=== skinny_sbox8_cms1_pipelined_lanes_flat ===
Fig. 1: skinny_sbox8_cms1_pipelined_lanes_flat, the clock network
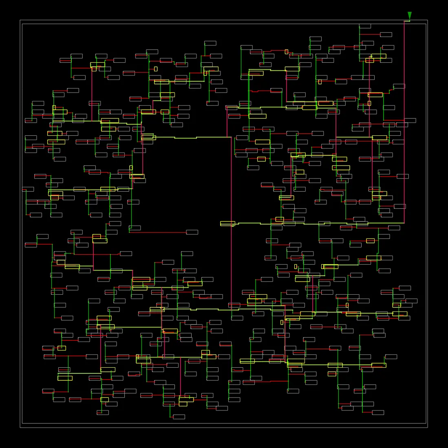
Fig. 2: skinny_sbox8_cms1_pipelined_lanes_flat, cells coloured by class
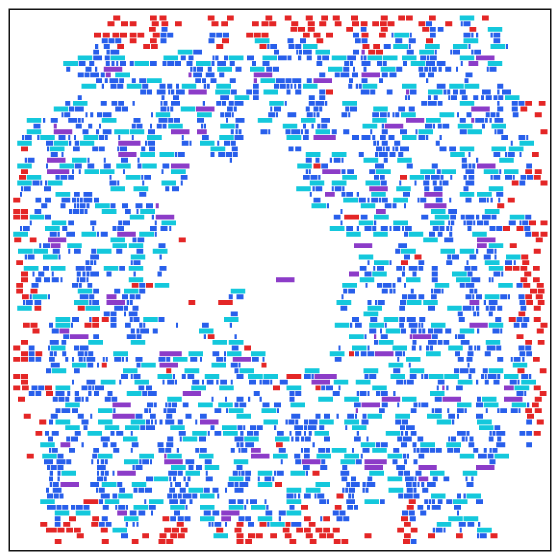
File: src/rtl/skinny_sbox8_cms1_pipelined_lanes_pkg.sv
// Shared types, constants and the unmasked reference S-box for the CMS first-order
// SKINNY-128 8-bit S-box array.
package skinny_cms1_pkg;

    localparam int unsigned SBOX_LAT    = 4;
    localparam int unsigned RW_PER_SBOX = 32;

    // Pipeline stage (1..4) of gadget gi, element i.
    localparam logic [7:0][2:0] GADGET_STAGE = {
        3'd4, 3'd3, 3'd3, 3'd2, 3'd2, 3'd1, 3'd1, 3'd1
    };

    // Output bit position of compressed value ai, element i.
    localparam logic [7:0][2:0] OUT_BIT = {
        3'd0, 3'd4, 3'd1, 3'd3, 3'd7, 3'd2, 3'd5, 3'd6
    };

    // Two-share bit: [1] = share 1, [0] = share 0.
    typedef logic [1:0] share2_t;

    typedef struct packed {
        share2_t b1;
        share2_t b2;
        share2_t b3;
        share2_t b5;
        share2_t b7;
    } fwd1_t;

    typedef struct packed {
        share2_t a0;
        share2_t a1;
        share2_t a2;
        share2_t b2;
        share2_t b3;
        share2_t b7;
    } fwd2_t;

    typedef struct packed {
        share2_t a0;
        share2_t a1;
        share2_t a2;
        share2_t a3;
        share2_t a4;
        share2_t b2;
    } fwd3_t;

    typedef struct packed {
        share2_t a0;
        share2_t a1;
        share2_t a2;
        share2_t a3;
        share2_t a4;
        share2_t a5;
        share2_t a6;
    } fwd4_t;

    // Unmasked S8 as four NOR-XOR rounds with the inter-round bit permutation.
    function automatic logic [7:0] s8(input logic [7:0] x_in);
        logic [7:0] x;
        x = x_in;
        for (int rnd = 0; rnd < 4; rnd++) begin
            x[4] = x[4] ^ ~(x[7] | x[6]);
            x[0] = x[0] ^ ~(x[3] | x[2]);
            if (rnd < 3) begin
                x = {x[2], x[1], x[7], x[6], x[4], x[0], x[3], x[5]};
            end else begin
                x = {x[7:3], x[1], x[2], x[0]};
            end
        end
        return x;
    endfunction

endpackage

File: src/rtl/skinny_sbox8_cms1_pipelined_lanes_if.sv
// Valid/ready stream bundle carrying the input shares, fresh masks and output shares.
interface skinny_sbox8_cms1_pipelined_lanes_if #(
    parameter int unsigned LANES = 4,
    parameter int unsigned RW    = 32
) ();
    import skinny_cms1_pkg::*;

    logic                  in_valid;
    logic                  in_ready;
    logic [8*LANES-1:0]    si0;
    logic [8*LANES-1:0]    si1;
    logic [RW*LANES-1:0]   r;
    logic                  out_valid;
    logic                  out_ready;
    logic [8*LANES-1:0]    bo0;
    logic [8*LANES-1:0]    bo1;

    modport master (
        output in_valid,
        output si0,
        output si1,
        output r,
        output out_ready,
        input  in_ready,
        input  out_valid,
        input  bo0,
        input  bo1
    );

    modport slave (
        input  in_valid,
        input  si0,
        input  si1,
        input  r,
        input  out_ready,
        output in_ready,
        output out_valid,
        output bo0,
        output bo1
    );

endinterface

File: src/rtl/skinny_sbox8_cms1_pipelined_lanes_gadget.sv
// One CMS gadget computing (~a & ~b) ^ z on two shares; partial products and z are
// registered, compression happens combinationally after the register.
module cms1_nor_xor_gadget
    import skinny_cms1_pkg::*;
(
    input  logic       clk,
    input  logic       rst_n,
    input  logic       en,
    input  share2_t    a,
    input  share2_t    b,
    input  share2_t    z,
    input  logic [3:0] r,
    output share2_t    f
);
    logic       x0, x1, y0, y1;
    logic [3:0] p_d, p_q;
    share2_t    zd_q;

    // Complementing share 0 alone negates the shared value.
    always_comb begin
        x0     = ~a[0];
        x1     = a[1];
        y0     = ~b[0];
        y1     = b[1];
        p_d    = '0;
        p_d[0] = (x0 & y0) ^ r[0] ^ r[1];
        p_d[1] = (x0 & y1) ^ r[1] ^ r[2];
        p_d[2] = (x1 & y0) ^ r[2] ^ r[3];
        p_d[3] = (x1 & y1) ^ r[3] ^ r[0];
    end

    always_ff @(posedge clk) begin
        if (!rst_n) begin
            p_q  <= '0;
            zd_q <= '0;
        end else if (en) begin
            p_q  <= p_d;
            zd_q <= z;
        end
    end

    assign f = {p_q[2] ^ p_q[3] ^ zd_q[1], p_q[0] ^ p_q[1] ^ zd_q[0]};

endmodule

File: src/rtl/skinny_sbox8_cms1_pipelined_lanes.sv
// LANES parallel 4-stage masked SKINNY-128 S-boxes behind a single global stall enable.
module skinny_sbox8_cms1_pipelined_lanes
    import skinny_cms1_pkg::*;
#(
    parameter int unsigned LANES = 4,
    parameter int unsigned RW    = 32
) (
    input logic clk,
    input logic rst_n,
    skinny_sbox8_cms1_pipelined_lanes_if.slave bus
);
    logic [SBOX_LAT-1:0] v_q;
    logic                en;
    logic [8*LANES-1:0]  bo0_w;
    logic [8*LANES-1:0]  bo1_w;
    logic [RW*LANES-1:0] r_all;

    // The whole array advances together; only a held output can stall it.
    assign en            = ~v_q[SBOX_LAT-1] | bus.out_ready;
    assign bus.in_ready  = en;
    assign bus.out_valid = v_q[SBOX_LAT-1];
    assign bus.bo0       = bo0_w;
    assign bus.bo1       = bo1_w;
    assign r_all         = bus.r;

    always_ff @(posedge clk) begin
        if (!rst_n) begin
            v_q <= '0;
        end else if (en) begin
            v_q <= {v_q[SBOX_LAT-2:0], bus.in_valid};
        end
    end

    for (genvar k = 0; k < LANES; k++) begin : g_lane
        share2_t       in_b  [8];
        share2_t       a     [8];
        share2_t       out_a [8];
        logic [RW-1:0] rl;
        fwd1_t         f1_d, f1_q;
        fwd2_t         f2_d, f2_q;
        fwd3_t         f3_d, f3_q;
        fwd4_t         f4_d, f4_q;

        assign rl = r_all[RW*k +: RW];

        for (genvar i = 0; i < 8; i++) begin : g_in
            assign in_b[i] = {bus.si1[8*k+i], bus.si0[8*k+i]};
        end

        // Stage 1
        cms1_nor_xor_gadget u_g0 (
            .clk(clk), .rst_n(rst_n), .en(en),
            .a(in_b[7]), .b(in_b[6]), .z(in_b[4]), .r(rl[3:0]), .f(a[0])
        );
        cms1_nor_xor_gadget u_g1 (
            .clk(clk), .rst_n(rst_n), .en(en),
            .a(in_b[3]), .b(in_b[2]), .z(in_b[0]), .r(rl[7:4]), .f(a[1])
        );
        cms1_nor_xor_gadget u_g2 (
            .clk(clk), .rst_n(rst_n), .en(en),
            .a(in_b[2]), .b(in_b[1]), .z(in_b[6]), .r(rl[11:8]), .f(a[2])
        );

        // Stage 2
        cms1_nor_xor_gadget u_g3 (
            .clk(clk), .rst_n(rst_n), .en(en),
            .a(a[0]), .b(a[1]), .z(f1_q.b5), .r(rl[15:12]), .f(a[3])
        );
        cms1_nor_xor_gadget u_g4 (
            .clk(clk), .rst_n(rst_n), .en(en),
            .a(a[1]), .b(f1_q.b3), .z(f1_q.b1), .r(rl[19:16]), .f(a[4])
        );

        // Stage 3
        cms1_nor_xor_gadget u_g5 (
            .clk(clk), .rst_n(rst_n), .en(en),
            .a(f2_q.a2), .b(a[3]), .z(f2_q.b7), .r(rl[23:20]), .f(a[5])
        );
        cms1_nor_xor_gadget u_g6 (
            .clk(clk), .rst_n(rst_n), .en(en),
            .a(a[3]), .b(f2_q.a0), .z(f2_q.b3), .r(rl[27:24]), .f(a[6])
        );

        // Stage 4
        cms1_nor_xor_gadget u_g7 (
            .clk(clk), .rst_n(rst_n), .en(en),
            .a(f3_q.a4), .b(a[5]), .z(f3_q.b2), .r(rl[31:28]), .f(a[7])
        );

        always_comb begin
            f1_d    = '0;
            f1_d.b1 = in_b[1];
            f1_d.b2 = in_b[2];
            f1_d.b3 = in_b[3];
            f1_d.b5 = in_b[5];
            f1_d.b7 = in_b[7];

            f2_d    = '0;
            f2_d.a0 = a[0];
            f2_d.a1 = a[1];
            f2_d.a2 = a[2];
            f2_d.b2 = f1_q.b2;
            f2_d.b3 = f1_q.b3;
            f2_d.b7 = f1_q.b7;

            f3_d    = '0;
            f3_d.a0 = f2_q.a0;
            f3_d.a1 = f2_q.a1;
            f3_d.a2 = f2_q.a2;
            f3_d.a3 = a[3];
            f3_d.a4 = a[4];
            f3_d.b2 = f2_q.b2;

            f4_d    = '0;
            f4_d.a0 = f3_q.a0;
            f4_d.a1 = f3_q.a1;
            f4_d.a2 = f3_q.a2;
            f4_d.a3 = f3_q.a3;
            f4_d.a4 = f3_q.a4;
            f4_d.a5 = a[5];
            f4_d.a6 = a[6];
        end

        always_ff @(posedge clk) begin
            if (!rst_n) begin
                f1_q <= '0;
                f2_q <= '0;
                f3_q <= '0;
                f4_q <= '0;
            end else if (en) begin
                f1_q <= f1_d;
                f2_q <= f2_d;
                f3_q <= f3_d;
                f4_q <= f4_d;
            end
        end

        assign out_a[0] = f4_q.a0;
        assign out_a[1] = f4_q.a1;
        assign out_a[2] = f4_q.a2;
        assign out_a[3] = f4_q.a3;
        assign out_a[4] = f4_q.a4;
        assign out_a[5] = f4_q.a5;
        assign out_a[6] = f4_q.a6;
        assign out_a[7] = a[7];

        for (genvar i = 0; i < 8; i++) begin : g_out
            localparam int Pos = 8 * k + int'(OUT_BIT[i]);
            assign bo0_w[Pos] = out_a[i][0];
            assign bo1_w[Pos] = out_a[i][1];
        end
    end

endmodule
File: src/flat_wrapper.sv
// flat-port wrapper written by rule: the top's interface ports become plain ports
module skinny_sbox8_cms1_pipelined_lanes_flat import skinny_cms1_pkg::*;
#(
    parameter int unsigned LANES = 4,
    parameter int unsigned RW    = 32
)
  (clk, rst_n, bus_in_valid, bus_si0, bus_si1, bus_r, bus_out_ready, bus_in_ready, bus_out_valid, bus_bo0, bus_bo1);
  skinny_sbox8_cms1_pipelined_lanes_if #(.LANES(LANES), .RW(RW)) bus_i ();
  input logic clk;
  input logic rst_n;
  input wire logic [$bits(bus_i.in_valid)-1:0] bus_in_valid;
  input wire logic [$bits(bus_i.si0)-1:0] bus_si0;
  input wire logic [$bits(bus_i.si1)-1:0] bus_si1;
  input wire logic [$bits(bus_i.r)-1:0] bus_r;
  input wire logic [$bits(bus_i.out_ready)-1:0] bus_out_ready;
  output wire logic [$bits(bus_i.in_ready)-1:0] bus_in_ready;
  output wire logic [$bits(bus_i.out_valid)-1:0] bus_out_valid;
  output wire logic [$bits(bus_i.bo0)-1:0] bus_bo0;
  output wire logic [$bits(bus_i.bo1)-1:0] bus_bo1;
  assign bus_i.in_valid = bus_in_valid;
  assign bus_i.si0 = bus_si0;
  assign bus_i.si1 = bus_si1;
  assign bus_i.r = bus_r;
  assign bus_i.out_ready = bus_out_ready;
  assign bus_in_ready = bus_i.in_ready;
  assign bus_out_valid = bus_i.out_valid;
  assign bus_bo0 = bus_i.bo0;
  assign bus_bo1 = bus_i.bo1;
  skinny_sbox8_cms1_pipelined_lanes #(.LANES(LANES), .RW(RW)) u_core (.clk(clk), .rst_n(rst_n), .bus(bus_i));
endmodule
File: config.mk
export PLATFORM = sky130hd
export DESIGN_NAME = skinny_sbox8_cms1_pipelined_lanes_flat
export DESIGN_NICKNAME = d
export VERILOG_FILES = /design/src/rtl/skinny_sbox8_cms1_pipelined_lanes_pkg.sv /design/src/rtl/skinny_sbox8_cms1_pipelined_lanes_if.sv /design/src/rtl/skinny_sbox8_cms1_pipelined_lanes_gadget.sv /design/src/rtl/skinny_sbox8_cms1_pipelined_lanes.sv /design/src/flat_wrapper.sv
export SDC_FILE = /design/constraint.sdc
export NUM_CORES = 1
export LEC_CHECK = 0
export CAP_MARGIN = 10
export CORE_UTILIZATION = 30
export DETAILED_ROUTE_END_ITERATION = 8
export MAX_ROUTING_LAYER = met4
export PLACE_DENSITY = 0.46
export SLEW_MARGIN = 15
export SYNTH_ARGS = -nofsm -noshare
export SYNTH_HDL_FRONTEND = slang
export SYNTH_HIERARCHICAL = 1
export SYNTH_SLANG_ARGS = --single-unit
File: constraint.sdc
create_clock -name clk -period 6.1 [get_ports clk]
set_input_delay 0.61 -clock clk [delete_from_list [all_inputs] [get_ports clk]]
set_output_delay 0.61 -clock clk [all_outputs]
set_load 0.005 [all_outputs]
==> flow_summary.json <==
{
  "nFillCells": 6540,
  "status": "completed",
  "powerDensity_mw_per_mm2": 310,
  "antenna_cells": 1,
  "signal_buffers": 271,
  "pg_seq_mw": 2.99,
  "crit_cells": 5,
  "cts_setup_buffers": 0,
  "r2r_cells": 7,
  "synthCells": 1989,
  "r2r-end": "u_core/g_lane[2].u_g4/p_q[0]",
  "cts_tree": "yes",
  "routed_wl_um": 50200,
  "chip_area_mm2": 0.0666,
  "crit_buf_inv": 4,
  "grt_pass1_wl_um": 80100,
  "syn-cell-area_mm2": 0.0197,
  "edf_count": 0,
  "power_mw": 7.61,
  "cellLeakagePower_nw": 8.89
}
About Fig. 1:
clk sinks: 388
count of clock-net buffers in the final layout: 70
flop count: 388
clock latency on the worst-skew pair: 0.56 ns

About Fig. 2:
| colour | class | cells | share of their area |
|---|---|---|---|
| cyan | registers | 388 | 33% |
| red | remaining buffers and delay cells | 271 | 12% |
| blue | remaining logic cells | 1,514 | 48% |
| purple | clock drivers and dummy loads | 86 | 7.5% |
core area: 0.0647 mm^2
num rows: 93
final design utilization: 37.9%

==> registers in the layout (all words and copies together) (netlist names), 16 cells and up <==
register / cells
u_core/g_lane.u_g3/p_q: 16
u_core/bus.bo1: 28
u_core/g_lane.u_g2/p_q: 16
u_core/g_lane.u_g7/p_q: 16
u_core/g_lane.u_g1/p_q: 16
u_core/g_lane.f1_q: 40
u_core/g_lane.f3_q: 48
u_core/g_lane.u_g5/p_q: 16
u_core/g_lane.f2_q: 48
u_core/g_lane.u_g4/p_q: 16
u_core/bus.bo0: 28
u_core/g_lane.u_g6/p_q: 16
u_core/g_lane.u_g0/p_q: 16

=== clos_cm_sync_buf ===
Fig. 3: clos_cm_sync_buf, power grid
The bar under the picture is 50 um long. Pins as bars on the die edge. Tap cells in grey.
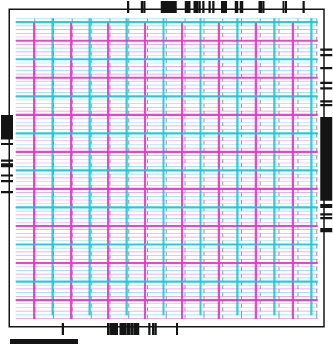
Fig. 4: clos_cm_sync_buf, cells coloured by class
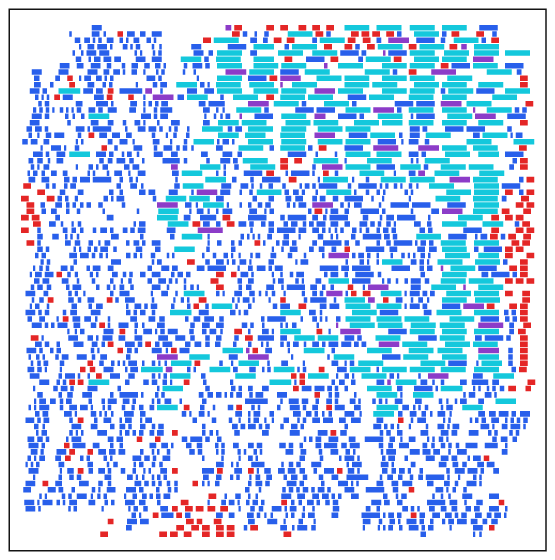
Fig. 5: clos_cm_sync_buf, clock network drawn from the DEF
The bar under the picture is 50 um long.
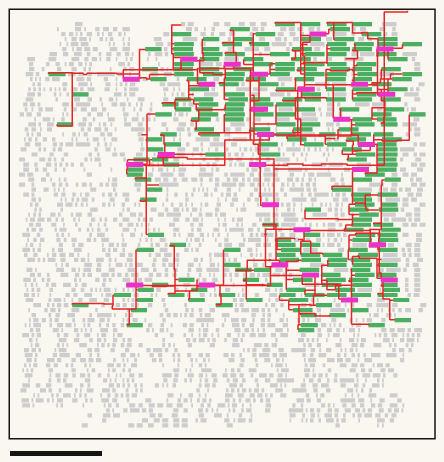
==> src/rtl/clos_cm_sync_buf.sv <==
// Buffered Clos centre module: KN x KN wormhole crossbar with per-output
// round-robin packet lock and a BD-deep output FIFO decoupling OM back-pressure.

module clos_cm_oport #(
  parameter int KN = 5,
  parameter int DW = 8,
  parameter int BD = 4
) (
  input  logic                  clk,
  input  logic                  rst_n,
  input  logic [KN-1:0]         req,
  input  logic [KN-1:0]         div,
  input  logic [KN-1:0]         di4,
  input  logic [KN-1:0][DW-1:0] di,
  input  logic                  doa,
  output logic [DW-1:0]         dout,
  output logic                  do4,
  output logic                  dov,
  output logic                  obusy,
  output logic [KN-1:0]         ack
);
  localparam int PW = (KN > 1) ? $clog2(KN) : 1;
  localparam int AW = (BD > 1) ? $clog2(BD) : 1;
  localparam int CW = $clog2(BD + 1);

  typedef enum logic {IDLE, LOCKED} state_t;

  state_t        state, state_nx;
  logic [PW-1:0] owner, owner_nx, ptr, ptr_nx, pick, cand;
  logic          any;
  logic [CW-1:0] cnt;
  logic [AW-1:0] wptr, rptr;
  logic [DW:0]   mem [BD];
  logic          full, push, pop;

  assign full  = (cnt == CW'(BD));
  assign dov   = (cnt != '0);
  assign pop   = dov & doa;
  assign obusy = (state == LOCKED);
  // full is the pre-pop count, so a full FIFO never takes a write even while popping
  assign push  = obusy & div[owner] & ~full;

  // first requester strictly after ptr, scanning upward; descending loop so nearest wins
  always_comb begin
    pick = ptr;
    any  = 1'b0;
    cand = '0;
    for (int off = KN; off >= 1; off--) begin
      cand = PW'((int'(ptr) + off) % KN);
      if (req[cand]) begin
        pick = cand;
        any  = 1'b1;
      end
    end
  end

  always_comb begin
    state_nx = state;
    owner_nx = owner;
    ptr_nx   = ptr;
    case (state)
      IDLE:    if (any) begin
                 state_nx = LOCKED;
                 owner_nx = pick;
               end
      LOCKED:  if (push && di4[owner]) begin
                 state_nx = IDLE;
                 ptr_nx   = owner;
               end
      default: state_nx = IDLE;
    endcase
  end

  always_comb begin
    ack = '0;
    if (obusy && !full) ack[owner] = 1'b1;
  end

  always_ff @(posedge clk or negedge rst_n) begin
    if (!rst_n) begin
      state <= IDLE;
      owner <= '0;
      ptr   <= PW'(KN - 1);
      cnt   <= '0;
      wptr  <= '0;
      rptr  <= '0;
    end else begin
      state <= state_nx;
      owner <= owner_nx;
      ptr   <= ptr_nx;
      if (push) wptr <= wptr + AW'(1);
      if (pop)  rptr <= rptr + AW'(1);
      case ({push, pop})
        2'b10:   cnt <= cnt + CW'(1);
        2'b01:   cnt <= cnt - CW'(1);
        default: cnt <= cnt;
      endcase
    end
  end

  always_ff @(posedge clk) begin
    if (push) mem[wptr] <= {di4[owner], di[owner]};
  end

  assign dout = dov ? mem[rptr][DW-1:0] : '0;
  assign do4  = dov & mem[rptr][DW];
endmodule

module clos_cm_sync_buf #(
  parameter int KN = 5,
  parameter int DW = 8,
  parameter int BD = 4
) (
  input  logic             clk,
  input  logic             rst_n,
  input  logic [KN*DW-1:0] di,
  input  logic [KN-1:0]    di4,
  input  logic [KN-1:0]    div,
  input  logic [KN*KN-1:0] dreq,
  output logic [KN-1:0]    dia,
  output logic [KN*DW-1:0] dout,
  output logic [KN-1:0]    do4,
  output logic [KN-1:0]    dov,
  input  logic [KN-1:0]    doa,
  output logic [KN-1:0]    obusy
);
  logic [KN-1:0][DW-1:0] din_a, dout_a;
  logic [KN-1:0][KN-1:0] rq_a, oh, req_t, ack_a;

  assign din_a = di;
  assign rq_a  = dreq;
  assign dout  = dout_a;

  genvar gi, gj;
  generate
    for (gi = 0; gi < KN; gi++) begin : g_req
      // illegal multi-hot requests collapse to their lowest set bit
      assign oh[gi] = rq_a[gi] & (~rq_a[gi] + KN'(1));
      for (gj = 0; gj < KN; gj++) begin : g_col
        assign req_t[gj][gi] = div[gi] & oh[gi][gj];
      end
    end

    for (gj = 0; gj < KN; gj++) begin : g_op
      clos_cm_oport #(.KN(KN), .DW(DW), .BD(BD)) u_op (
        .clk   (clk),
        .rst_n (rst_n),
        .req   (req_t[gj]),
        .div   (div),
        .di4   (di4),
        .di    (din_a),
        .doa   (doa[gj]),
        .dout  (dout_a[gj]),
        .do4   (do4[gj]),
        .dov   (dov[gj]),
        .obusy (obusy[gj]),
        .ack   (ack_a[gj])
      );
    end
  endgenerate

  always_comb begin
    dia = '0;
    for (int j = 0; j < KN; j++) dia = dia | ack_a[j];
  end
endmodule

==> config.mk <==
export PLATFORM = sky130hd
export DESIGN_NAME = clos_cm_sync_buf
export DESIGN_NICKNAME = d
export VERILOG_FILES = /design/src/rtl/clos_cm_sync_buf.sv
export SDC_FILE = /design/constraint.sdc
export NUM_CORES = 1
export LEC_CHECK = 0
export CAP_MARGIN = 20
export CELL_PAD_IN_SITES_DETAIL_PLACEMENT = 1
export CELL_PAD_IN_SITES_GLOBAL_PLACEMENT = 1
export CORE_AREA = 4 4 226 228
export DETAILED_ROUTE_END_ITERATION = 8
export DIE_AREA = 0 0 230 232
export PLACE_DENSITY_LB_ADDON = 0.1
export SYNTH_ARGS = -nofsm -noshare
export SYNTH_HDL_FRONTEND = slang
export SYNTH_SLANG_ARGS = --single-unit
==> constraint.sdc <==
create_clock -name clk -period 4.8 [get_ports clk]
set_input_delay 0.48 -clock clk [delete_from_list [all_inputs] [get_ports clk]]
set_output_delay 0.48 -clock clk [all_outputs]
set_load 0.01 [all_outputs]
==> flow_summary.json <==
{
  "status": "completed",
  "drv_slew": 0,
  "crit_type": "reg -> reg",
  "flops": 250,
  "largest_register": "g_op.u_op.mem",
  "cts_tree": "yes",
  "fin_cells": 2990,
  "cpLargestDelayFamily": "adder cells",
  "netlist.area_leader.share_pct": 25.8,
  "crit_buf_inv": 2,
  "drtIter0Drc": 1185,
  "use_met3_pct": 4.13,
  "cp_common_cell": "mux2i_1",
  "ctsRootBufferMaster": "clkbuf_16",
  "sh_comb_area_pct": 52.6,
  "fin_skew_ns": 0.0177,
  "cts_setup_buffers": 0
}
Notes on Fig. 3 above:
| colour | net |
|---|---|
| magenta | VSS |
| cyan | VDD |
met4 straps: 16
tap cells: 664
met5 straps: 16

Notes on Fig. 4 above:
| colour | class | cells | share of their area |
|---|---|---|---|
| cyan | registers | 250 | 31% |
| purple | clock drivers and dummy loads | 50 | 4.0% |
| red | remaining buffers and delay cells | 217 | 8.5% |
| blue | remaining logic cells | 1,806 | 57% |
num rows: 81
core area: 0.0488 mm^2
final instance area: 0.0242 mm^2
final design utilization: 49.6%

Notes on Fig. 5 above:
[green] flip-flops | count: 250
[red] clock wires | length: 3,280 um
[magenta] clock-net drivers | count: 27
routed clock nets: 28

==> stage by stage <==
step / util (%) / hold WS (ns)
after detailed placement: 47.5 / 0.424
after floorplan: - / 0.184
after CTS: 49.4 / 0.384
after global placement: 47.5 / 0.415
after global routing: 49.5 / 0.398
final: 49.6 / 0.381
==> cells by family (layout without fill, tap and decap cells) <==
kind of cell	Yosys count	count (layout)	share of synthesized area, %
xor gates and xnor gates	76	76	3.34
DFF	250	250	34.2
AOI/OAI and AO/OA	577	577	18.4
muxes	161	161	12.5
other	0	3	0
and+or+nand+nor	698	698	17.5
buffers and inverters	275	417	5.33
adders and majority gates	144	144	8.78

=== frame_buf_pingpong ===
Fig. 6: frame_buf_pingpong, power grid
The bar under the picture is 20 um long. Pins as bars on the die edge. Tap cells in grey.
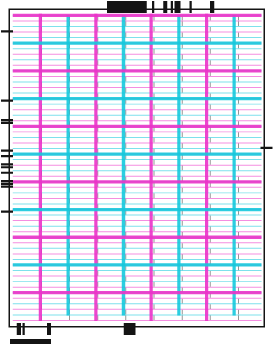
## src/rtl/frame_buf_pingpong_pkg.sv

```systemverilog
`default_nettype none
// +----------------------------------------------------------------------+
// | Module      : frame_buf_pingpong_pkg                                 |
// | Description : Shared types and default sizes for the ping-pong frame |
// |               buffer (bank-select encoding, default widths).         |
// | Revision    : 1.0 - initial release                                  |
// +----------------------------------------------------------------------+
package frame_buf_pingpong_pkg;

   // Which physical bank is meant by a bank-select value
   typedef enum logic {
      BANK0 = 1'b0,
      BANK1 = 1'b1
   } bank_e;

   localparam int DEF_DATA_WIDTH = 16;
   localparam int DEF_ADDR_WIDTH = 3;
   localparam int DEF_CNT_WIDTH  = 8;

endpackage
`default_nettype wire

```

## src/rtl/fb_ram_bank.sv

```systemverilog
`default_nettype none
// +----------------------------------------------------------------------+
// | Module      : fb_ram_bank                                            |
// | Description : Simple dual-port RAM bank: synchronous write, one-cycle |
// |               registered read. Only the read register is reset.      |
// | Revision    : 1.0 - initial release                                  |
// +----------------------------------------------------------------------+
module fb_ram_bank #(
   parameter int DATA_WIDTH = 16,
   parameter int ADDR_WIDTH = 3
) (
   input  logic                  clk,
   input  logic                  rst_n,
   input  logic                  we,
   input  logic [ADDR_WIDTH-1:0] waddr,
   input  logic [DATA_WIDTH-1:0] wdata,
   input  logic                  re,
   input  logic [ADDR_WIDTH-1:0] raddr,
   output logic [DATA_WIDTH-1:0] rdata
);

   localparam int DEPTH = 2 ** ADDR_WIDTH;

   logic [DATA_WIDTH-1:0] mem_q [DEPTH];
   logic [DATA_WIDTH-1:0] rdata_d;
   logic [DATA_WIDTH-1:0] rdata_q;

   // Storage array: contents survive reset
   always_ff @(posedge clk) begin
      if (we) begin
         mem_q[waddr] <= wdata;
      end
   end

   // Read register keeps its last word when no read is issued
   always_comb begin
      rdata_d = rdata_q;
      if (re) begin
         rdata_d = mem_q[raddr];
      end
   end

   // Read register state
   always_ff @(posedge clk or negedge rst_n) begin
      if (!rst_n) begin
         rdata_q <= '0;
      end else begin
         rdata_q <= rdata_d;
      end
   end

   assign rdata = rdata_q;

endmodule
`default_nettype wire

```

## src/rtl/frame_buf_pingpong.sv

```systemverilog
`default_nettype none
// +----------------------------------------------------------------------+
// | Module      : frame_buf_pingpong                                     |
// | Description : Double-buffered frame memory. The writer fills one bank |
// |               while the reader drains the other; banks swap once the |
// |               writer has finished and the reader has released.       |
// | Revision    : 1.0 - initial release                                  |
// +----------------------------------------------------------------------+
module frame_buf_pingpong
   import frame_buf_pingpong_pkg::*;
#(
   parameter int DATA_WIDTH = DEF_DATA_WIDTH,
   parameter int ADDR_WIDTH = DEF_ADDR_WIDTH,
   parameter int CNT_WIDTH  = DEF_CNT_WIDTH
) (
   input  logic                  clk,
   input  logic                  rst_n,
   input  logic                  wr_en,
   input  logic [ADDR_WIDTH-1:0] wr_addr,
   input  logic [DATA_WIDTH-1:0] wr_data,
   input  logic                  wr_done,
   output logic                  wr_ready,
   input  logic                  rd_en,
   input  logic [ADDR_WIDTH-1:0] rd_addr,
   output logic [DATA_WIDTH-1:0] rd_data,
   output logic                  rd_valid,
   input  logic                  rd_done,
   output logic                  frame_avail,
   output logic                  wr_drop,
   output logic [CNT_WIDTH-1:0]  frame_cnt
);

   bank_e                 sel_d, sel_q;          // current write bank
   bank_e                 rd_bank_d, rd_bank_q;  // bank whose read register drives rd_data
   logic                  wf_d, wf_q;            // writer finished its frame
   logic                  rf_d, rf_q;            // reader released its frame
   logic                  avail_d, avail_q;
   logic                  drop_d, drop_q;
   logic                  rvalid_d, rvalid_q;
   logic [CNT_WIDTH-1:0]  cnt_d, cnt_q;

   logic                  wr_acc;
   logic                  rd_acc;
   logic                  swap;
   logic                  we0, we1, re0, re1;
   logic [DATA_WIDTH-1:0] rdata0, rdata1;

   // Swap control: flags, bank select, counters, and bank steering
   always_comb begin
      wr_acc    = wr_en & ~wf_q;
      rd_acc    = rd_en & avail_q;
      swap      = wf_q & (rf_q | ~avail_q);

      sel_d     = sel_q;
      wf_d      = wf_q;
      rf_d      = rf_q;
      avail_d   = avail_q;
      cnt_d     = cnt_q;
      drop_d    = drop_q | (wr_en & wf_q);
      rvalid_d  = rd_acc;
      rd_bank_d = rd_acc ? bank_e'(~sel_q) : rd_bank_q;

      if (swap) begin
         // Done pulses on the swap edge are ignored: their flags are set or clearing
         sel_d   = bank_e'(~sel_q);
         wf_d    = 1'b0;
         rf_d    = 1'b0;
         avail_d = 1'b1;
         cnt_d   = cnt_q + {{(CNT_WIDTH-1){1'b0}}, 1'b1};
      end else begin
         if (wr_done && !wf_q) begin
            wf_d = 1'b1;
         end
         if (rd_done && avail_q && !rf_q) begin
            rf_d = 1'b1;
         end
      end

      we0 = wr_acc & (sel_q == BANK0);
      we1 = wr_acc & (sel_q == BANK1);
      re0 = rd_acc & (sel_q == BANK1);
      re1 = rd_acc & (sel_q == BANK0);
   end

   // Control state registers
   always_ff @(posedge clk or negedge rst_n) begin
      if (!rst_n) begin
         sel_q     <= BANK0;
         rd_bank_q <= BANK0;
         wf_q      <= 1'b0;
         rf_q      <= 1'b0;
         avail_q   <= 1'b0;
         drop_q    <= 1'b0;
         rvalid_q  <= 1'b0;
         cnt_q     <= '0;
      end else begin
         sel_q     <= sel_d;
         rd_bank_q <= rd_bank_d;
         wf_q      <= wf_d;
         rf_q      <= rf_d;
         avail_q   <= avail_d;
         drop_q    <= drop_d;
         rvalid_q  <= rvalid_d;
         cnt_q     <= cnt_d;
      end
   end

   fb_ram_bank #(
      .DATA_WIDTH(DATA_WIDTH),
      .ADDR_WIDTH(ADDR_WIDTH)
   ) u_bank0 (
      .clk   (clk),
      .rst_n (rst_n),
      .we    (we0),
      .waddr (wr_addr),
      .wdata (wr_data),
      .re    (re0),
      .raddr (rd_addr),
      .rdata (rdata0)
   );

   fb_ram_bank #(
      .DATA_WIDTH(DATA_WIDTH),
      .ADDR_WIDTH(ADDR_WIDTH)
   ) u_bank1 (
      .clk   (clk),
      .rst_n (rst_n),
      .we    (we1),
      .waddr (wr_addr),
      .wdata (wr_data),
      .re    (re1),
      .raddr (rd_addr),
      .rdata (rdata1)
   );

   assign wr_ready    = ~wf_q;
   assign frame_avail = avail_q;
   assign wr_drop     = drop_q;
   assign rd_valid    = rvalid_q;
   assign frame_cnt   = cnt_q;
   assign rd_data     = (rd_bank_q == BANK1) ? rdata1 : rdata0;

endmodule
`default_nettype wire

```

## config.mk

```make
export PLATFORM = sky130hd
export DESIGN_NAME = frame_buf_pingpong
export DESIGN_NICKNAME = d
export VERILOG_FILES = /design/src/rtl/frame_buf_pingpong_pkg.sv /design/src/rtl/fb_ram_bank.sv /design/src/rtl/frame_buf_pingpong.sv
export SDC_FILE = /design/constraint.sdc
export NUM_CORES = 1
export LEC_CHECK = 0
export CAP_MARGIN = 20
export CORE_ASPECT_RATIO = 1.25
export CORE_UTILIZATION = 65
export DETAILED_ROUTE_END_ITERATION = 8
export GPL_TIMING_DRIVEN = 0
export PLACE_DENSITY = 0.84
export SKIP_LAST_GASP = 1
export SYNTH_ARGS = -nofsm -noshare
export SYNTH_HDL_FRONTEND = slang
export SYNTH_HIERARCHICAL = 1
export SYNTH_SLANG_ARGS = --single-unit
```

## constraint.sdc

```tcl
create_clock -name clk -period 5.9 [get_ports clk]
set_input_delay 0.59 -clock clk [delete_from_list [all_inputs] [get_ports clk]]
set_output_delay 0.59 -clock clk [all_outputs]
set_load 0.05 [all_outputs]
```

==> flow_summary.json <==
{
  "status": "finished, violations left",
  "failed_checks": "hold timing",
  "logic_area_mm2": 0.00299,
  "fin_skew_ns": 0.0130,
  "power.share.clock_pct": 31.9,
  "place_inst": 1015,
  "power_mw": 5.77,
  "p_sw_mw": 1.64,
  "cts.sinks": 303,
  "xor_area_share_pct": 0.576,
  "netlist.area_leader.share_pct": 63.2,
  "vias": 6944,
  "drive_above_1_share_pct": 13.8,
  "met1_usage_pct": 33.0,
  "buffer_area_share_pct": 6.97,
  "layout_top_cell": "edfxtp_1",
  "top_power_group": "sequential cells",
  "cts_hold_buf": 0,
  "reg2reg_slack_ns": 3.50,
  "hold_class": "in -> async",
  "cp_slowest_stage_delay_ns": 0.74,
  "worstSetupStartpointType": "flip-flop",
  "timing.hold.ws_ns": -0.00327,
  "hold_viol": 9,
  "common_cells": "256 x edfxtp_1, 96 x mux2i_1, 67 x nor2b_1",
  "required_ns": 5.31,
  "num-nets-final": 844
}
## Picture notes: Fig. 6
| colour | net |
|---|---|
| magenta | VSS |
| cyan | VDD |
tap cells: 228
met1 rails: 56

[final timing paths]
kind	depth (start not counted)	from	end
worst max-delay path	4	rd_bank_q	rd_data[12]
worst min-delay path	1	rst_n	frame_cnt[7]
worst max register to register	5	wf_q	u_bank0/mem_q[2][8]
worst min register to register	1	wr_drop	wr_drop
max in group asynchronous	2	rst_n	u_bank1/rdata[6]
min in group clk	3	rd_addr[1]	u_bank1/rdata[0]
[critical path, delay by kind of cell (launching register included)]
| family | cells | cell delay (ns) |
|---|---|---|
| buffers and inverters | 3 | 1.06 |
| flip-flops | 1 | 0.35 |
| multiplexers | 1 | 0.38 |

=== sample_reconstructor_flat ===
Fig. 7: sample_reconstructor_flat, power grid
The bar under the picture is 50 um long. Pins as bars on the die edge. Tap cells in grey.
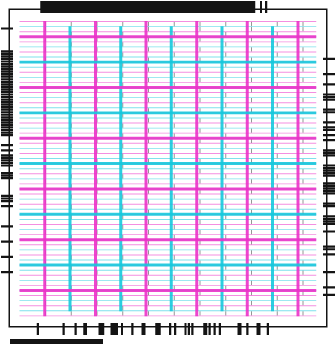
Fig. 8: sample_reconstructor_flat, cells coloured by class
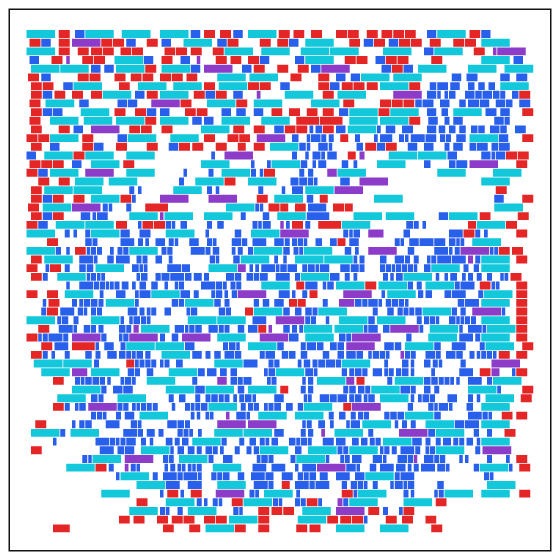
Fig. 9: sample_reconstructor_flat, clock network drawn from the DEF
The bar under the picture is 50 um long.
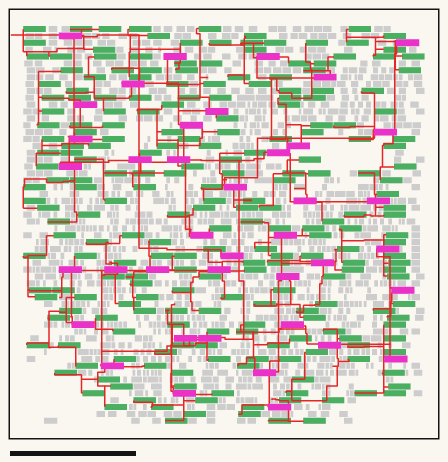
$ cat src/rtl/sample_reconstructor_if.sv
// Stream bundle around the sample reconstructor: timestamp input,
// discriminated data input and the reconstructed output stream.
interface sample_reconstructor_if #(
   parameter int SAMPLE_WIDTH       = 16,
   parameter int PARALLEL_SAMPLES   = 4,
   parameter int SAMPLE_INDEX_WIDTH = 14,
   parameter int CLOCK_WIDTH        = 50
);
   localparam int W = SAMPLE_WIDTH * PARALLEL_SAMPLES;

   logic [SAMPLE_INDEX_WIDTH+CLOCK_WIDTH-1:0] ts_data;
   logic                                      ts_valid;
   logic                                      ts_ready;

   logic [W-1:0]                              data_in_data;
   logic                                      data_in_valid;
   logic                                      data_in_ready;

   logic [W-1:0]                              data_out_data;
   logic                                      data_out_valid;
   logic                                      data_out_ready;
   logic                                      data_out_fill;
   logic [CLOCK_WIDTH-1:0]                    data_out_time;

   // Reconstructor side: consumes timestamps and data, produces the stream
   modport slave (
      input  ts_data, ts_valid,
      output ts_ready,
      input  data_in_data, data_in_valid,
      output data_in_ready,
      output data_out_data, data_out_valid, data_out_fill, data_out_time,
      input  data_out_ready
   );

   // Environment side: produces timestamps and data, sinks the stream
   modport master (
      output ts_data, ts_valid,
      input  ts_ready,
      output data_in_data, data_in_valid,
      input  data_in_ready,
      input  data_out_data, data_out_valid, data_out_fill, data_out_time,
      output data_out_ready
   );
endinterface

$ cat src/rtl/sample_reconstructor.sv
// Rebuilds a time-aligned sample stream from discriminated data words and
// their segment-start timestamps by re-inserting zero fill words, so that
// output word t always corresponds to discriminator timer value t.
module sample_reconstructor #(
   parameter int SAMPLE_WIDTH       = 16,
   parameter int PARALLEL_SAMPLES   = 4,
   parameter int SAMPLE_INDEX_WIDTH = 14,
   parameter int CLOCK_WIDTH        = 50
) (
   input  logic                  i_clk,
   input  logic                  i_rst_n,
   input  logic                  i_reset_state,
   sample_reconstructor_if.slave bus,
   output logic                  o_error_ts_order,
   output logic                  o_error_index
);
   localparam int W = SAMPLE_WIDTH * PARALLEL_SAMPLES;
   localparam logic [CLOCK_WIDTH-1:0]        TIME_ONE  = {{(CLOCK_WIDTH-1){1'b0}}, 1'b1};
   localparam logic [SAMPLE_INDEX_WIDTH-1:0] INDEX_ONE = {{(SAMPLE_INDEX_WIDTH-1){1'b0}}, 1'b1};

   typedef enum logic [1:0] {
      IDLE,
      GAP,
      BURST
   } state_t;

   state_t                        r_state;
   state_t                        w_next_state;
   logic                          r_active;
   logic [CLOCK_WIDTH-1:0]        r_out_time;
   logic [CLOCK_WIDTH-1:0]        r_target;
   logic [SAMPLE_INDEX_WIDTH-1:0] r_data_index;
   logic                          r_err_ts_order;
   logic                          r_err_index;

   logic [W-1:0]                  r_q_data;
   logic                          r_q_valid;
   logic                          r_q_fill;
   logic [CLOCK_WIDTH-1:0]        r_q_time;

   logic [CLOCK_WIDTH-1:0]        w_ts_timer;
   logic [SAMPLE_INDEX_WIDTH-1:0] w_ts_index;
   logic                          w_out_free;
   logic                          w_ts_ready;
   logic                          w_data_in_ready;
   logic                          w_ts_accept;
   logic                          w_data_accept;
   logic                          w_fill_load;

   assign w_ts_timer = bus.ts_data[SAMPLE_INDEX_WIDTH +: CLOCK_WIDTH];
   assign w_ts_index = bus.ts_data[0 +: SAMPLE_INDEX_WIDTH];
   assign w_out_free = !r_q_valid || bus.data_out_ready;

   // Next-state and handshake decode; readies stay low in reset, on the
   // first cycle after reset and while a state clear is pending, so no
   // handshake can complete that the state clear would silently drop.
   always_comb begin
      w_next_state    = r_state;
      w_ts_ready      = 1'b0;
      w_data_in_ready = 1'b0;
      w_ts_accept     = 1'b0;
      w_data_accept   = 1'b0;
      w_fill_load     = 1'b0;
      if (r_active && !i_reset_state) begin
         case (r_state)
            IDLE: begin
               w_ts_ready  = 1'b1;
               w_ts_accept = bus.ts_valid;
            end
            GAP: begin
               if (r_out_time != r_target) begin
                  w_fill_load = w_out_free;
               end else begin
                  w_next_state = BURST;
               end
            end
            BURST: begin
               if (bus.ts_valid && (w_ts_index == r_data_index)) begin
                  w_ts_ready  = 1'b1;
                  w_ts_accept = 1'b1;
               end else begin
                  w_data_in_ready = w_out_free;
                  w_data_accept   = w_out_free && bus.data_in_valid;
               end
            end
            default: begin
               w_next_state = IDLE;
            end
         endcase
         if (w_ts_accept) begin
            w_next_state = (w_ts_timer > r_out_time) ? GAP : BURST;
         end
      end
   end

   // State, counters, target and sticky error flags; a late timestamp
   // rewinds out_time so the following data is tagged with its own timer.
   always_ff @(posedge i_clk or negedge i_rst_n) begin
      if (!i_rst_n) begin
         r_state        <= IDLE;
         r_active       <= 1'b0;
         r_out_time     <= '0;
         r_target       <= '0;
         r_data_index   <= '0;
         r_err_ts_order <= 1'b0;
         r_err_index    <= 1'b0;
      end else if (i_reset_state) begin
         r_state        <= IDLE;
         r_active       <= 1'b1;
         r_out_time     <= '0;
         r_target       <= '0;
         r_data_index   <= '0;
         r_err_ts_order <= 1'b0;
         r_err_index    <= 1'b0;
      end else begin
         r_state  <= w_next_state;
         r_active <= 1'b1;
         if (w_ts_accept) begin
            r_target <= w_ts_timer;
            if (w_ts_timer < r_out_time) begin
               r_err_ts_order <= 1'b1;
               r_out_time     <= w_ts_timer;
            end
            if ((r_state == IDLE) && (w_ts_index != r_data_index)) begin
               r_err_index  <= 1'b1;
               r_data_index <= w_ts_index;
            end
         end
         if (w_fill_load || w_data_accept) begin
            r_out_time <= r_out_time + TIME_ONE;
         end
         if (w_data_accept) begin
            r_data_index <= r_data_index + INDEX_ONE;
         end
      end
   end

   // Single output register stage: loads a fill or data word when free,
   // otherwise holds its contents until the sink takes them.
   always_ff @(posedge i_clk or negedge i_rst_n) begin
      if (!i_rst_n) begin
         r_q_data  <= '0;
         r_q_valid <= 1'b0;
         r_q_fill  <= 1'b0;
         r_q_time  <= '0;
      end else if (i_reset_state) begin
         r_q_data  <= '0;
         r_q_valid <= 1'b0;
         r_q_fill  <= 1'b0;
         r_q_time  <= '0;
      end else if (w_fill_load) begin
         r_q_data  <= '0;
         r_q_valid <= 1'b1;
         r_q_fill  <= 1'b1;
         r_q_time  <= r_out_time;
      end else if (w_data_accept) begin
         r_q_data  <= bus.data_in_data;
         r_q_valid <= 1'b1;
         r_q_fill  <= 1'b0;
         r_q_time  <= r_out_time;
      end else if (bus.data_out_ready) begin
         r_q_valid <= 1'b0;
      end
   end

   assign bus.ts_ready       = w_ts_ready;
   assign bus.data_in_ready  = w_data_in_ready;
   assign bus.data_out_data  = r_q_data;
   assign bus.data_out_valid = r_q_valid;
   assign bus.data_out_fill  = r_q_fill;
   assign bus.data_out_time  = r_q_time;
   assign o_error_ts_order   = r_err_ts_order;
   assign o_error_index      = r_err_index;
endmodule

$ cat src/flat_wrapper.sv
// flat-port wrapper written by rule: the top's interface ports become plain ports
module sample_reconstructor_flat 
#(
   parameter int SAMPLE_WIDTH       = 16,
   parameter int PARALLEL_SAMPLES   = 4,
   parameter int SAMPLE_INDEX_WIDTH = 14,
   parameter int CLOCK_WIDTH        = 50
)
  (i_clk, i_rst_n, i_reset_state, o_error_ts_order, o_error_index, bus_ts_data, bus_ts_valid, bus_ts_ready, bus_data_in_data, bus_data_in_valid, bus_data_in_ready, bus_data_out_data, bus_data_out_valid, bus_data_out_fill, bus_data_out_time, bus_data_out_ready);
  sample_reconstructor_if #(.SAMPLE_WIDTH(SAMPLE_WIDTH), .PARALLEL_SAMPLES(PARALLEL_SAMPLES), .SAMPLE_INDEX_WIDTH(SAMPLE_INDEX_WIDTH), .CLOCK_WIDTH(CLOCK_WIDTH)) bus_i ();
  input  logic i_clk;
  input  logic i_rst_n;
  input  logic i_reset_state;
  output logic o_error_ts_order;
  output logic o_error_index;
  input wire logic [$bits(bus_i.ts_data)-1:0] bus_ts_data;
  input wire logic [$bits(bus_i.ts_valid)-1:0] bus_ts_valid;
  output wire logic [$bits(bus_i.ts_ready)-1:0] bus_ts_ready;
  input wire logic [$bits(bus_i.data_in_data)-1:0] bus_data_in_data;
  input wire logic [$bits(bus_i.data_in_valid)-1:0] bus_data_in_valid;
  output wire logic [$bits(bus_i.data_in_ready)-1:0] bus_data_in_ready;
  output wire logic [$bits(bus_i.data_out_data)-1:0] bus_data_out_data;
  output wire logic [$bits(bus_i.data_out_valid)-1:0] bus_data_out_valid;
  output wire logic [$bits(bus_i.data_out_fill)-1:0] bus_data_out_fill;
  output wire logic [$bits(bus_i.data_out_time)-1:0] bus_data_out_time;
  input wire logic [$bits(bus_i.data_out_ready)-1:0] bus_data_out_ready;
  assign bus_i.ts_data = bus_ts_data;
  assign bus_i.ts_valid = bus_ts_valid;
  assign bus_ts_ready = bus_i.ts_ready;
  assign bus_i.data_in_data = bus_data_in_data;
  assign bus_i.data_in_valid = bus_data_in_valid;
  assign bus_data_in_ready = bus_i.data_in_ready;
  assign bus_data_out_data = bus_i.data_out_data;
  assign bus_data_out_valid = bus_i.data_out_valid;
  assign bus_data_out_fill = bus_i.data_out_fill;
  assign bus_data_out_time = bus_i.data_out_time;
  assign bus_i.data_out_ready = bus_data_out_ready;
  sample_reconstructor #(.SAMPLE_WIDTH(SAMPLE_WIDTH), .PARALLEL_SAMPLES(PARALLEL_SAMPLES), .SAMPLE_INDEX_WIDTH(SAMPLE_INDEX_WIDTH), .CLOCK_WIDTH(CLOCK_WIDTH)) u_core (.i_clk(i_clk), .i_rst_n(i_rst_n), .i_reset_state(i_reset_state), .bus(bus_i), .o_error_ts_order(o_error_ts_order), .o_error_index(o_error_index));
endmodule
$ cat config.mk
export PLATFORM = sky130hd
export DESIGN_NAME = sample_reconstructor_flat
export DESIGN_NICKNAME = d
export VERILOG_FILES = /design/src/rtl/sample_reconstructor_if.sv /design/src/rtl/sample_reconstructor.sv /design/src/flat_wrapper.sv
export SDC_FILE = /design/constraint.sdc
export NUM_CORES = 1
export LEC_CHECK = 0
export CAP_MARGIN = 10
export CORE_MARGIN = 5
export CORE_UTILIZATION = 48
export CTS_CLUSTER_DIAMETER = 40
export CTS_CLUSTER_SIZE = 8
export DETAILED_ROUTE_END_ITERATION = 8
export HOLD_SLACK_MARGIN = 0.05
export PLACE_DENSITY_LB_ADDON = 0.2
export SLEW_MARGIN = 15
export SYNTH_ARGS = -nofsm -noshare
export SYNTH_HDL_FRONTEND = slang
export SYNTH_SLANG_ARGS = --single-unit
export TNS_END_PERCENT = 100
$ cat constraint.sdc
create_clock -name i_clk -period 4.94 [get_ports i_clk]
set_input_delay 0.988 -clock i_clk [delete_from_list [all_inputs] [get_ports i_clk]]
set_output_delay 0.988 -clock i_clk [all_outputs]
set_load 0.05 [all_outputs]
==> flow_summary.json <==
{
  "clockBufferDepth": 3,
  "cpMaxStageDelayCell": "clkdlybuf4s50_1",
  "io_pins": 254,
  "grt_max_degree": 115,
  "intPower_mw": 3.89,
  "top_area_cell": "dfrtp_1",
  "cp_slowest_stage_delay_ns": 0.53,
  "r2r-start": "u_core.r_out_time[49]",
  "top_usage_layer": "met2",
  "status": "completed",
  "grt_usage_pct": 25.6,
  "aoi_share_pct": 18.8,
  "n_all_inverters": 57,
  "buffer_area_share_pct": 17.0,
  "antenna_found_initial": 2,
  "fin_cells": 1889,
  "reg2reg_slack_ns": 1.44,
  "largestClassByArea": "sequential cells",
  "tap_cells": 330,
  "worstSetupStartpointType": "input pin",
  "clock_area_share_pct": 7.20,
  "ys_cells": 1293,
  "drtIter0Drc": 867,
  "ys_sh_mux_pct": 1.73,
  "flop_cell": "dfrtp_1",
  "use_met3_pct": 5.94,
  "common_cells": "235 x dfrtp_1, 157 x o21ai_0, 129 x nand2_1"
}
About Fig. 7:
| colour | net |
|---|---|
| magenta | VSS |
| cyan | VDD |
tap cells: 330
met4 straps: 11

About Fig. 8:
| colour | class | cells | share of their area |
|---|---|---|---|
| blue | remaining logic cells | 984 | 38% |
| red | remaining buffers and delay cells | 275 | 17% |
| purple | clock drivers and dummy loads | 65 | 7.4% |
| cyan | registers | 235 | 37% |

About Fig. 9:
[green] flip-flops | count: 235
[red] clock wires | length: 3,460 um
[magenta] clock-net drivers | count: 40
routed clock nets: 41
Clk network pwr share: 46.1%
clock latency on the worst-skew pair: 0.52 ns

## how the worst max path moves through the flow
stage	from	endpoint	slack [ns]	cells after the start
floorplan	bus_ts_data[30]	u_core.r_out_time[0]	1.66	11
global placement	bus_ts_data[60]	u_core.r_out_time[15]	0.57	12
detailed placement	bus_ts_data[60]	u_core.r_out_time[19]	0.55	12
CTS	bus_ts_data[60]	u_core.r_out_time[19]	1.04	12
global route	bus_ts_data[60]	u_core.r_out_time[18]	0.76	12
finish	bus_ts_data[60]	u_core.r_out_time[19]	0.96	12

=== gshare_predictor ===
Fig. 10: gshare_predictor, power grid
The bar under the picture is 100 um long. Pins as bars on the die edge. Tap cells in grey.
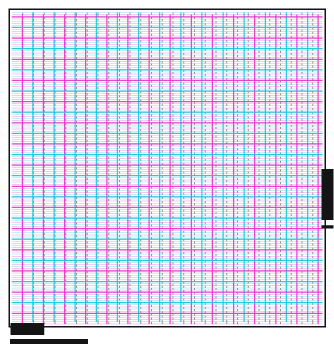
Fig. 11: gshare_predictor, cells coloured by class
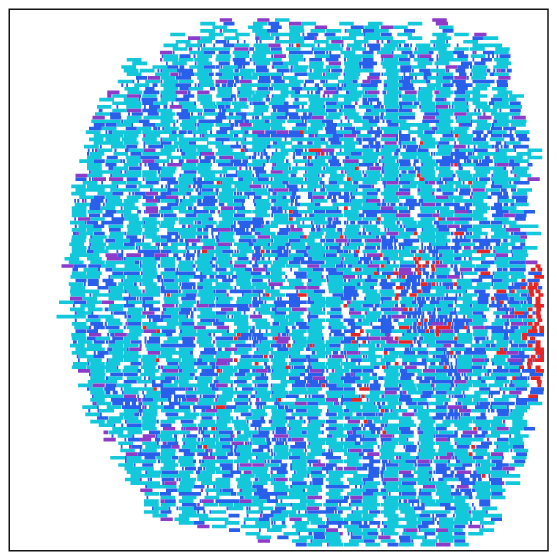
File: src/rtl/gshare_pkg.sv
// gshare_pkg: shared definitions for the gshare/bimodal direction predictor.
//   MODE_BIMODAL / MODE_GSHARE : index-function selectors for the MODE parameter
//   state_e                    : init-sweep / run state of the predictor
//   weak_nt()                  : weakly-not-taken counter value for a given width
//   sat_update()               : saturating increment/decrement of a counter
package gshare_pkg;

    localparam int unsigned MODE_BIMODAL = 0;
    localparam int unsigned MODE_GSHARE  = 1;

    // Widest counter the helpers handle; narrower counters are zero-extended.
    localparam int unsigned CTR_MAX_W = 4;

    typedef enum logic {
        INIT,
        RUN
    } state_e;

    function automatic logic [CTR_MAX_W-1:0] weak_nt(input int unsigned ctr_w);
        return CTR_MAX_W'((1 << (ctr_w - 1)) - 1);
    endfunction

    function automatic logic [CTR_MAX_W-1:0] sat_update(
        input logic [CTR_MAX_W-1:0] ctr,
        input logic                 taken,
        input int unsigned          ctr_w = 2
    );
        logic [CTR_MAX_W-1:0] ctr_max;
        ctr_max = CTR_MAX_W'((1 << ctr_w) - 1);
        if (taken) begin
            return (ctr >= ctr_max) ? ctr : ctr + CTR_MAX_W'(1);
        end
        return (ctr == '0) ? ctr : ctr - CTR_MAX_W'(1);
    endfunction

endpackage

File: src/rtl/gshare_predictor_sat_counter_table.sv
// sat_counter_table: flop array of saturating counters.
//   clk                    : clock (array is not reset; contents come from the init port)
//   rd_idx / rd_ctr        : asynchronous read port used by the predict path
//   init_en / init_idx     : writes the weakly-not-taken value to one entry
//   upd_en / upd_idx /
//   upd_taken              : saturating increment (taken) or decrement of one entry
// The init port has priority; the predictor never enables both at once.
module sat_counter_table
    import gshare_pkg::*;
#(
    parameter int unsigned TABLE_BITS = 10,
    parameter int unsigned CTR_W      = 2
) (
    input  logic                  clk,
    input  logic [TABLE_BITS-1:0] rd_idx,
    output logic [CTR_W-1:0]      rd_ctr,
    input  logic                  init_en,
    input  logic [TABLE_BITS-1:0] init_idx,
    input  logic                  upd_en,
    input  logic [TABLE_BITS-1:0] upd_idx,
    input  logic                  upd_taken
);

    localparam int unsigned    DEPTH   = 1 << TABLE_BITS;
    localparam logic [CTR_W-1:0] WEAK_NT = CTR_W'(weak_nt(CTR_W));

    logic [CTR_W-1:0]     ctr_mem [DEPTH];
    logic [CTR_MAX_W-1:0] upd_cur;
    logic [CTR_MAX_W-1:0] upd_next;
    logic [CTR_W-1:0]     upd_wr;

    assign rd_ctr = ctr_mem[rd_idx];

    always_comb begin
        upd_cur               = '0;
        upd_cur[CTR_W-1:0]    = ctr_mem[upd_idx];
        upd_next              = sat_update(upd_cur, upd_taken, CTR_W);
        upd_wr                = CTR_W'(upd_next);
    end

    always_ff @(posedge clk) begin
        if (init_en) begin
            ctr_mem[init_idx] <= WEAK_NT;
        end else if (upd_en) begin
            ctr_mem[upd_idx] <= upd_wr;
        end
    end

endmodule

File: src/rtl/gshare_predictor.sv
// gshare_predictor: saturating-counter direction predictor, bimodal or gshare indexed.
//   clk_i, rst_i        : clock, asynchronous active-high reset
//   ready_o             : counter table initialised, requests accepted
//   pred_valid_i, pc_i  : prediction request
//   prediction_o,
//   pred_valid_o,
//   pred_hist_o         : one-cycle-latency prediction and the history it used
//   upd_valid_i,
//   upd_pc_i, upd_hist_i,
//   upd_taken_i,
//   upd_pred_i          : resolved branch; trains the counter and repairs history
// After reset the table is swept to weakly-not-taken, one entry per cycle.
module gshare_predictor
    import gshare_pkg::*;
#(
    parameter int unsigned PC_W       = 32,
    parameter int unsigned TABLE_BITS = 10,
    parameter int unsigned CTR_W      = 2,
    parameter int unsigned HIST_W     = 10,
    parameter int unsigned MODE       = 1
) (
    input  logic              clk_i,
    input  logic              rst_i,
    output logic              ready_o,
    input  logic              pred_valid_i,
    input  logic [PC_W-1:0]   pc_i,
    output logic              prediction_o,
    output logic              pred_valid_o,
    output logic [HIST_W-1:0] pred_hist_o,
    input  logic              upd_valid_i,
    input  logic [PC_W-1:0]   upd_pc_i,
    input  logic [HIST_W-1:0] upd_hist_i,
    input  logic              upd_taken_i,
    input  logic              upd_pred_i
);

    state_e                state, state_next;
    logic [TABLE_BITS-1:0] init_idx, init_idx_next;
    logic                  init_en;
    logic [HIST_W-1:0]     ghr, ghr_next;

    logic                  pred_fire, upd_fire, repair;
    logic [TABLE_BITS-1:0] pred_hist_ext, upd_hist_ext;
    logic [TABLE_BITS-1:0] pred_idx, upd_idx;
    logic [CTR_W-1:0]      pred_ctr;
    logic                  pred_bit;
    // One bit wider than the history so the shift works for HIST_W = 1 too.
    logic [HIST_W:0]       spec_cat, repair_cat;

    assign pred_fire = ready_o & pred_valid_i;
    assign upd_fire  = ready_o & upd_valid_i;
    assign repair    = upd_fire & (upd_taken_i != upd_pred_i);
    assign pred_bit  = pred_ctr[CTR_W-1];

    always_comb begin
        pred_hist_ext = '0;
        upd_hist_ext  = '0;
        if (MODE == MODE_GSHARE) begin
            pred_hist_ext[HIST_W-1:0] = ghr;
            upd_hist_ext[HIST_W-1:0]  = upd_hist_i;
        end
        pred_idx = pc_i[TABLE_BITS+1:2] ^ pred_hist_ext;
        upd_idx  = upd_pc_i[TABLE_BITS+1:2] ^ upd_hist_ext;
    end

    always_comb begin
        state_next    = state;
        init_idx_next = init_idx;
        init_en       = 1'b0;
        case (state)
            INIT: begin
                init_en       = 1'b1;
                init_idx_next = init_idx + TABLE_BITS'(1);
                if (init_idx == '1) begin
                    state_next = RUN;
                end
            end
            RUN: begin
                state_next = RUN;
            end
            default: begin
                state_next = INIT;
            end
        endcase
    end

    // A repair overrides the speculative shift of a same-cycle prediction.
    always_comb begin
        spec_cat   = {ghr, pred_bit};
        repair_cat = {upd_hist_i, upd_taken_i};
        ghr_next   = ghr;
        if (repair) begin
            ghr_next = repair_cat[HIST_W-1:0];
        end else if (pred_fire) begin
            ghr_next = spec_cat[HIST_W-1:0];
        end
    end

    always_ff @(posedge clk_i or posedge rst_i) begin
        if (rst_i) begin
            state        <= INIT;
            init_idx     <= '0;
            ghr          <= '0;
            ready_o      <= 1'b0;
            pred_valid_o <= 1'b0;
            prediction_o <= 1'b0;
            pred_hist_o  <= '0;
        end else begin
            state        <= state_next;
            init_idx     <= init_idx_next;
            ghr          <= ghr_next;
            // Registered from state, so ready rises one edge after RUN is entered.
            ready_o      <= (state == RUN);
            pred_valid_o <= pred_fire;
            if (pred_fire) begin
                prediction_o <= pred_bit;
                pred_hist_o  <= ghr;
            end
        end
    end

    sat_counter_table #(
        .TABLE_BITS (TABLE_BITS),
        .CTR_W      (CTR_W)
    ) u_table (
        .clk       (clk_i),
        .rd_idx    (pred_idx),
        .rd_ctr    (pred_ctr),
        .init_en   (init_en),
        .init_idx  (init_idx),
        .upd_en    (upd_fire),
        .upd_idx   (upd_idx),
        .upd_taken (upd_taken_i)
    );

    // Bits outside the index window and the spare concatenation bits are intentionally unused.
    logic unused_ok;
    assign unused_ok = ^{pc_i, upd_pc_i, pred_ctr, spec_cat, repair_cat, upd_hist_i};

endmodule
File: config.mk
export PLATFORM = sky130hd
export DESIGN_NAME = gshare_predictor
export DESIGN_NICKNAME = d
export VERILOG_FILES = /design/src/rtl/gshare_pkg.sv /design/src/rtl/gshare_predictor_sat_counter_table.sv /design/src/rtl/gshare_predictor.sv
export SDC_FILE = /design/constraint.sdc
export NUM_CORES = 2
export LEC_CHECK = 0
export CORE_AREA = 2 2 402 404
export DETAILED_ROUTE_END_ITERATION = 10
export DIE_AREA = 0 0 404 406
export MAX_ROUTING_LAYER = met4
export PLACE_DENSITY = 0.82
export SLEW_MARGIN = 20
export SYNTH_ARGS = -nofsm -noshare
export SYNTH_HDL_FRONTEND = slang
export SYNTH_HIERARCHICAL = 1
export SYNTH_SLANG_ARGS = --single-unit
File: constraint.sdc
create_clock -name clk_i -period 55.1 [get_ports clk_i]
set_clock_uncertainty 0.15 [all_clocks]
set_input_delay 5.51 -clock clk_i [delete_from_list [all_inputs] [get_ports clk_i]]
set_output_delay 5.51 -clock clk_i [all_outputs]
set_load 0.03 [all_outputs]
==> flow_summary.json <==
{
  "hpwl_um": 158000,
  "warnings": 102,
  "antenna_cells": 26,
  "nFillCells": 10098,
  "drive_above_1_share_pct": 23.7,
  "logic_area_mm2": 0.0295,
  "grt_pass1_wl_um": 404000,
  "nClkBuffers": 245,
  "nMultiInputCombCells": 2951,
  "endpoint_kind": "flip-flop",
  "power_mw": 3.28,
  "drv_slew": 0,
  "largest_reg_flops": 2048,
  "status": "completed",
  "gp_congestion": 0.930
}
## Picture notes: Fig. 10
| colour | net |
|---|---|
| magenta | VSS |
| cyan | VDD |
met1 rails: 148
met5 straps: 29
tap cells: 2,086
signal pins: 93
Die Width: 404 um
core area: 0.160 mm^2
maximum vdd drop: 0.0293 mV
Die Ht: 406 um

## Picture notes: Fig. 11
| colour | class | cells | share of their area |
|---|---|---|---|
| red | remaining buffers and delay cells | 183 | 1.7% |
| cyan | registers | 2,082 | 62% |
| blue | remaining logic cells | 2,975 | 30% |
| purple | clock drivers and dummy loads | 361 | 6.3% |
final instance area: 0.103 mm^2
final design utilization: 64.3%

[power breakdown]
part | internal, mW | switching [mW] | leakage, nW
clock network | 0.755 | 0.598 | 3.09
registers | 1.71 | 0 | 19.3
logic | 0.0663 | 0.150 | 8.38
[path summary, 6_finish.rpt]
| kind | end | slack [ns] |
|---|---|---|
| max | u_table/ctr_mem[978][0] | 39.26 |
| min | pred_hist_o[0] | 0.33 |
| max reg2reg | u_table/ctr_mem[978][0] | 47.40 |
| min reg2reg | pred_hist_o[0] | 0.33 |
| max in group asynchronous | state | 49.55 |
| min in group asynchronous | init_idx[9] | 4.92 |

=== param_digital_lock ===
===== config.mk =====
export PLATFORM = sky130hd
export DESIGN_NAME = param_digital_lock
export DESIGN_NICKNAME = d
export VERILOG_FILES = /design/src/rtl/param_digital_lock.sv
export SDC_FILE = /design/constraint.sdc
export NUM_CORES = 1
export LEC_CHECK = 0
export ABC_AREA = 1
export CAP_MARGIN = 20
export CORE_UTILIZATION = 50
export CTS_CLUSTER_DIAMETER = 150
export CTS_CLUSTER_SIZE = 20
export DETAILED_ROUTE_END_ITERATION = 8
export HOLD_SLACK_MARGIN = 0.03
export PLACE_DENSITY = 0.76
export SETUP_SLACK_MARGIN = 0.05
export SLEW_MARGIN = 30
export SYNTH_ARGS = -nofsm -noshare
export SYNTH_HDL_FRONTEND = slang
export SYNTH_SLANG_ARGS = --single-unit

===== constraint.sdc =====
create_clock -name clk -period 2.74 [get_ports clk]
set_input_delay 0.822 -clock clk [delete_from_list [all_inputs] [get_ports clk]]
set_output_delay 0.822 -clock clk [all_outputs]
set_load 0.02 [all_outputs]

===== src/rtl/param_digital_lock.sv =====
// param_digital_lock: parametrised code lock with press edge detection,
// failed-attempt lockout, automatic relock and a reprogrammable code.
module param_digital_lock #(
  parameter int BTN_W       = 4,
  parameter int CODE_LEN    = 4,
  parameter int MAX_FAIL    = 3,
  parameter int LOCKOUT_CYC = 1000,
  parameter int OPEN_CYC    = 500,
  parameter logic [CODE_LEN*BTN_W-1:0] DEFAULT_CODE = 16'h1284
) (
  input  logic                            clk,
  input  logic                            rst,
  input  logic [BTN_W-1:0]                button,
  input  logic                            prog_en,
  input  logic                            relock,
  output logic                            open,
  output logic                            lockout,
  output logic [$clog2(CODE_LEN+1)-1:0]   progress,
  output logic [$clog2(MAX_FAIL+1)-1:0]   fail_cnt,
  output logic                            code_updated
);

  localparam int PW   = $clog2(CODE_LEN + 1);
  localparam int FW   = $clog2(MAX_FAIL + 1);
  localparam int TMAX = (OPEN_CYC > LOCKOUT_CYC) ? OPEN_CYC : LOCKOUT_CYC;
  localparam int TW   = $clog2(TMAX + 1);
  localparam int CW   = CODE_LEN * BTN_W;

  typedef enum logic [1:0] {ST_ENTRY, ST_OPEN, ST_PROG, ST_LOCKOUT} state_t;

  state_t          state_q, state_d;
  logic            any_q;
  logic [PW-1:0]   progress_q, progress_d;
  logic [FW-1:0]   fail_q, fail_d;
  logic            err_q, err_d;
  logic [TW-1:0]   tmr_q, tmr_d;
  logic [CW-1:0]   code_q, code_d;
  logic [CW-1:0]   shadow_q, shadow_d;
  logic            open_q, lockout_q, upd_q, upd_d;

  logic            press;
  logic            last;
  logic            mismatch;
  logic            expired;

  assign press    = (button != '0) && !any_q;
  assign last     = (int'(progress_q) == CODE_LEN - 1);
  assign mismatch = (button != code_q[int'(progress_q)*BTN_W +: BTN_W]);
  assign expired  = (tmr_q == '0);

  // Next-state, counter and code-storage decisions for one cycle.
  always_comb begin
    // NOTE: every variable gets a default before the case so no latch is inferred.
    state_d    = state_q;
    progress_d = progress_q;
    fail_d     = fail_q;
    err_d      = err_q;
    tmr_d      = tmr_q;
    code_d     = code_q;
    shadow_d   = shadow_q;
    upd_d      = 1'b0;

    case (state_q)
      ST_ENTRY: begin
        if (press) begin
          if (last) begin
            progress_d = '0;
            err_d      = 1'b0;
            if (!(err_q || mismatch)) begin
              state_d = ST_OPEN;
              fail_d  = '0;
              tmr_d   = TW'(OPEN_CYC - 1);
            end else if (int'(fail_q) + 1 < MAX_FAIL) begin
              fail_d = fail_q + FW'(1);
            end else begin
              state_d = ST_LOCKOUT;
              fail_d  = FW'(MAX_FAIL);
              tmr_d   = TW'(LOCKOUT_CYC - 1);
            end
          end else begin
            progress_d = progress_q + PW'(1);
            err_d      = err_q || mismatch;
          end
        end
      end

      ST_OPEN: begin
        // Relock or expiry wins over a same-cycle press, which is dropped.
        if (relock || expired) begin
          state_d    = ST_ENTRY;
          progress_d = '0;
          tmr_d      = '0;
        end else begin
          tmr_d = tmr_q - TW'(1);
          if (press && prog_en) begin
            shadow_d[0 +: BTN_W] = button;
            if (CODE_LEN == 1) begin
              code_d = shadow_d;
              upd_d  = 1'b1;
              tmr_d  = TW'(OPEN_CYC - 1);
            end else begin
              state_d    = ST_PROG;
              progress_d = PW'(1);
            end
          end
        end
      end

      ST_PROG: begin
        if (relock || expired) begin
          state_d    = ST_ENTRY;
          progress_d = '0;
          tmr_d      = '0;
        end else begin
          tmr_d = tmr_q - TW'(1);
          if (press) begin
            shadow_d[int'(progress_q)*BTN_W +: BTN_W] = button;
            if (last) begin
              code_d     = shadow_d;
              upd_d      = 1'b1;
              state_d    = ST_OPEN;
              progress_d = '0;
              tmr_d      = TW'(OPEN_CYC - 1);
            end else begin
              progress_d = progress_q + PW'(1);
            end
          end
        end
      end

      ST_LOCKOUT: begin
        if (expired) begin
          state_d = ST_ENTRY;
          fail_d  = '0;
        end else begin
          tmr_d = tmr_q - TW'(1);
        end
      end

      default: state_d = ST_ENTRY;
    endcase
  end

  // State, counters, stored code and registered outputs.
  always_ff @(posedge clk) begin
    // NOTE: sequential state uses non-blocking assignments so all registers update together.
    if (rst) begin
      state_q    <= ST_ENTRY;
      any_q      <= 1'b1;
      progress_q <= '0;
      fail_q     <= '0;
      err_q      <= 1'b0;
      tmr_q      <= '0;
      code_q     <= DEFAULT_CODE;
      open_q     <= 1'b0;
      lockout_q  <= 1'b0;
      upd_q      <= 1'b0;
    end else begin
      state_q    <= state_d;
      any_q      <= (button != '0);
      progress_q <= progress_d;
      fail_q     <= fail_d;
      err_q      <= err_d;
      tmr_q      <= tmr_d;
      code_q     <= code_d;
      open_q     <= (state_d == ST_OPEN) || (state_d == ST_PROG);
      lockout_q  <= (state_d == ST_LOCKOUT);
      upd_q      <= upd_d;
    end
  end

  // Shadow code being programmed; every digit is rewritten before a commit.
  always_ff @(posedge clk) begin
    // NOTE: the shadow register needs no reset since it is never read before being fully written.
    shadow_q <= shadow_d;
  end

  assign open         = open_q;
  assign lockout      = lockout_q;
  assign progress     = progress_q;
  assign fail_cnt     = fail_q;
  assign code_updated = upd_q;

endmodule


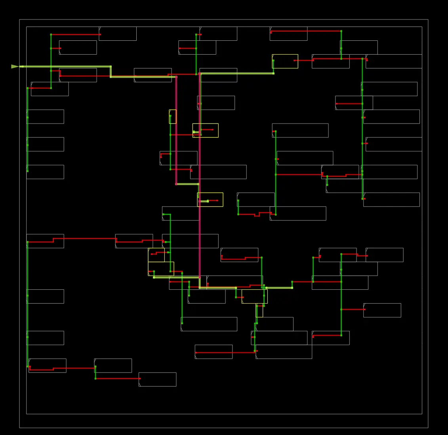
Fig. 12. The clock network (param_digital_lock).
clock skew: 0.00550 ns
count of clock-net buffers in the final layout: 5
P_clk: 428 uW

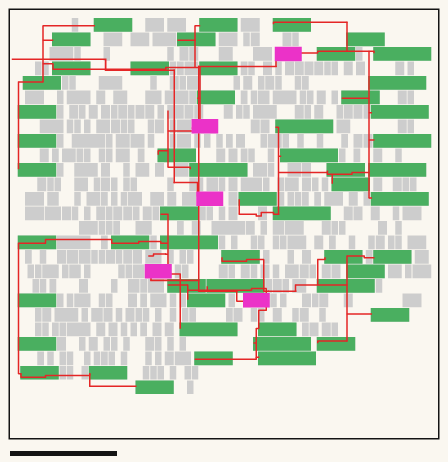
Fig. 13. Clock network drawn from the DEF (param_digital_lock).
The bar under the picture is 20 um long.
[magenta] clock-net drivers | count: 5
[red] clock wires | length: 617 um
[green] flip-flops | count: 54
routed clock nets: 6
flops lie: all over the die

==> flow_summary.json <==
{
  "fin_crit_sh_pct": 91.6,
  "cts_tree": "yes",
  "cts_hold_buf": 0,
  "grt_usage_pct": 23.7,
  "pre_cts_ws_ns": -0.0725,
  "first_pass_iters": 5,
  "overflow": 0,
  "power.share.clock_pct": 16.7,
  "portBuffers": 15,
  "cpLargestDelayFamily": "simple AND/OR/NAND/NOR gates",
  "top_cells_by_area": "dfxtp_1 25%, edfxtp_1 16%, nand2_1 13%",
  "status": "completed",
  "ys.warnings.count": 0,
  "synthCells": 436,
  "final_cell_mix": "109 x nand2_1, 66 x inv_1, 49 x nor2_1",
  "chip_area_mm2": 0.00645,
  "max-slew-margin-rel_pct": 75.6,
  "adder_share_pct": 4.08,
  "netlist.area_leader.share_pct": 24.8,
  "cts.sinks": 54,
  "required_ns": 2.95,
  "yosys.cell_types.count": 31,
  "clockBufferDepth": 2,
  "pg_seq_uw": 919,
  "routed_wl_um": 7070,
  "power_mw": 2.57,
  "ys_sh_simple_pct": 29.2,
  "critPathCapture": "open"
}
-- per-layer routing --
layer | track usage, % | vias to the layer above | part of all wire [%]
li1 | - | 1482 | -
met3 | 4.09 | 6 | 3.7
met5 | 0 | - | 0
met4 | 7.68 | 0 | 0.86
met1 | 28.5 | 1334 | 46
met2 | 42.5 | 53 | 49
-- cell type report --
cell class,count,area (um^2)
fill,576,2400
multi-input combinational,304,1510
sequential,54,1240
timing repair buffer,39,330
inverter,69,259
tap,75,93.8
clock buffer,5,68.8
clock inverter,3,16.3

=== bist_transmitter ===
==> src/rtl/bist_transmitter.sv <==
// BIST pattern transmitter: drives a 32-bit LFSR-derived shifting pattern onto
// the link in lockstep with the far-end receiver, then hands the link over to
// functional traffic once the programmed number of words has been sent.

// 32-bit Fibonacci LFSR, taps 32/22/2/1. Must match the receiver's generator.
module lfsr32 #(
   parameter logic [31:0] SEED = 32'hdeadbeef
) (
   input  logic        clk,
   input  logic        reset,
   output logic [31:0] rng
);

   logic [31:0] lfsr_q, lfsr_d;

   // next state: shift left, feedback from the tap parity
   always_comb lfsr_d = {lfsr_q[30:0], lfsr_q[31] ^ lfsr_q[21] ^ lfsr_q[1] ^ lfsr_q[0]};

   // free-running state register, reloads SEED on reset
   always_ff @(posedge clk or posedge reset) begin
      if (reset) lfsr_q <= SEED;
      else       lfsr_q <= lfsr_d;
   end

   assign rng = lfsr_q;

endmodule

module bist_transmitter #(
   parameter int unsigned TEST_CHANNELS = 70,
   parameter logic [31:0] SEED          = 32'hdeadbeef,
   parameter logic [31:0] TEST_CASES    = 32'd1000
) (
   input  logic                     clk,
   input  logic                     reset,
   input  logic                     abort,
   input  logic                     inject_error,
   input  logic [TEST_CHANNELS-1:0] func_channels,
   output logic [TEST_CHANNELS-1:0] output_channels,
   output logic                     busy,
   output logic                     done,
   output logic                     aborted,
   output logic [31:0]              sent_count
);

   typedef enum logic [1:0] {S_RUN, S_DONE, S_ABORTED} state_e;

   state_e                   state_q;
   logic [TEST_CHANNELS-1:0] pattern_q, pattern_d;
   logic [31:0]              sent_q;
   logic                     err_q;
   logic                     busy_q, done_q, aborted_q;
   logic [31:0]              rng;
   logic [32:0]              next_cnt;
   logic                     last_word;

   lfsr32 #(.SEED(SEED)) u_lfsr (
      .clk   (clk),
      .reset (reset),
      .rng   (rng)
   );

   // New word = old pattern shifted up by 32 with the fresh rng in the low bits.
   if (TEST_CHANNELS > 32) begin : g_wide
      assign pattern_d = {pattern_q[TEST_CHANNELS-33:0], rng};
   end else begin : g_narrow
      assign pattern_d = rng[TEST_CHANNELS-1:0];
   end

   // 33-bit compare so TEST_CASES == 0 terminates on the first edge and the
   // counter saturates at TEST_CASES instead of wrapping.
   assign next_cnt  = {1'b0, sent_q} + 33'd1;
   assign last_word = next_cnt >= {1'b0, TEST_CASES};

   // Control FSM with registered status flags; DONE and ABORTED are terminal.
   always_ff @(posedge clk or posedge reset) begin
      if (reset) begin
         state_q   <= S_RUN;
         pattern_q <= '0;
         sent_q    <= '0;
         err_q     <= 1'b0;
         busy_q    <= 1'b1;
         done_q    <= 1'b0;
         aborted_q <= 1'b0;
      end else begin
         err_q <= inject_error & (state_q == S_RUN);
         if (state_q == S_RUN) begin
            pattern_q <= pattern_d;
            sent_q    <= last_word ? TEST_CASES : next_cnt[31:0];
            // abort takes priority over normal completion
            if (abort) begin
               state_q   <= S_ABORTED;
               busy_q    <= 1'b0;
               aborted_q <= 1'b1;
            end else if (last_word) begin
               state_q <= S_DONE;
               busy_q  <= 1'b0;
               done_q  <= 1'b1;
            end
         end
      end
   end

   // Link mux: registered pattern (bit 0 optionally corrupted), functional
   // pass-through after completion, or quiet after abort.
   always_comb begin
      output_channels = '0;
      case (state_q)
         S_RUN:   output_channels = pattern_q ^ TEST_CHANNELS'(err_q);
         S_DONE:  output_channels = func_channels;
         default: output_channels = '0;
      endcase
   end

   assign busy       = busy_q;
   assign done       = done_q;
   assign aborted    = aborted_q;
   assign sent_count = sent_q;

endmodule

==> config.mk <==
export PLATFORM = sky130hd
export DESIGN_NAME = bist_transmitter
export DESIGN_NICKNAME = d
export VERILOG_FILES = /design/src/rtl/bist_transmitter.sv
export SDC_FILE = /design/constraint.sdc
export NUM_CORES = 1
export LEC_CHECK = 0
export CAP_MARGIN = 20
export CORE_MARGIN = 8
export CORE_UTILIZATION = 49
export DETAILED_ROUTE_END_ITERATION = 7
export PLACE_DENSITY = 0.87
export SETUP_SLACK_MARGIN = 0.02
export SYNTH_ARGS = -nofsm -noshare
export SYNTH_HDL_FRONTEND = slang
export SYNTH_HIERARCHICAL = 1
export SYNTH_SLANG_ARGS = --single-unit
==> constraint.sdc <==
create_clock -name clk -period 4.6 [get_ports clk]
set_input_delay 0.92 -clock clk [delete_from_list [all_inputs] [get_ports clk]]
set_output_delay 0.92 -clock clk [all_outputs]
set_load 0.1 [all_outputs]
==> flow_summary.json <==
{
  "status": "completed",
  "met1_usage_pct": 24.8,
  "r2r_cells": 8,
  "wl_met2_um": 8770,
  "tns_ns": 0,
  "core_mm2": 0.0138,
  "cts_resized": 0,
  "fin_cells": 1073,
  "crit_start": "state_q[0]",
  "endpoint_kind": "output pin",
  "wl_met3_um": 1260,
  "clock_area_share_pct": 6.81,
  "yosys_register_bits": 140,
  "nMultiInputCombCells": 528,
  "buffer_area_share_pct": 18.6,
  "ys_sh_simple_pct": 25.8,
  "cts_setup_buffers": 0,
  "ctsRootBufferMaster": "clkbuf_16",
  "top_layer": "met4",
  "hold_class": "reg -> reg",
  "drtIter0Drc": 362,
  "worstSetupStartpointType": "flip-flop",
  "drv_slew": 0,
  "synthToLayoutAreaGrowth_pct": 31.0,
  "syn-cell-area_mm2": 0.00691,
  "r2r-end": "sent_count[1]",
  "adder_share_pct": 0.181,
  "utilization_pct": 65.5,
  "syn_avg_cell_area_um2": 9.24,
  "postRouteAntennaNets": 0
}
where the power goes:
group	leakage (nW)	internal [mW]	switching (mW)
Sequential	1.85	1.23	0
Combinational	2.72	0.112	0.301
Clock	0.303	0.830	0.597
worst max-delay path, delay by kind of cell (launching register included):
| family | cells | cell delay [ns] |
|---|---|---|
| buffers and inverters | 2 | 0.76 |
| muxes | 1 | 0.12 |
| DFF | 1 | 1.04 |
| and+or+nand+nor | 1 | 0.15 |
sequential cells by signal (all words and copies together), names as in the netlist:
name	count
aborted	1
busy	1
done	1
err_q	1
pattern_q	70
sent_count	32
state_q	2
u_lfsr/rng	32
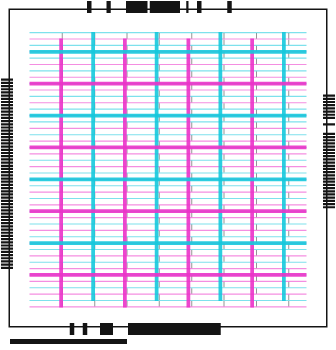
Fig. 14. Power grid (bist_transmitter).
The bar under the picture is 50 um long. Pins as bars on the die edge. Tap cells in grey.
| colour | net |
|---|---|
| magenta | VSS |
| cyan | VDD |
met5 straps: 8
signal pins: 179
rows: 43
met4 straps: 8
met1 rails: 44


=== multi_16bit_shift_add_flat ===
===== src/rtl/multi_16bit_shift_add_pkg.sv =====
// Shared arithmetic-library constants and the multiplier state encoding.
package arith_pkg;

    localparam int MUL_IN_W  = 16;
    localparam int MUL_OUT_W = 32;
    localparam int MUL_ITER  = 16;
    localparam int CNT_W     = 5;

    localparam logic [CNT_W-1:0] MUL_LAST_CNT = 5'd15;

    typedef enum logic [1:0] {
        IDLE = 2'd0,
        CALC = 2'd1,
        DONE = 2'd2
    } mul_state_e;

endpackage


===== src/rtl/multi_16bit_shift_add_if.sv =====
// Request/result bus of the shift-add multiplier; master drives operands, slave returns the product.
interface multi_16bit_shift_add_if;
    import arith_pkg::*;

    logic                 start;
    logic [MUL_IN_W-1:0]  ain;
    logic [MUL_IN_W-1:0]  bin;
    logic                 busy;
    logic                 done;
    logic [MUL_OUT_W-1:0] yout;
    logic                 c32;

    modport master (output start, ain, bin, input busy, done, yout, c32);
    modport slave  (input start, ain, bin, output busy, done, yout, c32);
endinterface


===== src/rtl/multi_16bit_shift_add_adder.sv =====
// 32-bit adder built from 4-bit carry-lookahead groups, carry-in tied to 0.
module verified_adder_32bit (
    input  logic [32:1] A,
    input  logic [32:1] B,
    output logic [32:1] S,
    output logic        C32
);

    logic [32:1] g_s;
    logic [32:1] p_s;
    logic [32:0] c_s;

    // carries out of each bit of a 4-bit group, flattened lookahead terms
    function automatic logic [3:0] cla4(input logic [3:0] g, input logic [3:0] p, input logic ci);
        logic [3:0] co;
        co[0] = g[0] | (p[0] & ci);
        co[1] = g[1] | (p[1] & g[0]) | (p[1] & p[0] & ci);
        co[2] = g[2] | (p[2] & g[1]) | (p[2] & p[1] & g[0]) | (p[2] & p[1] & p[0] & ci);
        co[3] = g[3] | (p[3] & g[2]) | (p[3] & p[2] & g[1]) | (p[3] & p[2] & p[1] & g[0])
              | (p[3] & p[2] & p[1] & p[0] & ci);
        return co;
    endfunction

    assign g_s = A & B;
    assign p_s = A ^ B;

    // group carries chain between lookahead blocks
    always_comb begin
        c_s      = 33'd0;
        c_s[0]   = 1'b0;
        for (int k = 0; k < 8; k++) begin
            c_s[4*k+4 -: 4] = cla4(g_s[4*k+4 -: 4], p_s[4*k+4 -: 4], c_s[4*k]);
        end
    end

    assign S   = p_s ^ c_s[31:0];
    assign C32 = c_s[32];

endmodule


===== src/rtl/multi_16bit_shift_add.sv =====
// Sequential 16x16 unsigned multiplier: one partial product per clock through the 32-bit adder.
module multi_16bit_shift_add
    import arith_pkg::*;
(
    input  logic                    clk,
    input  logic                    rst_n,
    multi_16bit_shift_add_if.slave  bus
);

    mul_state_e           state_q, state_d;
    logic [MUL_OUT_W-1:0] mcand_q, mcand_d;
    logic [MUL_IN_W-1:0]  mplr_q,  mplr_d;
    logic [MUL_OUT_W-1:0] prod_q,  prod_d;
    logic [CNT_W-1:0]     cnt_q,   cnt_d;

    logic [32:1] add_a_s;
    logic [32:1] add_b_s;
    logic [32:1] add_s_s;
    logic        add_c32_s;

    assign add_a_s = prod_q;
    assign add_b_s = mplr_q[0] ? mcand_q : 32'd0;

    verified_adder_32bit u_adder (
        .A   (add_a_s),
        .B   (add_b_s),
        .S   (add_s_s),
        .C32 (add_c32_s)
    );

    // state and datapath registers
    always_ff @(posedge clk or negedge rst_n) begin
        if (!rst_n) begin
            state_q <= IDLE;
            mcand_q <= 32'd0;
            mplr_q  <= 16'd0;
            prod_q  <= 32'd0;
            cnt_q   <= 5'd0;
        end else begin
            state_q <= state_d;
            mcand_q <= mcand_d;
            mplr_q  <= mplr_d;
            prod_q  <= prod_d;
            cnt_q   <= cnt_d;
        end
    end

    // next-state logic; DONE accepts a new request just like IDLE for back-to-back use
    always_comb begin
        state_d = state_q;
        mcand_d = mcand_q;
        mplr_d  = mplr_q;
        prod_d  = prod_q;
        cnt_d   = cnt_q;
        case (state_q)
            IDLE, DONE: begin
                if (bus.start) begin
                    mcand_d = {16'd0, bus.ain};
                    mplr_d  = bus.bin;
                    prod_d  = 32'd0;
                    cnt_d   = 5'd0;
                    state_d = CALC;
                end else begin
                    state_d = IDLE;
                end
            end
            CALC: begin
                prod_d  = add_s_s;
                mcand_d = mcand_q << 1;
                mplr_d  = mplr_q >> 1;
                cnt_d   = cnt_q + 5'd1;
                if (cnt_q == MUL_LAST_CNT) begin
                    state_d = DONE;
                end else begin
                    state_d = CALC;
                end
            end
            default: begin
                state_d = IDLE;
            end
        endcase
    end

    assign bus.busy = (state_q == CALC);
    assign bus.done = (state_q == DONE);
    assign bus.yout = prod_q;
    assign bus.c32  = add_c32_s;

endmodule


===== src/flat_wrapper.sv =====
// flat-port wrapper written by rule: the top's interface ports become plain ports
module multi_16bit_shift_add_flat import arith_pkg::*;
  (clk, rst_n, bus_start, bus_ain, bus_bin, bus_busy, bus_done, bus_yout, bus_c32);
  multi_16bit_shift_add_if bus_i ();
  input  logic clk;
  input  logic rst_n;
  input wire logic [$bits(bus_i.start)-1:0] bus_start;
  input wire logic [$bits(bus_i.ain)-1:0] bus_ain;
  input wire logic [$bits(bus_i.bin)-1:0] bus_bin;
  output wire logic [$bits(bus_i.busy)-1:0] bus_busy;
  output wire logic [$bits(bus_i.done)-1:0] bus_done;
  output wire logic [$bits(bus_i.yout)-1:0] bus_yout;
  output wire logic [$bits(bus_i.c32)-1:0] bus_c32;
  assign bus_i.start = bus_start;
  assign bus_i.ain = bus_ain;
  assign bus_i.bin = bus_bin;
  assign bus_busy = bus_i.busy;
  assign bus_done = bus_i.done;
  assign bus_yout = bus_i.yout;
  assign bus_c32 = bus_i.c32;
  multi_16bit_shift_add u_core (.clk(clk), .rst_n(rst_n), .bus(bus_i));
endmodule

===== config.mk =====
export PLATFORM = sky130hd
export DESIGN_NAME = multi_16bit_shift_add_flat
export DESIGN_NICKNAME = d
export VERILOG_FILES = /design/src/rtl/multi_16bit_shift_add_pkg.sv /design/src/rtl/multi_16bit_shift_add_if.sv /design/src/rtl/multi_16bit_shift_add_adder.sv /design/src/rtl/multi_16bit_shift_add.sv /design/src/flat_wrapper.sv
export SDC_FILE = /design/constraint.sdc
export NUM_CORES = 1
export LEC_CHECK = 0
export CELL_PAD_IN_SITES_DETAIL_PLACEMENT = 1
export CELL_PAD_IN_SITES_GLOBAL_PLACEMENT = 1
export CORE_AREA = 2 2 105 107
export CTS_BUF_LIST = sky130_fd_sc_hd__clkbuf_4 sky130_fd_sc_hd__clkbuf_8
export CTS_CLUSTER_DIAMETER = 200
export CTS_CLUSTER_SIZE = 14
export DETAILED_ROUTE_END_ITERATION = 6
export DIE_AREA = 0 0 107 109
export PLACE_DENSITY = 0.87
export SLEW_MARGIN = 0
export SYNTH_ARGS = -nofsm -noshare
export SYNTH_HDL_FRONTEND = slang
export SYNTH_SLANG_ARGS = --single-unit

===== constraint.sdc =====
create_clock -name clk -period 5.8 [get_ports clk]
set_input_delay 0.58 -clock clk [delete_from_list [all_inputs] [get_ports clk]]
set_output_delay 0.58 -clock clk [all_outputs]
set_load 0.03 [all_outputs]

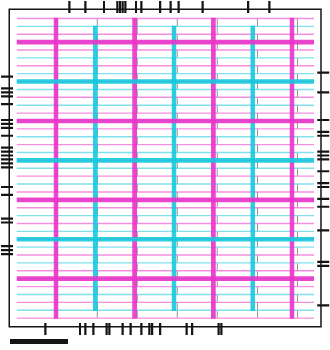
Fig. 15. Power grid (multi_16bit_shift_add_flat).
The bar under the picture is 20 um long. Pins as bars on the die edge. Tap cells in grey.
| colour | net |
|---|---|
| cyan | VDD |
| magenta | VSS |
met5 straps: 7
met4 straps: 7
met1 rails: 39
rows: 38
signal pins: 70
Die Ht: 109 um
core area: 0.0106 mm^2
maximum vdd drop: 0.235 mV
Die Width: 107 um

==> flow_summary.json <==
{
  "xor_area_share_pct": 3.27,
  "combPwrFrac_pct": 53.6,
  "adder_share_pct": 12.1,
  "drv_slew": 0,
  "required_ns": 5.22,
  "cts_setup_buffers": 0,
  "rsz0062_at_grt": "false",
  "io_pins": 70,
  "drive_above_1_share_pct": 5.83,
  "top_area_cell": "dfrtp_1",
  "reg2reg_slack_ns": 2.06,
  "ys_sh_simple_pct": 16.2,
  "fin_cells": 689,
  "gp_congestion": 0.862,
  "viasPerCell": 5.70,
  "status": "completed",
  "wl_per_cell_um": 18.0,
  "async_flop_share_pct": 100,
  "final_area_mm2": 0.00589,
  "rows": 38,
  "wl_met3_um": 347,
  "yosys_register_bits": 87,
  "p_sw_mw": 1.59
}
[area by class of cell]
| type | instances | area [um^2] |
|---|---|---|
| clock buffer | 11 | 151 |
| clock inverter | 5 | 80.1 |
| fill | 1190 | 4710 |
| inverter | 11 | 41.3 |
| multi-input combinational | 361 | 2530 |
| sequential | 87 | 2180 |
| tap | 140 | 175 |
| timing repair buffer | 74 | 738 |
[cell families after synthesis]
group / after synthesis
AND-OR/OR-AND: 135
buffers and inverters: 36
adder cells (fa/ha/maj): 42
XOR/XNOR: 18
AND/OR/NAND/NOR: 166
flip-flops: 87

=== rr_arbiter_4 ===
$ cat src/rtl/rr_arbiter_4.sv
// Four-requester round-robin arbiter with one-cycle grant latency and a mandatory idle cycle between grants.
// Optional hold timeout compiled in with `define ARB_TIMEOUT_EN (limit set by MAX_HOLD).
module rr_arbiter_4 #(
    parameter int unsigned MAX_HOLD = 16
) (
    input  logic       clk,
    input  logic       rst_n,
    input  logic [3:0] req,
    output logic [3:0] gnt,
    output logic [1:0] gnt_idx,
    output logic       gnt_valid,
    output logic       timeout
);

    localparam int unsigned NUM_REQ = 4;
    localparam int unsigned IDX_W   = 2;
    localparam int unsigned HOLD_W  = 8;

    typedef enum logic {
        ST_IDLE  = 1'b0,
        ST_GRANT = 1'b1
    } state_e;

    // Out-of-range hold limits cannot be represented by the 8-bit hold counter.
    if (MAX_HOLD < 2 || MAX_HOLD > 256) begin : g_bad_max_hold
        $error("rr_arbiter_4: MAX_HOLD must be in 2..256");
    end

    state_e             state_q, state_d;
    logic [IDX_W-1:0]   ptr_q, ptr_d;
    logic [IDX_W-1:0]   gnt_idx_q, gnt_idx_d;
    logic [NUM_REQ-1:0] gnt_q, gnt_d;
    logic               gnt_valid_q, gnt_valid_d;
    logic [IDX_W-1:0]   pick_c;
    logic               pick_found_c;

`ifdef ARB_TIMEOUT_EN
    localparam logic [HOLD_W-1:0] HOLD_LIMIT = HOLD_W'(MAX_HOLD - 1);

    logic [HOLD_W-1:0]  hold_cnt_q, hold_cnt_d;
    logic               timeout_q, timeout_d;
`endif

    // First requester found when searching upward from the priority pointer.
    always_comb begin
        pick_c       = ptr_q;
        pick_found_c = 1'b0;
        for (int k = 0; k < NUM_REQ; k++) begin
            if (!pick_found_c && req[ptr_q + IDX_W'(k)]) begin
                pick_c       = ptr_q + IDX_W'(k);
                pick_found_c = 1'b1;
            end
        end
    end

    always_comb begin
        state_d     = state_q;
        ptr_d       = ptr_q;
        gnt_idx_d   = gnt_idx_q;
        gnt_d       = '0;
        gnt_valid_d = 1'b0;
`ifdef ARB_TIMEOUT_EN
        hold_cnt_d  = hold_cnt_q;
        timeout_d   = 1'b0;
`endif
        case (state_q)
            ST_IDLE: begin
                if (pick_found_c) begin
                    state_d     = ST_GRANT;
                    gnt_idx_d   = pick_c;
                    gnt_d       = NUM_REQ'(1) << pick_c;
                    gnt_valid_d = 1'b1;
`ifdef ARB_TIMEOUT_EN
                    hold_cnt_d  = '0;
`endif
                end
            end
            ST_GRANT: begin
                // Voluntary release wins over a simultaneous timeout.
                if (!req[gnt_idx_q]) begin
                    state_d = ST_IDLE;
                    ptr_d   = gnt_idx_q + IDX_W'(1);
`ifdef ARB_TIMEOUT_EN
                end else if (hold_cnt_q == HOLD_LIMIT) begin
                    state_d   = ST_IDLE;
                    ptr_d     = gnt_idx_q + IDX_W'(1);
                    timeout_d = 1'b1;
`endif
                end else begin
                    gnt_d       = gnt_q;
                    gnt_valid_d = 1'b1;
`ifdef ARB_TIMEOUT_EN
                    hold_cnt_d  = hold_cnt_q + HOLD_W'(1);
`endif
                end
            end
            default: begin
                state_d = ST_IDLE;
            end
        endcase
    end

    always_ff @(posedge clk or negedge rst_n) begin
        if (!rst_n) begin
            state_q     <= ST_IDLE;
            ptr_q       <= '0;
            gnt_idx_q   <= '0;
            gnt_q       <= '0;
            gnt_valid_q <= 1'b0;
        end else begin
            state_q     <= state_d;
            ptr_q       <= ptr_d;
            gnt_idx_q   <= gnt_idx_d;
            gnt_q       <= gnt_d;
            gnt_valid_q <= gnt_valid_d;
        end
    end

`ifdef ARB_TIMEOUT_EN
    always_ff @(posedge clk or negedge rst_n) begin
        if (!rst_n) begin
            hold_cnt_q <= '0;
            timeout_q  <= 1'b0;
        end else begin
            hold_cnt_q <= hold_cnt_d;
            timeout_q  <= timeout_d;
        end
    end

    assign timeout = timeout_q;
`else
    assign timeout = 1'b0;
`endif

    assign gnt       = gnt_q;
    assign gnt_idx   = gnt_idx_q;
    assign gnt_valid = gnt_valid_q;

endmodule
$ cat config.mk
export PLATFORM = sky130hd
export DESIGN_NAME = rr_arbiter_4
export DESIGN_NICKNAME = d
export VERILOG_FILES = /design/src/rtl/rr_arbiter_4.sv
export SDC_FILE = /design/constraint.sdc
export NUM_CORES = 1
export LEC_CHECK = 0
export ABC_AREA = 1
export ABC_CLOCK_PERIOD_IN_PS = 2100
export CAP_MARGIN = 5
export CORE_ASPECT_RATIO = 1.1
export CORE_MARGIN = 2
export CORE_UTILIZATION = 43
export DETAILED_ROUTE_END_ITERATION = 8
export MAX_ROUTING_LAYER = met4
export PLACE_DENSITY_LB_ADDON = 0.1
export SKIP_LAST_GASP = 1
export SLEW_MARGIN = 20
export SYNTH_ARGS = -nofsm -noshare
export SYNTH_HDL_FRONTEND = slang
export SYNTH_SLANG_ARGS = --single-unit
export TNS_END_PERCENT = 1
$ cat constraint.sdc
create_clock -name clk -period 2.1 [get_ports clk]
set_input_delay 0.525 -clock clk [delete_from_list [all_inputs] [get_ports clk]]
set_output_delay 0.525 -clock clk [all_outputs]
set_load 0.03 [all_outputs]
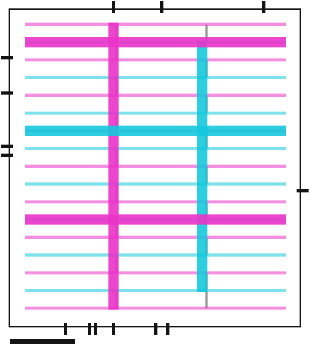
Fig. 16. Power grid (rr_arbiter_4).
The bar under the picture is 10 um long. Pins as bars on the die edge. Tap cells in grey.
| colour | net |
|---|---|
| cyan | VDD |
| magenta | VSS |
met4 straps: 2
met1 rails: 17
signal pins: 14
met5 straps: 3
tap cells: 18

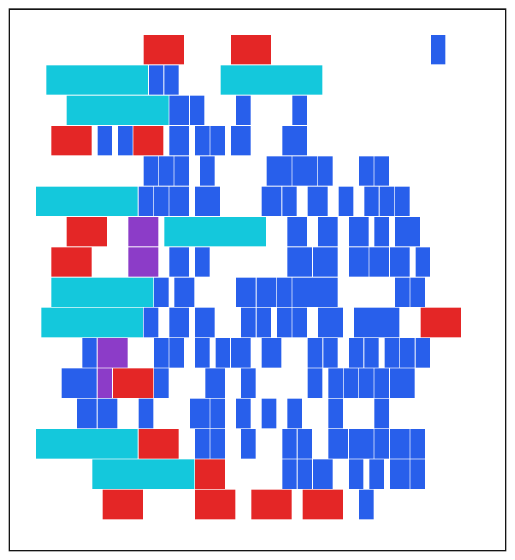
Fig. 17. Cells coloured by class (rr_arbiter_4).
| colour | class | cells | share of their area |
|---|---|---|---|
| red | remaining buffers and delay cells | 14 | 15% |
| cyan | registers | 9 | 25% |
| blue | remaining logic cells | 116 | 57% |
| purple | clock drivers and dummy loads | 4 | 2.9% |

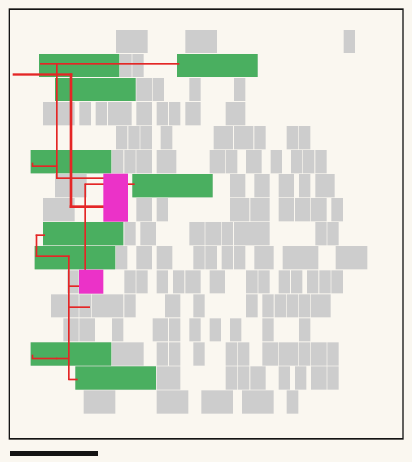
Fig. 18. Clock network drawn from the DEF (rr_arbiter_4).
The bar under the picture is 10 um long.
[magenta] clock-net drivers | count: 3
[red] clock wires | length: 114 um
[green] flip-flops | count: 9
routed clock nets: 4

==> flow_summary.json <==
{
  "tns_ns": 0,
  "drtIter0Drc": 24,
  "postRouteAntennaNets": 0,
  "clk_latency_ns": 0.25,
  "sh_comb_area_pct": 50.5,
  "rsz0062_at_grt": "false",
  "clockBufferDepth": 2,
  "seq_share_pct": 24.4,
  "fin_crit_sh_pct": 91.4,
  "top_cells_by_area": "dfrtp_1 29%, nand2_1 28%, nand3_1 12%",
  "top_usage_layer": "met2",
  "ys_cells": 129,
  "intPower_uw": 715,
  "drive_above_1_share_pct": 11.2,
  "synthCells": 129,
  "syn_avg_cell_area_um2": 5.98,
  "status": "completed",
  "cts_setup_buffers": 0,
  "fin_skew_ns": 0.00186
}
## final timing paths
kind / from / end / slack, ns
min: gnt[3] / gnt[3] / 0.48
max reg2reg: ptr_q[1] / gnt[1] / 0.36
min in group asynchronous: rst_n / gnt[1] / 0.57
max in group asynchronous: rst_n / gnt_idx[0] / 1.25
max: gnt_idx[0] / gnt_idx[0] / 0.18
min reg2reg: gnt[3] / gnt[3] / 0.48
## state kept, by name, summed over array words and instances, names as in the netlist
signal,flops
gnt,4
gnt_valid,1
gnt_idx,2
ptr_q,2

=== truth_table_scanner ===
Fig. 19: truth_table_scanner, power grid
The bar under the picture is 20 um long. Pins as bars on the die edge. Tap cells in grey.
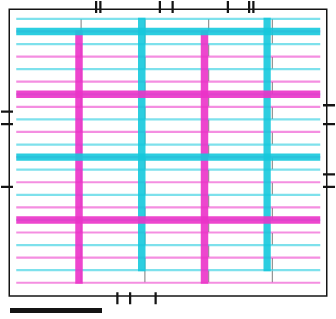
Fig. 20: truth_table_scanner, cells coloured by class
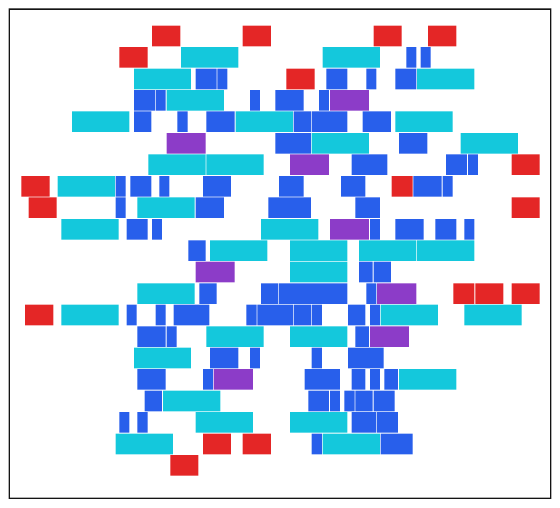
Fig. 21: truth_table_scanner, clock network drawn from the DEF
The bar under the picture is 20 um long.
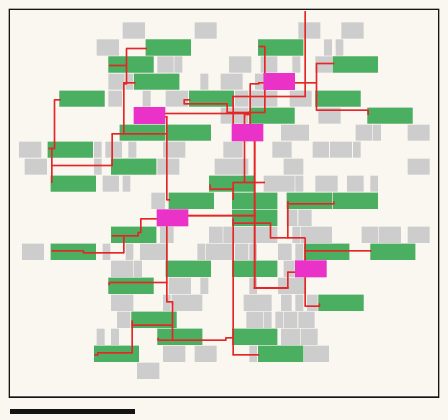
===== config.mk =====
export PLATFORM = sky130hd
export DESIGN_NAME = truth_table_scanner
export DESIGN_NICKNAME = d
export VERILOG_FILES = /design/src/rtl/truth_scan_pkg.sv /design/src/rtl/truth_table_scanner_settle_counter.sv /design/src/rtl/truth_table_scanner.sv
export SDC_FILE = /design/constraint.sdc
export NUM_CORES = 1
export LEC_CHECK = 0
export ABC_AREA = 0
export ABC_CLOCK_PERIOD_IN_PS = 3500
export CAP_MARGIN = 40
export CELL_PAD_IN_SITES_DETAIL_PLACEMENT = 0
export CELL_PAD_IN_SITES_GLOBAL_PLACEMENT = 1
export CORE_ASPECT_RATIO = 0.9
export CORE_UTILIZATION = 32
export CTS_BUF_LIST = sky130_fd_sc_hd__clkbuf_4 sky130_fd_sc_hd__clkbuf_8
export DETAILED_ROUTE_END_ITERATION = 7
export HOLD_SLACK_MARGIN = 0.05
export PLACE_DENSITY = 0.68
export SLEW_MARGIN = 15
export SYNTH_ARGS = -nofsm -noshare
export SYNTH_HDL_FRONTEND = slang
export SYNTH_SLANG_ARGS = --single-unit

===== constraint.sdc =====
create_clock -name i_clk -period 3.5 [get_ports i_clk]
set_clock_uncertainty 0.2 [all_clocks]
set_input_delay 0.525 -clock i_clk [delete_from_list [all_inputs] [get_ports i_clk]]
set_output_delay 0.525 -clock i_clk [all_outputs]
set_load 0.01 [all_outputs]

===== src/rtl/truth_scan_pkg.sv =====
// Shared types and sizing for the truth-table scanner.
// The scanner walks all eight {b,a,c} input vectors of a 3-input function.
package truth_scan_pkg;

  // Scan controller states.
  typedef enum logic [1:0] {
    IDLE  = 2'd0,
    DRIVE = 2'd1,
    DONE  = 2'd2
  } scan_state_t;

  localparam int unsigned N_VEC = 32'd8;  // number of input vectors
  localparam int unsigned IDX_W = 32'd3;  // vector index width
  localparam int unsigned SET_W = 32'd4;  // settle counter width (SETTLE <= 15)

endpackage


===== src/rtl/truth_table_scanner_settle_counter.sv =====
// Settle counter: counts 0..i_settle-1 while enabled and flags the terminal
// count, which the scanner uses as its "vector has settled" strobe.
module scan_settle_counter
  import truth_scan_pkg::*;
(
  input  logic             i_clk,
  input  logic             i_reset,
  input  logic             i_clear,
  input  logic             i_en,
  input  logic [SET_W-1:0] i_settle,
  output logic             o_tc
);

  logic [SET_W-1:0] r_count;
  logic [SET_W-1:0] w_last;

  assign w_last = i_settle - {{(SET_W-1){1'b0}}, 1'b1};
  assign o_tc   = i_en & (r_count == w_last);

  // Count while enabled, wrap to zero on terminal count or clear.
  always_ff @(posedge i_clk) begin
    if (i_reset) begin
      r_count <= {SET_W{1'b0}};
    end else if (i_clear) begin
      r_count <= {SET_W{1'b0}};
    end else if (o_tc) begin
      r_count <= {SET_W{1'b0}};
    end else if (i_en) begin
      r_count <= r_count + {{(SET_W-1){1'b0}}, 1'b1};
    end else begin
      r_count <= r_count;
    end
  end

endmodule


===== src/rtl/truth_table_scanner.sv =====
// truth_table_scanner: drives all eight {b,a,c} vectors into a 3-input
// combinational block, samples y after SETTLE cycles per vector and publishes
// the 8-bit truth table with a one-cycle done pulse.
// Optional compare against EXPECTED: define TRUTH_SCAN_COMPARE_EN.
//
// All outputs are registered from the controller state, so they trail the
// state by one cycle. The sample strobe is delayed by one cycle as well so
// that y is always sampled against the vector actually on the pins; the last
// sample therefore lands on the same edge that publishes the table.
module truth_table_scanner
  import truth_scan_pkg::*;
#(
  parameter int unsigned SETTLE   = 32'd1,
  parameter logic [7:0]  EXPECTED = 8'h18
) (
  input  logic       i_clk,
  input  logic       i_reset,
  input  logic       i_start,
  input  logic       i_y,
  output logic       o_a,
  output logic       o_b,
  output logic       o_c,
  output logic       o_busy,
  output logic       o_done,
  output logic [7:0] o_table
`ifdef TRUTH_SCAN_COMPARE_EN
  ,
  output logic       o_mismatch
`endif
);

  localparam logic [SET_W-1:0] SETTLE_V = SET_W'(SETTLE);
  localparam logic [IDX_W-1:0] LAST_IDX = IDX_W'(N_VEC - 32'd1);

  scan_state_t      r_state;
  scan_state_t      w_next_state;
  logic [IDX_W-1:0] r_idx;
  logic [N_VEC-1:0] r_shadow;
  logic [N_VEC-1:0] w_shadow_next;
  logic             r_sample;
  logic [IDX_W-1:0] r_sample_idx;
  logic [IDX_W-1:0] r_stim;
  logic             r_busy;
  logic             r_done;
  logic [N_VEC-1:0] r_table;
  logic             w_tc;
  logic             w_in_drive;

  assign w_in_drive = (r_state == DRIVE);

  scan_settle_counter u_settle (
    .i_clk    (i_clk),
    .i_reset  (i_reset),
    .i_clear  (~w_in_drive),
    .i_en     (w_in_drive),
    .i_settle (SETTLE_V),
    .o_tc     (w_tc)
  );

  // Next-state logic for the scan controller.
  always_comb begin
    w_next_state = r_state;
    case (r_state)
      IDLE: begin
        if (i_start) begin
          w_next_state = DRIVE;
        end else begin
          w_next_state = IDLE;
        end
      end
      DRIVE: begin
        if (w_tc && (r_idx == LAST_IDX)) begin
          w_next_state = DONE;
        end else begin
          w_next_state = DRIVE;
        end
      end
      DONE:    w_next_state = IDLE;
      default: w_next_state = IDLE;
    endcase
  end

  // State register.
  always_ff @(posedge i_clk) begin
    if (i_reset) begin
      r_state <= IDLE;
    end else begin
      r_state <= w_next_state;
    end
  end

  // Vector index: steps on each settle terminal count, never wraps mid-scan.
  always_ff @(posedge i_clk) begin
    if (i_reset) begin
      r_idx <= {IDX_W{1'b0}};
    end else if (!w_in_drive) begin
      r_idx <= {IDX_W{1'b0}};
    end else if (w_tc && (r_idx != LAST_IDX)) begin
      r_idx <= r_idx + {{(IDX_W-1){1'b0}}, 1'b1};
    end else begin
      r_idx <= r_idx;
    end
  end

  // Sample strobe delayed one cycle to line up with the registered stimulus.
  always_ff @(posedge i_clk) begin
    if (i_reset) begin
      r_sample     <= 1'b0;
      r_sample_idx <= {IDX_W{1'b0}};
    end else begin
      r_sample     <= w_in_drive & w_tc;
      r_sample_idx <= r_idx;
    end
  end

  // Shadow table with the pending sample merged in.
  always_comb begin
    w_shadow_next = r_shadow;
    if (r_sample) begin
      w_shadow_next[r_sample_idx] = i_y;
    end else begin
      w_shadow_next = r_shadow;
    end
  end

  // Shadow register collects samples during the scan.
  always_ff @(posedge i_clk) begin
    if (i_reset) begin
      r_shadow <= {N_VEC{1'b0}};
    end else begin
      r_shadow <= w_shadow_next;
    end
  end

  // Registered stimulus, busy, done and published table.
  always_ff @(posedge i_clk) begin
    if (i_reset) begin
      r_stim  <= {IDX_W{1'b0}};
      r_busy  <= 1'b0;
      r_done  <= 1'b0;
      r_table <= {N_VEC{1'b0}};
    end else begin
      r_stim  <= w_in_drive ? r_idx : {IDX_W{1'b0}};
      r_busy  <= w_in_drive;
      r_done  <= (r_state == DONE);
      r_table <= (r_state == DONE) ? w_shadow_next : r_table;
    end
  end

  assign o_b     = r_stim[2];
  assign o_a     = r_stim[1];
  assign o_c     = r_stim[0];
  assign o_busy  = r_busy;
  assign o_done  = r_done;
  assign o_table = r_table;

`ifdef TRUTH_SCAN_COMPARE_EN
  logic r_mismatch;

  // Compare flag, published together with the table and held until the next one.
  always_ff @(posedge i_clk) begin
    if (i_reset) begin
      r_mismatch <= 1'b0;
    end else if (r_state == DONE) begin
      r_mismatch <= (w_shadow_next != EXPECTED);
    end else begin
      r_mismatch <= r_mismatch;
    end
  end

  assign o_mismatch = r_mismatch;
`else
  logic w_unused_expected;
  assign w_unused_expected = ^EXPECTED;
`endif

endmodule


==> flow_summary.json <==
{
  "status": "completed",
  "critPathCapture": "o_table[3]",
  "netlist.area_leader.share_pct": 53.6,
  "sh_comb_area_pct": 34.3,
  "clk_pin_slew_ns": 0.07,
  "r2r-start": "u_settle.r_count[0]",
  "hold_end": "r_stim[1]",
  "crit_type": "reg -> out",
  "worstSetupStartpointType": "flip-flop",
  "endpoint_kind": "output pin",
  "first_pass_iters": 4,
  "tap_cells": 46,
  "final_area_mm2": 0.00159,
  "core_mm2": 0.00376,
  "antenna_cells": 0,
  "synth_nets": 129
}
About Fig. 19:
| colour | net |
|---|---|
| magenta | VSS |
| cyan | VDD |
rows: 21
met1 rails: 22

About Fig. 20:
| colour | class | cells | share of their area |
|---|---|---|---|
| blue | remaining logic cells | 82 | 37% |
| purple | clock drivers and dummy loads | 8 | 7.2% |
| cyan | registers | 34 | 44% |
| red | remaining buffers and delay cells | 18 | 11% |

About Fig. 21:
[red] clock wires | length: 435 um
[magenta] clock-net drivers | count: 5
[green] flip-flops | count: 34
flops lie: all over the die
routed clock nets: 6
P_clk: 337 uW
clock latency on the worst-skew pair: 0.28 ns
Clk network pwr share: 44.8%

==> metal layers <==
| metal | global-route usage (%) | wire length (um) |
|---|---|---|
| met3 | 3.83 | 79 |
| met1 | 14.1 | 1100 |
| met4 | 5.65 | 25 |
| met5 | 0 | 0 |
| met2 | 16.7 | 884 |
==> power by group <==
part	leakage [nW]	internal (mW)	switching, mW	total (mW)
clock	0.0575	0.199	0.138	0.337
sequential	0.275	0.390	0.00325	0.393
combinational	0.316	0.0105	0.0114	0.0218

=== tlul_sram_adapter_flat ===
File: src/rtl/tlul_sram_adapter_if.sv
`default_nettype none
// ---------------------------------------------------------------------------
// tlul_sram_adapter_if : TL-UL A/D channel bundle between crossbar and device
// Rev 1.0
// ---------------------------------------------------------------------------
interface tlul_sram_adapter_if;
  // A channel (host -> device)
  logic        a_valid;
  logic        a_ready;
  logic [2:0]  a_opcode;
  logic [2:0]  a_param;
  logic [1:0]  a_size;
  logic [7:0]  a_source;
  logic [31:0] a_address;
  logic [3:0]  a_mask;
  logic [31:0] a_data;
  // D channel (device -> host)
  logic        d_valid;
  logic        d_ready;
  logic [2:0]  d_opcode;
  logic [2:0]  d_param;
  logic [1:0]  d_size;
  logic [7:0]  d_source;
  logic        d_sink;
  logic [31:0] d_data;
  logic        d_user;
  logic        d_error;

  modport master (
    output a_valid, a_opcode, a_param, a_size, a_source, a_address, a_mask, a_data, d_ready,
    input  a_ready, d_valid, d_opcode, d_param, d_size, d_source, d_sink, d_data, d_user, d_error
  );

  modport slave (
    input  a_valid, a_opcode, a_param, a_size, a_source, a_address, a_mask, a_data, d_ready,
    output a_ready, d_valid, d_opcode, d_param, d_size, d_source, d_sink, d_data, d_user, d_error
  );
endinterface
`default_nettype wire

File: src/rtl/tlul_sram_adapter.sv
`default_nettype none
// ---------------------------------------------------------------------------
// tlul_sram_adapter : TL-UL device front-end for a 1-cycle-latency SRAM macro
// Rev 1.0
// ---------------------------------------------------------------------------
module tlul_sram_adapter #(
  parameter int SramAw      = 12,
  parameter int SramDw      = 32,
  parameter int Outstanding = 4
) (
  input  logic                clk_i,
  input  logic                rst_ni,
  tlul_sram_adapter_if.slave  tl,
  output logic                req_o,
  output logic                we_o,
  output logic [SramAw-1:0]   addr_o,
  output logic [SramDw-1:0]   wdata_o,
  output logic [SramDw-1:0]   wmask_o,
  input  logic [SramDw-1:0]   rdata_i
);

  localparam logic [2:0] OpPutFull       = 3'd0;
  localparam logic [2:0] OpPutPartial    = 3'd1;
  localparam logic [2:0] OpGet           = 3'd4;
  localparam logic [2:0] OpAccessAck     = 3'd0;
  localparam logic [2:0] OpAccessAckData = 3'd1;

  localparam int              CntW    = $clog2(Outstanding + 1);
  localparam int              PtrW    = $clog2(Outstanding);
  localparam logic [CntW-1:0] MaxCnt  = CntW'(Outstanding);
  localparam logic [PtrW-1:0] LastPtr = PtrW'(Outstanding - 1);

  typedef struct packed {
    logic [2:0]        opcode;
    logic [1:0]        size;
    logic [7:0]        source;
    logic              error;
    logic [SramDw-1:0] data;
  } rsp_t;

  function automatic logic [PtrW-1:0] ptr_inc(input logic [PtrW-1:0] p);
    return (p == LastPtr) ? '0 : p + 1'b1;
  endfunction

  logic [3:0]      lanes_w;
  logic            misalign_w;
  logic            bad_op_w;
  logic            err_w;
  logic            accept_w;
  logic            d_hs_w;
  logic [CntW-1:0] cnt_q, cnt_d;

  // Stage 1: metadata of the request accepted last cycle, waiting for rdata_i.
  logic            s1_valid_q;
  logic [2:0]      s1_opcode_q;
  logic [1:0]      s1_size_q;
  logic [7:0]      s1_source_q;
  logic            s1_error_q;
  logic            s1_read_q;

  rsp_t            mem_q [Outstanding];
  logic [PtrW-1:0] wptr_q, rptr_q;
  logic [CntW-1:0] fcnt_q, fcnt_d;
  rsp_t            push_rsp_w;
  rsp_t            head_w;

  logic unused_bits;
  assign unused_bits = ^{tl.a_param, tl.a_address[31:SramAw+2]};

  always_comb begin
    lanes_w    = 4'b0000;
    misalign_w = 1'b0;
    case (tl.a_size)
      2'd0: lanes_w = 4'b0001 << tl.a_address[1:0];
      2'd1: begin
        lanes_w    = 4'b0011 << tl.a_address[1:0];
        misalign_w = tl.a_address[0];
      end
      2'd2: begin
        lanes_w    = 4'b1111;
        misalign_w = |tl.a_address[1:0];
      end
      default: ;
    endcase
  end

  assign bad_op_w = (tl.a_opcode != OpPutFull) && (tl.a_opcode != OpPutPartial) &&
                    (tl.a_opcode != OpGet);
  assign err_w    = bad_op_w || (tl.a_size > 2'd2) || misalign_w ||
                    (|(tl.a_mask & ~lanes_w)) ||
                    ((tl.a_opcode == OpPutFull) && (tl.a_mask != lanes_w));

  assign tl.a_ready = (cnt_q < MaxCnt);
  assign accept_w   = tl.a_valid && tl.a_ready;
  assign d_hs_w     = tl.d_valid && tl.d_ready;

  assign req_o   = accept_w && !err_w;
  assign we_o    = (tl.a_opcode == OpPutFull) || (tl.a_opcode == OpPutPartial);
  assign addr_o  = tl.a_address[SramAw+1:2];
  assign wdata_o = tl.a_data;

  for (genvar gi = 0; gi < SramDw / 8; gi++) begin : g_wmask
    assign wmask_o[8*gi +: 8] = {8{tl.a_mask[gi]}};
  end

  always_comb begin
    cnt_d = cnt_q;
    if (accept_w && !d_hs_w) begin
      cnt_d = cnt_q + 1'b1;
    end else if (!accept_w && d_hs_w) begin
      cnt_d = cnt_q - 1'b1;
    end
  end

  always_ff @(posedge clk_i or negedge rst_ni) begin
    if (!rst_ni) begin
      cnt_q       <= '0;
      s1_valid_q  <= 1'b0;
      s1_opcode_q <= 3'd0;
      s1_size_q   <= 2'd0;
      s1_source_q <= 8'd0;
      s1_error_q  <= 1'b0;
      s1_read_q   <= 1'b0;
    end else begin
      cnt_q      <= cnt_d;
      s1_valid_q <= accept_w;
      if (accept_w) begin
        s1_opcode_q <= (tl.a_opcode == OpGet) ? OpAccessAckData : OpAccessAck;
        s1_size_q   <= tl.a_size;
        s1_source_q <= tl.a_source;
        s1_error_q  <= err_w;
        s1_read_q   <= (tl.a_opcode == OpGet);
      end
    end
  end

  // Errored reads never strobed the SRAM, so rdata_i is meaningless for them.
  always_comb begin
    push_rsp_w.opcode = s1_opcode_q;
    push_rsp_w.size   = s1_size_q;
    push_rsp_w.source = s1_source_q;
    push_rsp_w.error  = s1_error_q;
    push_rsp_w.data   = (s1_read_q && !s1_error_q) ? rdata_i : '0;
  end

  always_comb begin
    fcnt_d = fcnt_q;
    if (s1_valid_q && !d_hs_w) begin
      fcnt_d = fcnt_q + 1'b1;
    end else if (!s1_valid_q && d_hs_w) begin
      fcnt_d = fcnt_q - 1'b1;
    end
  end

  // cnt covers stage 1 plus the FIFO, so a push never meets a full FIFO.
  always_ff @(posedge clk_i or negedge rst_ni) begin
    if (!rst_ni) begin
      for (int i = 0; i < Outstanding; i++) begin
        mem_q[i] <= '0;
      end
      wptr_q <= '0;
      rptr_q <= '0;
      fcnt_q <= '0;
    end else begin
      if (s1_valid_q) begin
        mem_q[wptr_q] <= push_rsp_w;
        wptr_q        <= ptr_inc(wptr_q);
      end
      if (d_hs_w) begin
        rptr_q <= ptr_inc(rptr_q);
      end
      fcnt_q <= fcnt_d;
    end
  end

  assign tl.d_valid  = (fcnt_q != '0);
  assign head_w      = tl.d_valid ? mem_q[rptr_q] : '0;
  assign tl.d_opcode = head_w.opcode;
  assign tl.d_size   = head_w.size;
  assign tl.d_source = head_w.source;
  assign tl.d_error  = head_w.error;
  assign tl.d_data   = head_w.data;
  assign tl.d_param  = 3'd0;
  assign tl.d_sink   = 1'b0;
  assign tl.d_user   = 1'b0;

endmodule
`default_nettype wire
File: src/flat_wrapper.sv
// flat-port wrapper written by rule: the top's interface ports become plain ports
module tlul_sram_adapter_flat 
#(
  parameter int SramAw      = 12,
  parameter int SramDw      = 32,
  parameter int Outstanding = 4
)
  (clk_i, rst_ni, req_o, we_o, addr_o, wdata_o, wmask_o, rdata_i, tl_a_valid, tl_a_opcode, tl_a_param, tl_a_size, tl_a_source, tl_a_address, tl_a_mask, tl_a_data, tl_d_ready, tl_a_ready, tl_d_valid, tl_d_opcode, tl_d_param, tl_d_size, tl_d_source, tl_d_sink, tl_d_data, tl_d_user, tl_d_error);
  tlul_sram_adapter_if tl_i ();
  input  logic clk_i;
  input  logic rst_ni;
  output logic req_o;
  output logic we_o;
  output logic [SramAw-1:0] addr_o;
  output logic [SramDw-1:0] wdata_o;
  output logic [SramDw-1:0] wmask_o;
  input  logic [SramDw-1:0] rdata_i;
  input wire logic [$bits(tl_i.a_valid)-1:0] tl_a_valid;
  input wire logic [$bits(tl_i.a_opcode)-1:0] tl_a_opcode;
  input wire logic [$bits(tl_i.a_param)-1:0] tl_a_param;
  input wire logic [$bits(tl_i.a_size)-1:0] tl_a_size;
  input wire logic [$bits(tl_i.a_source)-1:0] tl_a_source;
  input wire logic [$bits(tl_i.a_address)-1:0] tl_a_address;
  input wire logic [$bits(tl_i.a_mask)-1:0] tl_a_mask;
  input wire logic [$bits(tl_i.a_data)-1:0] tl_a_data;
  input wire logic [$bits(tl_i.d_ready)-1:0] tl_d_ready;
  output wire logic [$bits(tl_i.a_ready)-1:0] tl_a_ready;
  output wire logic [$bits(tl_i.d_valid)-1:0] tl_d_valid;
  output wire logic [$bits(tl_i.d_opcode)-1:0] tl_d_opcode;
  output wire logic [$bits(tl_i.d_param)-1:0] tl_d_param;
  output wire logic [$bits(tl_i.d_size)-1:0] tl_d_size;
  output wire logic [$bits(tl_i.d_source)-1:0] tl_d_source;
  output wire logic [$bits(tl_i.d_sink)-1:0] tl_d_sink;
  output wire logic [$bits(tl_i.d_data)-1:0] tl_d_data;
  output wire logic [$bits(tl_i.d_user)-1:0] tl_d_user;
  output wire logic [$bits(tl_i.d_error)-1:0] tl_d_error;
  assign tl_i.a_valid = tl_a_valid;
  assign tl_i.a_opcode = tl_a_opcode;
  assign tl_i.a_param = tl_a_param;
  assign tl_i.a_size = tl_a_size;
  assign tl_i.a_source = tl_a_source;
  assign tl_i.a_address = tl_a_address;
  assign tl_i.a_mask = tl_a_mask;
  assign tl_i.a_data = tl_a_data;
  assign tl_i.d_ready = tl_d_ready;
  assign tl_a_ready = tl_i.a_ready;
  assign tl_d_valid = tl_i.d_valid;
  assign tl_d_opcode = tl_i.d_opcode;
  assign tl_d_param = tl_i.d_param;
  assign tl_d_size = tl_i.d_size;
  assign tl_d_source = tl_i.d_source;
  assign tl_d_sink = tl_i.d_sink;
  assign tl_d_data = tl_i.d_data;
  assign tl_d_user = tl_i.d_user;
  assign tl_d_error = tl_i.d_error;
  tlul_sram_adapter #(.SramAw(SramAw), .SramDw(SramDw), .Outstanding(Outstanding)) u_core (.clk_i(clk_i), .rst_ni(rst_ni), .tl(tl_i), .req_o(req_o), .we_o(we_o), .addr_o(addr_o), .wdata_o(wdata_o), .wmask_o(wmask_o), .rdata_i(rdata_i));
endmodule
File: config.mk
export PLATFORM = sky130hd
export DESIGN_NAME = tlul_sram_adapter_flat
export DESIGN_NICKNAME = d
export VERILOG_FILES = /design/src/rtl/tlul_sram_adapter_if.sv /design/src/rtl/tlul_sram_adapter.sv /design/src/flat_wrapper.sv
export SDC_FILE = /design/constraint.sdc
export NUM_CORES = 1
export LEC_CHECK = 0
export CAP_MARGIN = 20
export CORE_MARGIN = 5
export CORE_UTILIZATION = 53
export DETAILED_ROUTE_END_ITERATION = 8
export PLACE_DENSITY_LB_ADDON = 0.3
export SLEW_MARGIN = 5
export SYNTH_ARGS = -nofsm -noshare
export SYNTH_HDL_FRONTEND = slang
export SYNTH_SLANG_ARGS = --single-unit
export TNS_END_PERCENT = 100
File: constraint.sdc
create_clock -name clk_i -period 3.5 [get_ports clk_i]
set_input_delay 0.525 -clock clk_i [delete_from_list [all_inputs] [get_ports clk_i]]
set_output_delay 0.525 -clock clk_i [all_outputs]
set_load 0.02 [all_outputs]
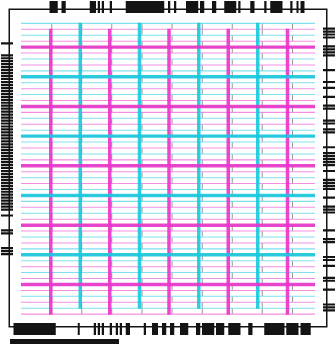
Fig. 22. Power grid (tlul_sram_adapter_flat).
The bar under the picture is 50 um long. Pins as bars on the die edge. Tap cells in grey.
| colour | net |
|---|---|
| cyan | VDD |
| magenta | VSS |
met1 rails: 50
tap cells: 229

==> flow_summary.json <==
{
  "routed_wl_um": 19600,
  "antenna_cells": 0,
  "combPwrFrac_pct": 39.1,
  "endpoint_kind": "output pin",
  "crit_path_max_fanout": 25,
  "synthCells": 849,
  "status": "completed",
  "die_h_um": 145,
  "fin_skew_ns": 0.0101,
  "gp_congestion": 0.778,
  "io_pins": 251,
  "cts_buffers": 17,
  "ctsRootBufferMaster": "clkbuf_16",
  "worstSetupStartpointType": "flip-flop",
  "synthToLayoutAreaGrowth_pct": 16.5,
  "netSwitchingFraction_pct": 33.0
}
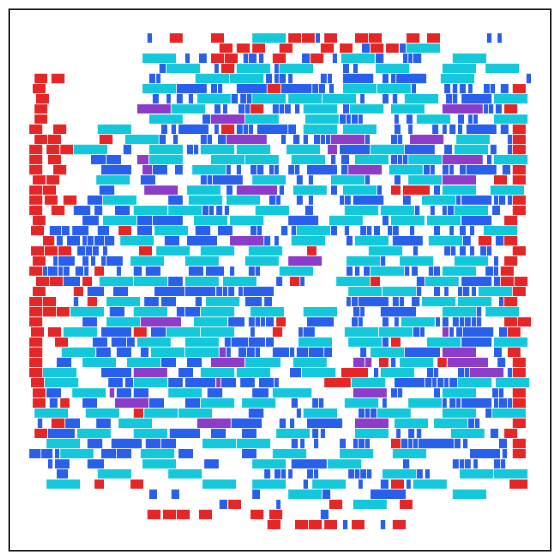
Fig. 23. Cells coloured by class (tlul_sram_adapter_flat).
| colour | class | cells | share of their area |
|---|---|---|---|
| blue | remaining logic cells | 520 | 34% |
| cyan | registers | 199 | 46% |
| red | remaining buffers and delay cells | 154 | 14% |
| purple | clock drivers and dummy loads | 32 | 6.0% |
flop share of the area: 44.4%
core area: 0.0180 mm^2
final instance area: 0.0112 mm^2

## registers in the layout (all words and copies together) (netlist names)
name / flops
u_core.s1_read_q: 1
u_core.rptr_q: 2
u_core.wptr_q: 2
u_core.s1_size_q: 2
u_core.s1_source_q: 8
u_core.fcnt_q: 3
u_core.s1_valid_q: 1
u_core.mem_q: 176
u_core.s1_error_q: 1
u_core.cnt_q: 3
## cell type report
type                    count  area, um^2
fillers                  1439        6730
clock inverters            13         228
clock buffers              19         433
well taps                 229         287
repair buffers            154        1530
flip-flops and latches    199        4980
multi-input cells         510        3730
inverters                  10        37.5


==> layout pictures side by side <==
The clock network.
shot_01.png
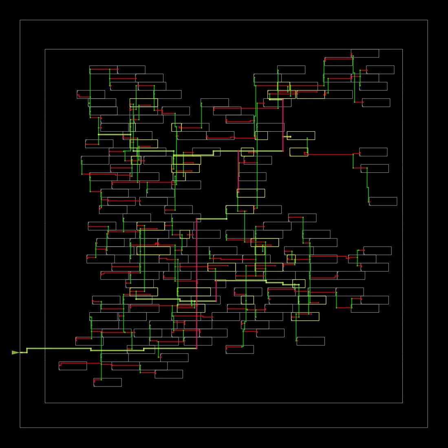
shot_02.png
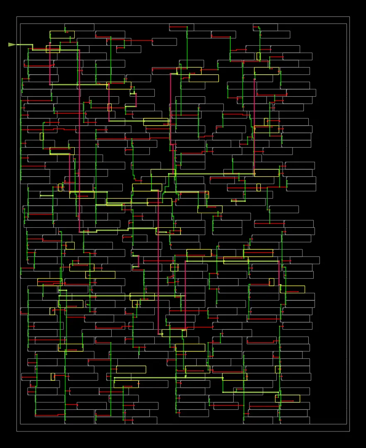
shot_03.png
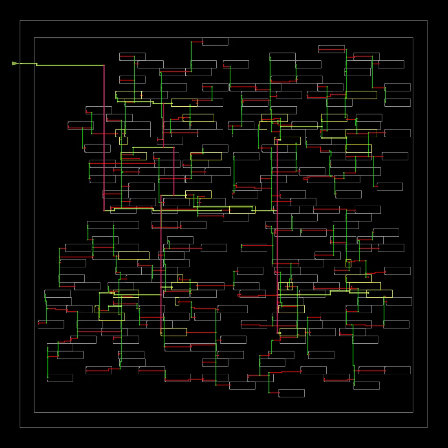
shot_04.png
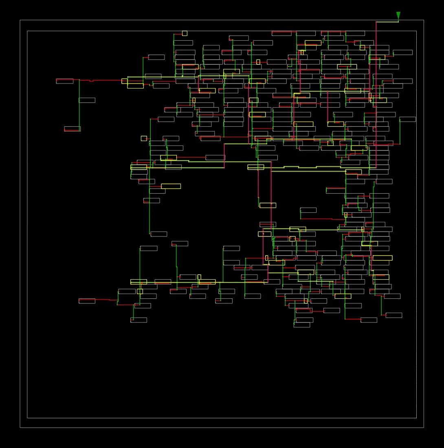
shot_05.png
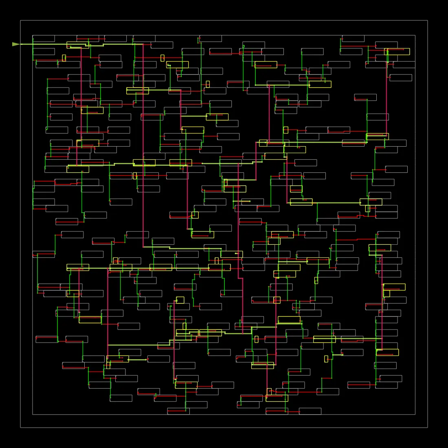
shot_06.png
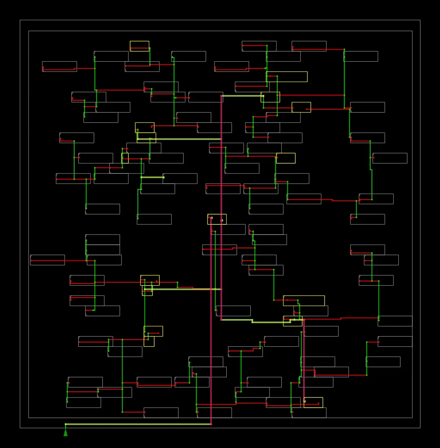
shot_04.png: clos_cm_sync_buf
shot_02.png: frame_buf_pingpong
shot_05.png: sample_reconstructor_flat
shot_03.png: tlul_sram_adapter_flat
shot_06.png: multi_16bit_shift_add_flat
shot_01.png: bist_transmitter


==> gallery <==
Cells coloured by class.
image #1
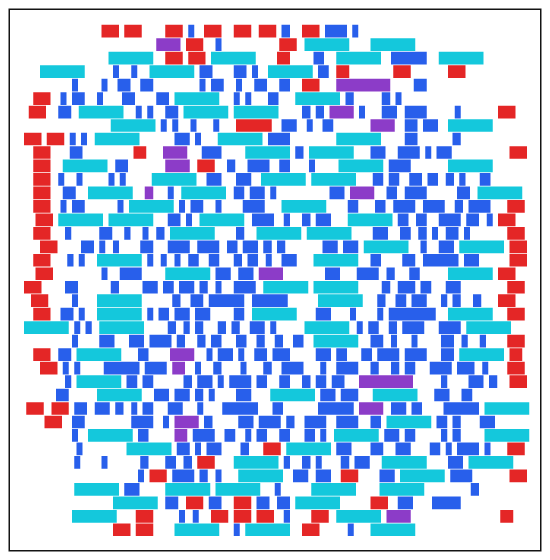
image #2
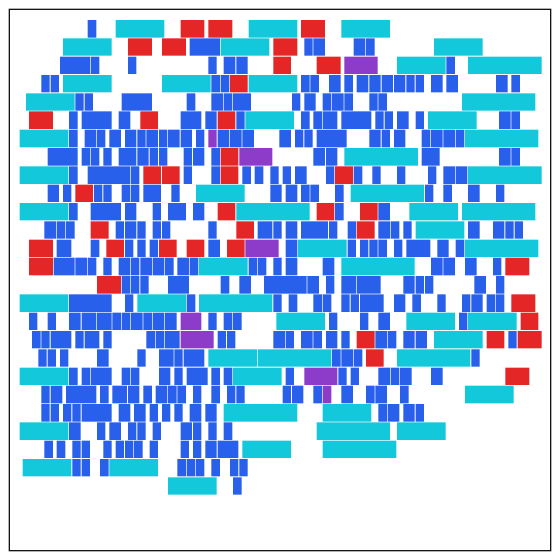
image #3
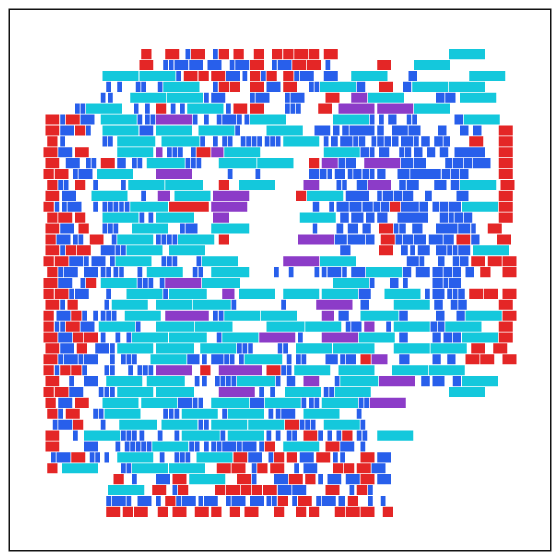
image #4
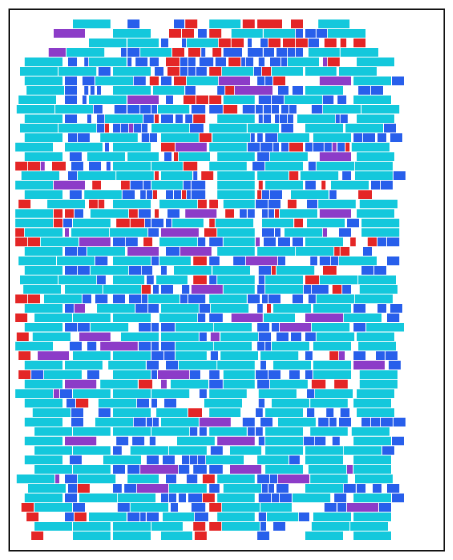
Of these, fewest sequential cells: image #2
Of these, highest utilization: image #4
multi_16bit_shift_add_flat: image #1
frame_buf_pingpong: image #4
param_digital_lock: image #2
bist_transmitter: image #3

Power is estimated from default activity; no workload was simulated.
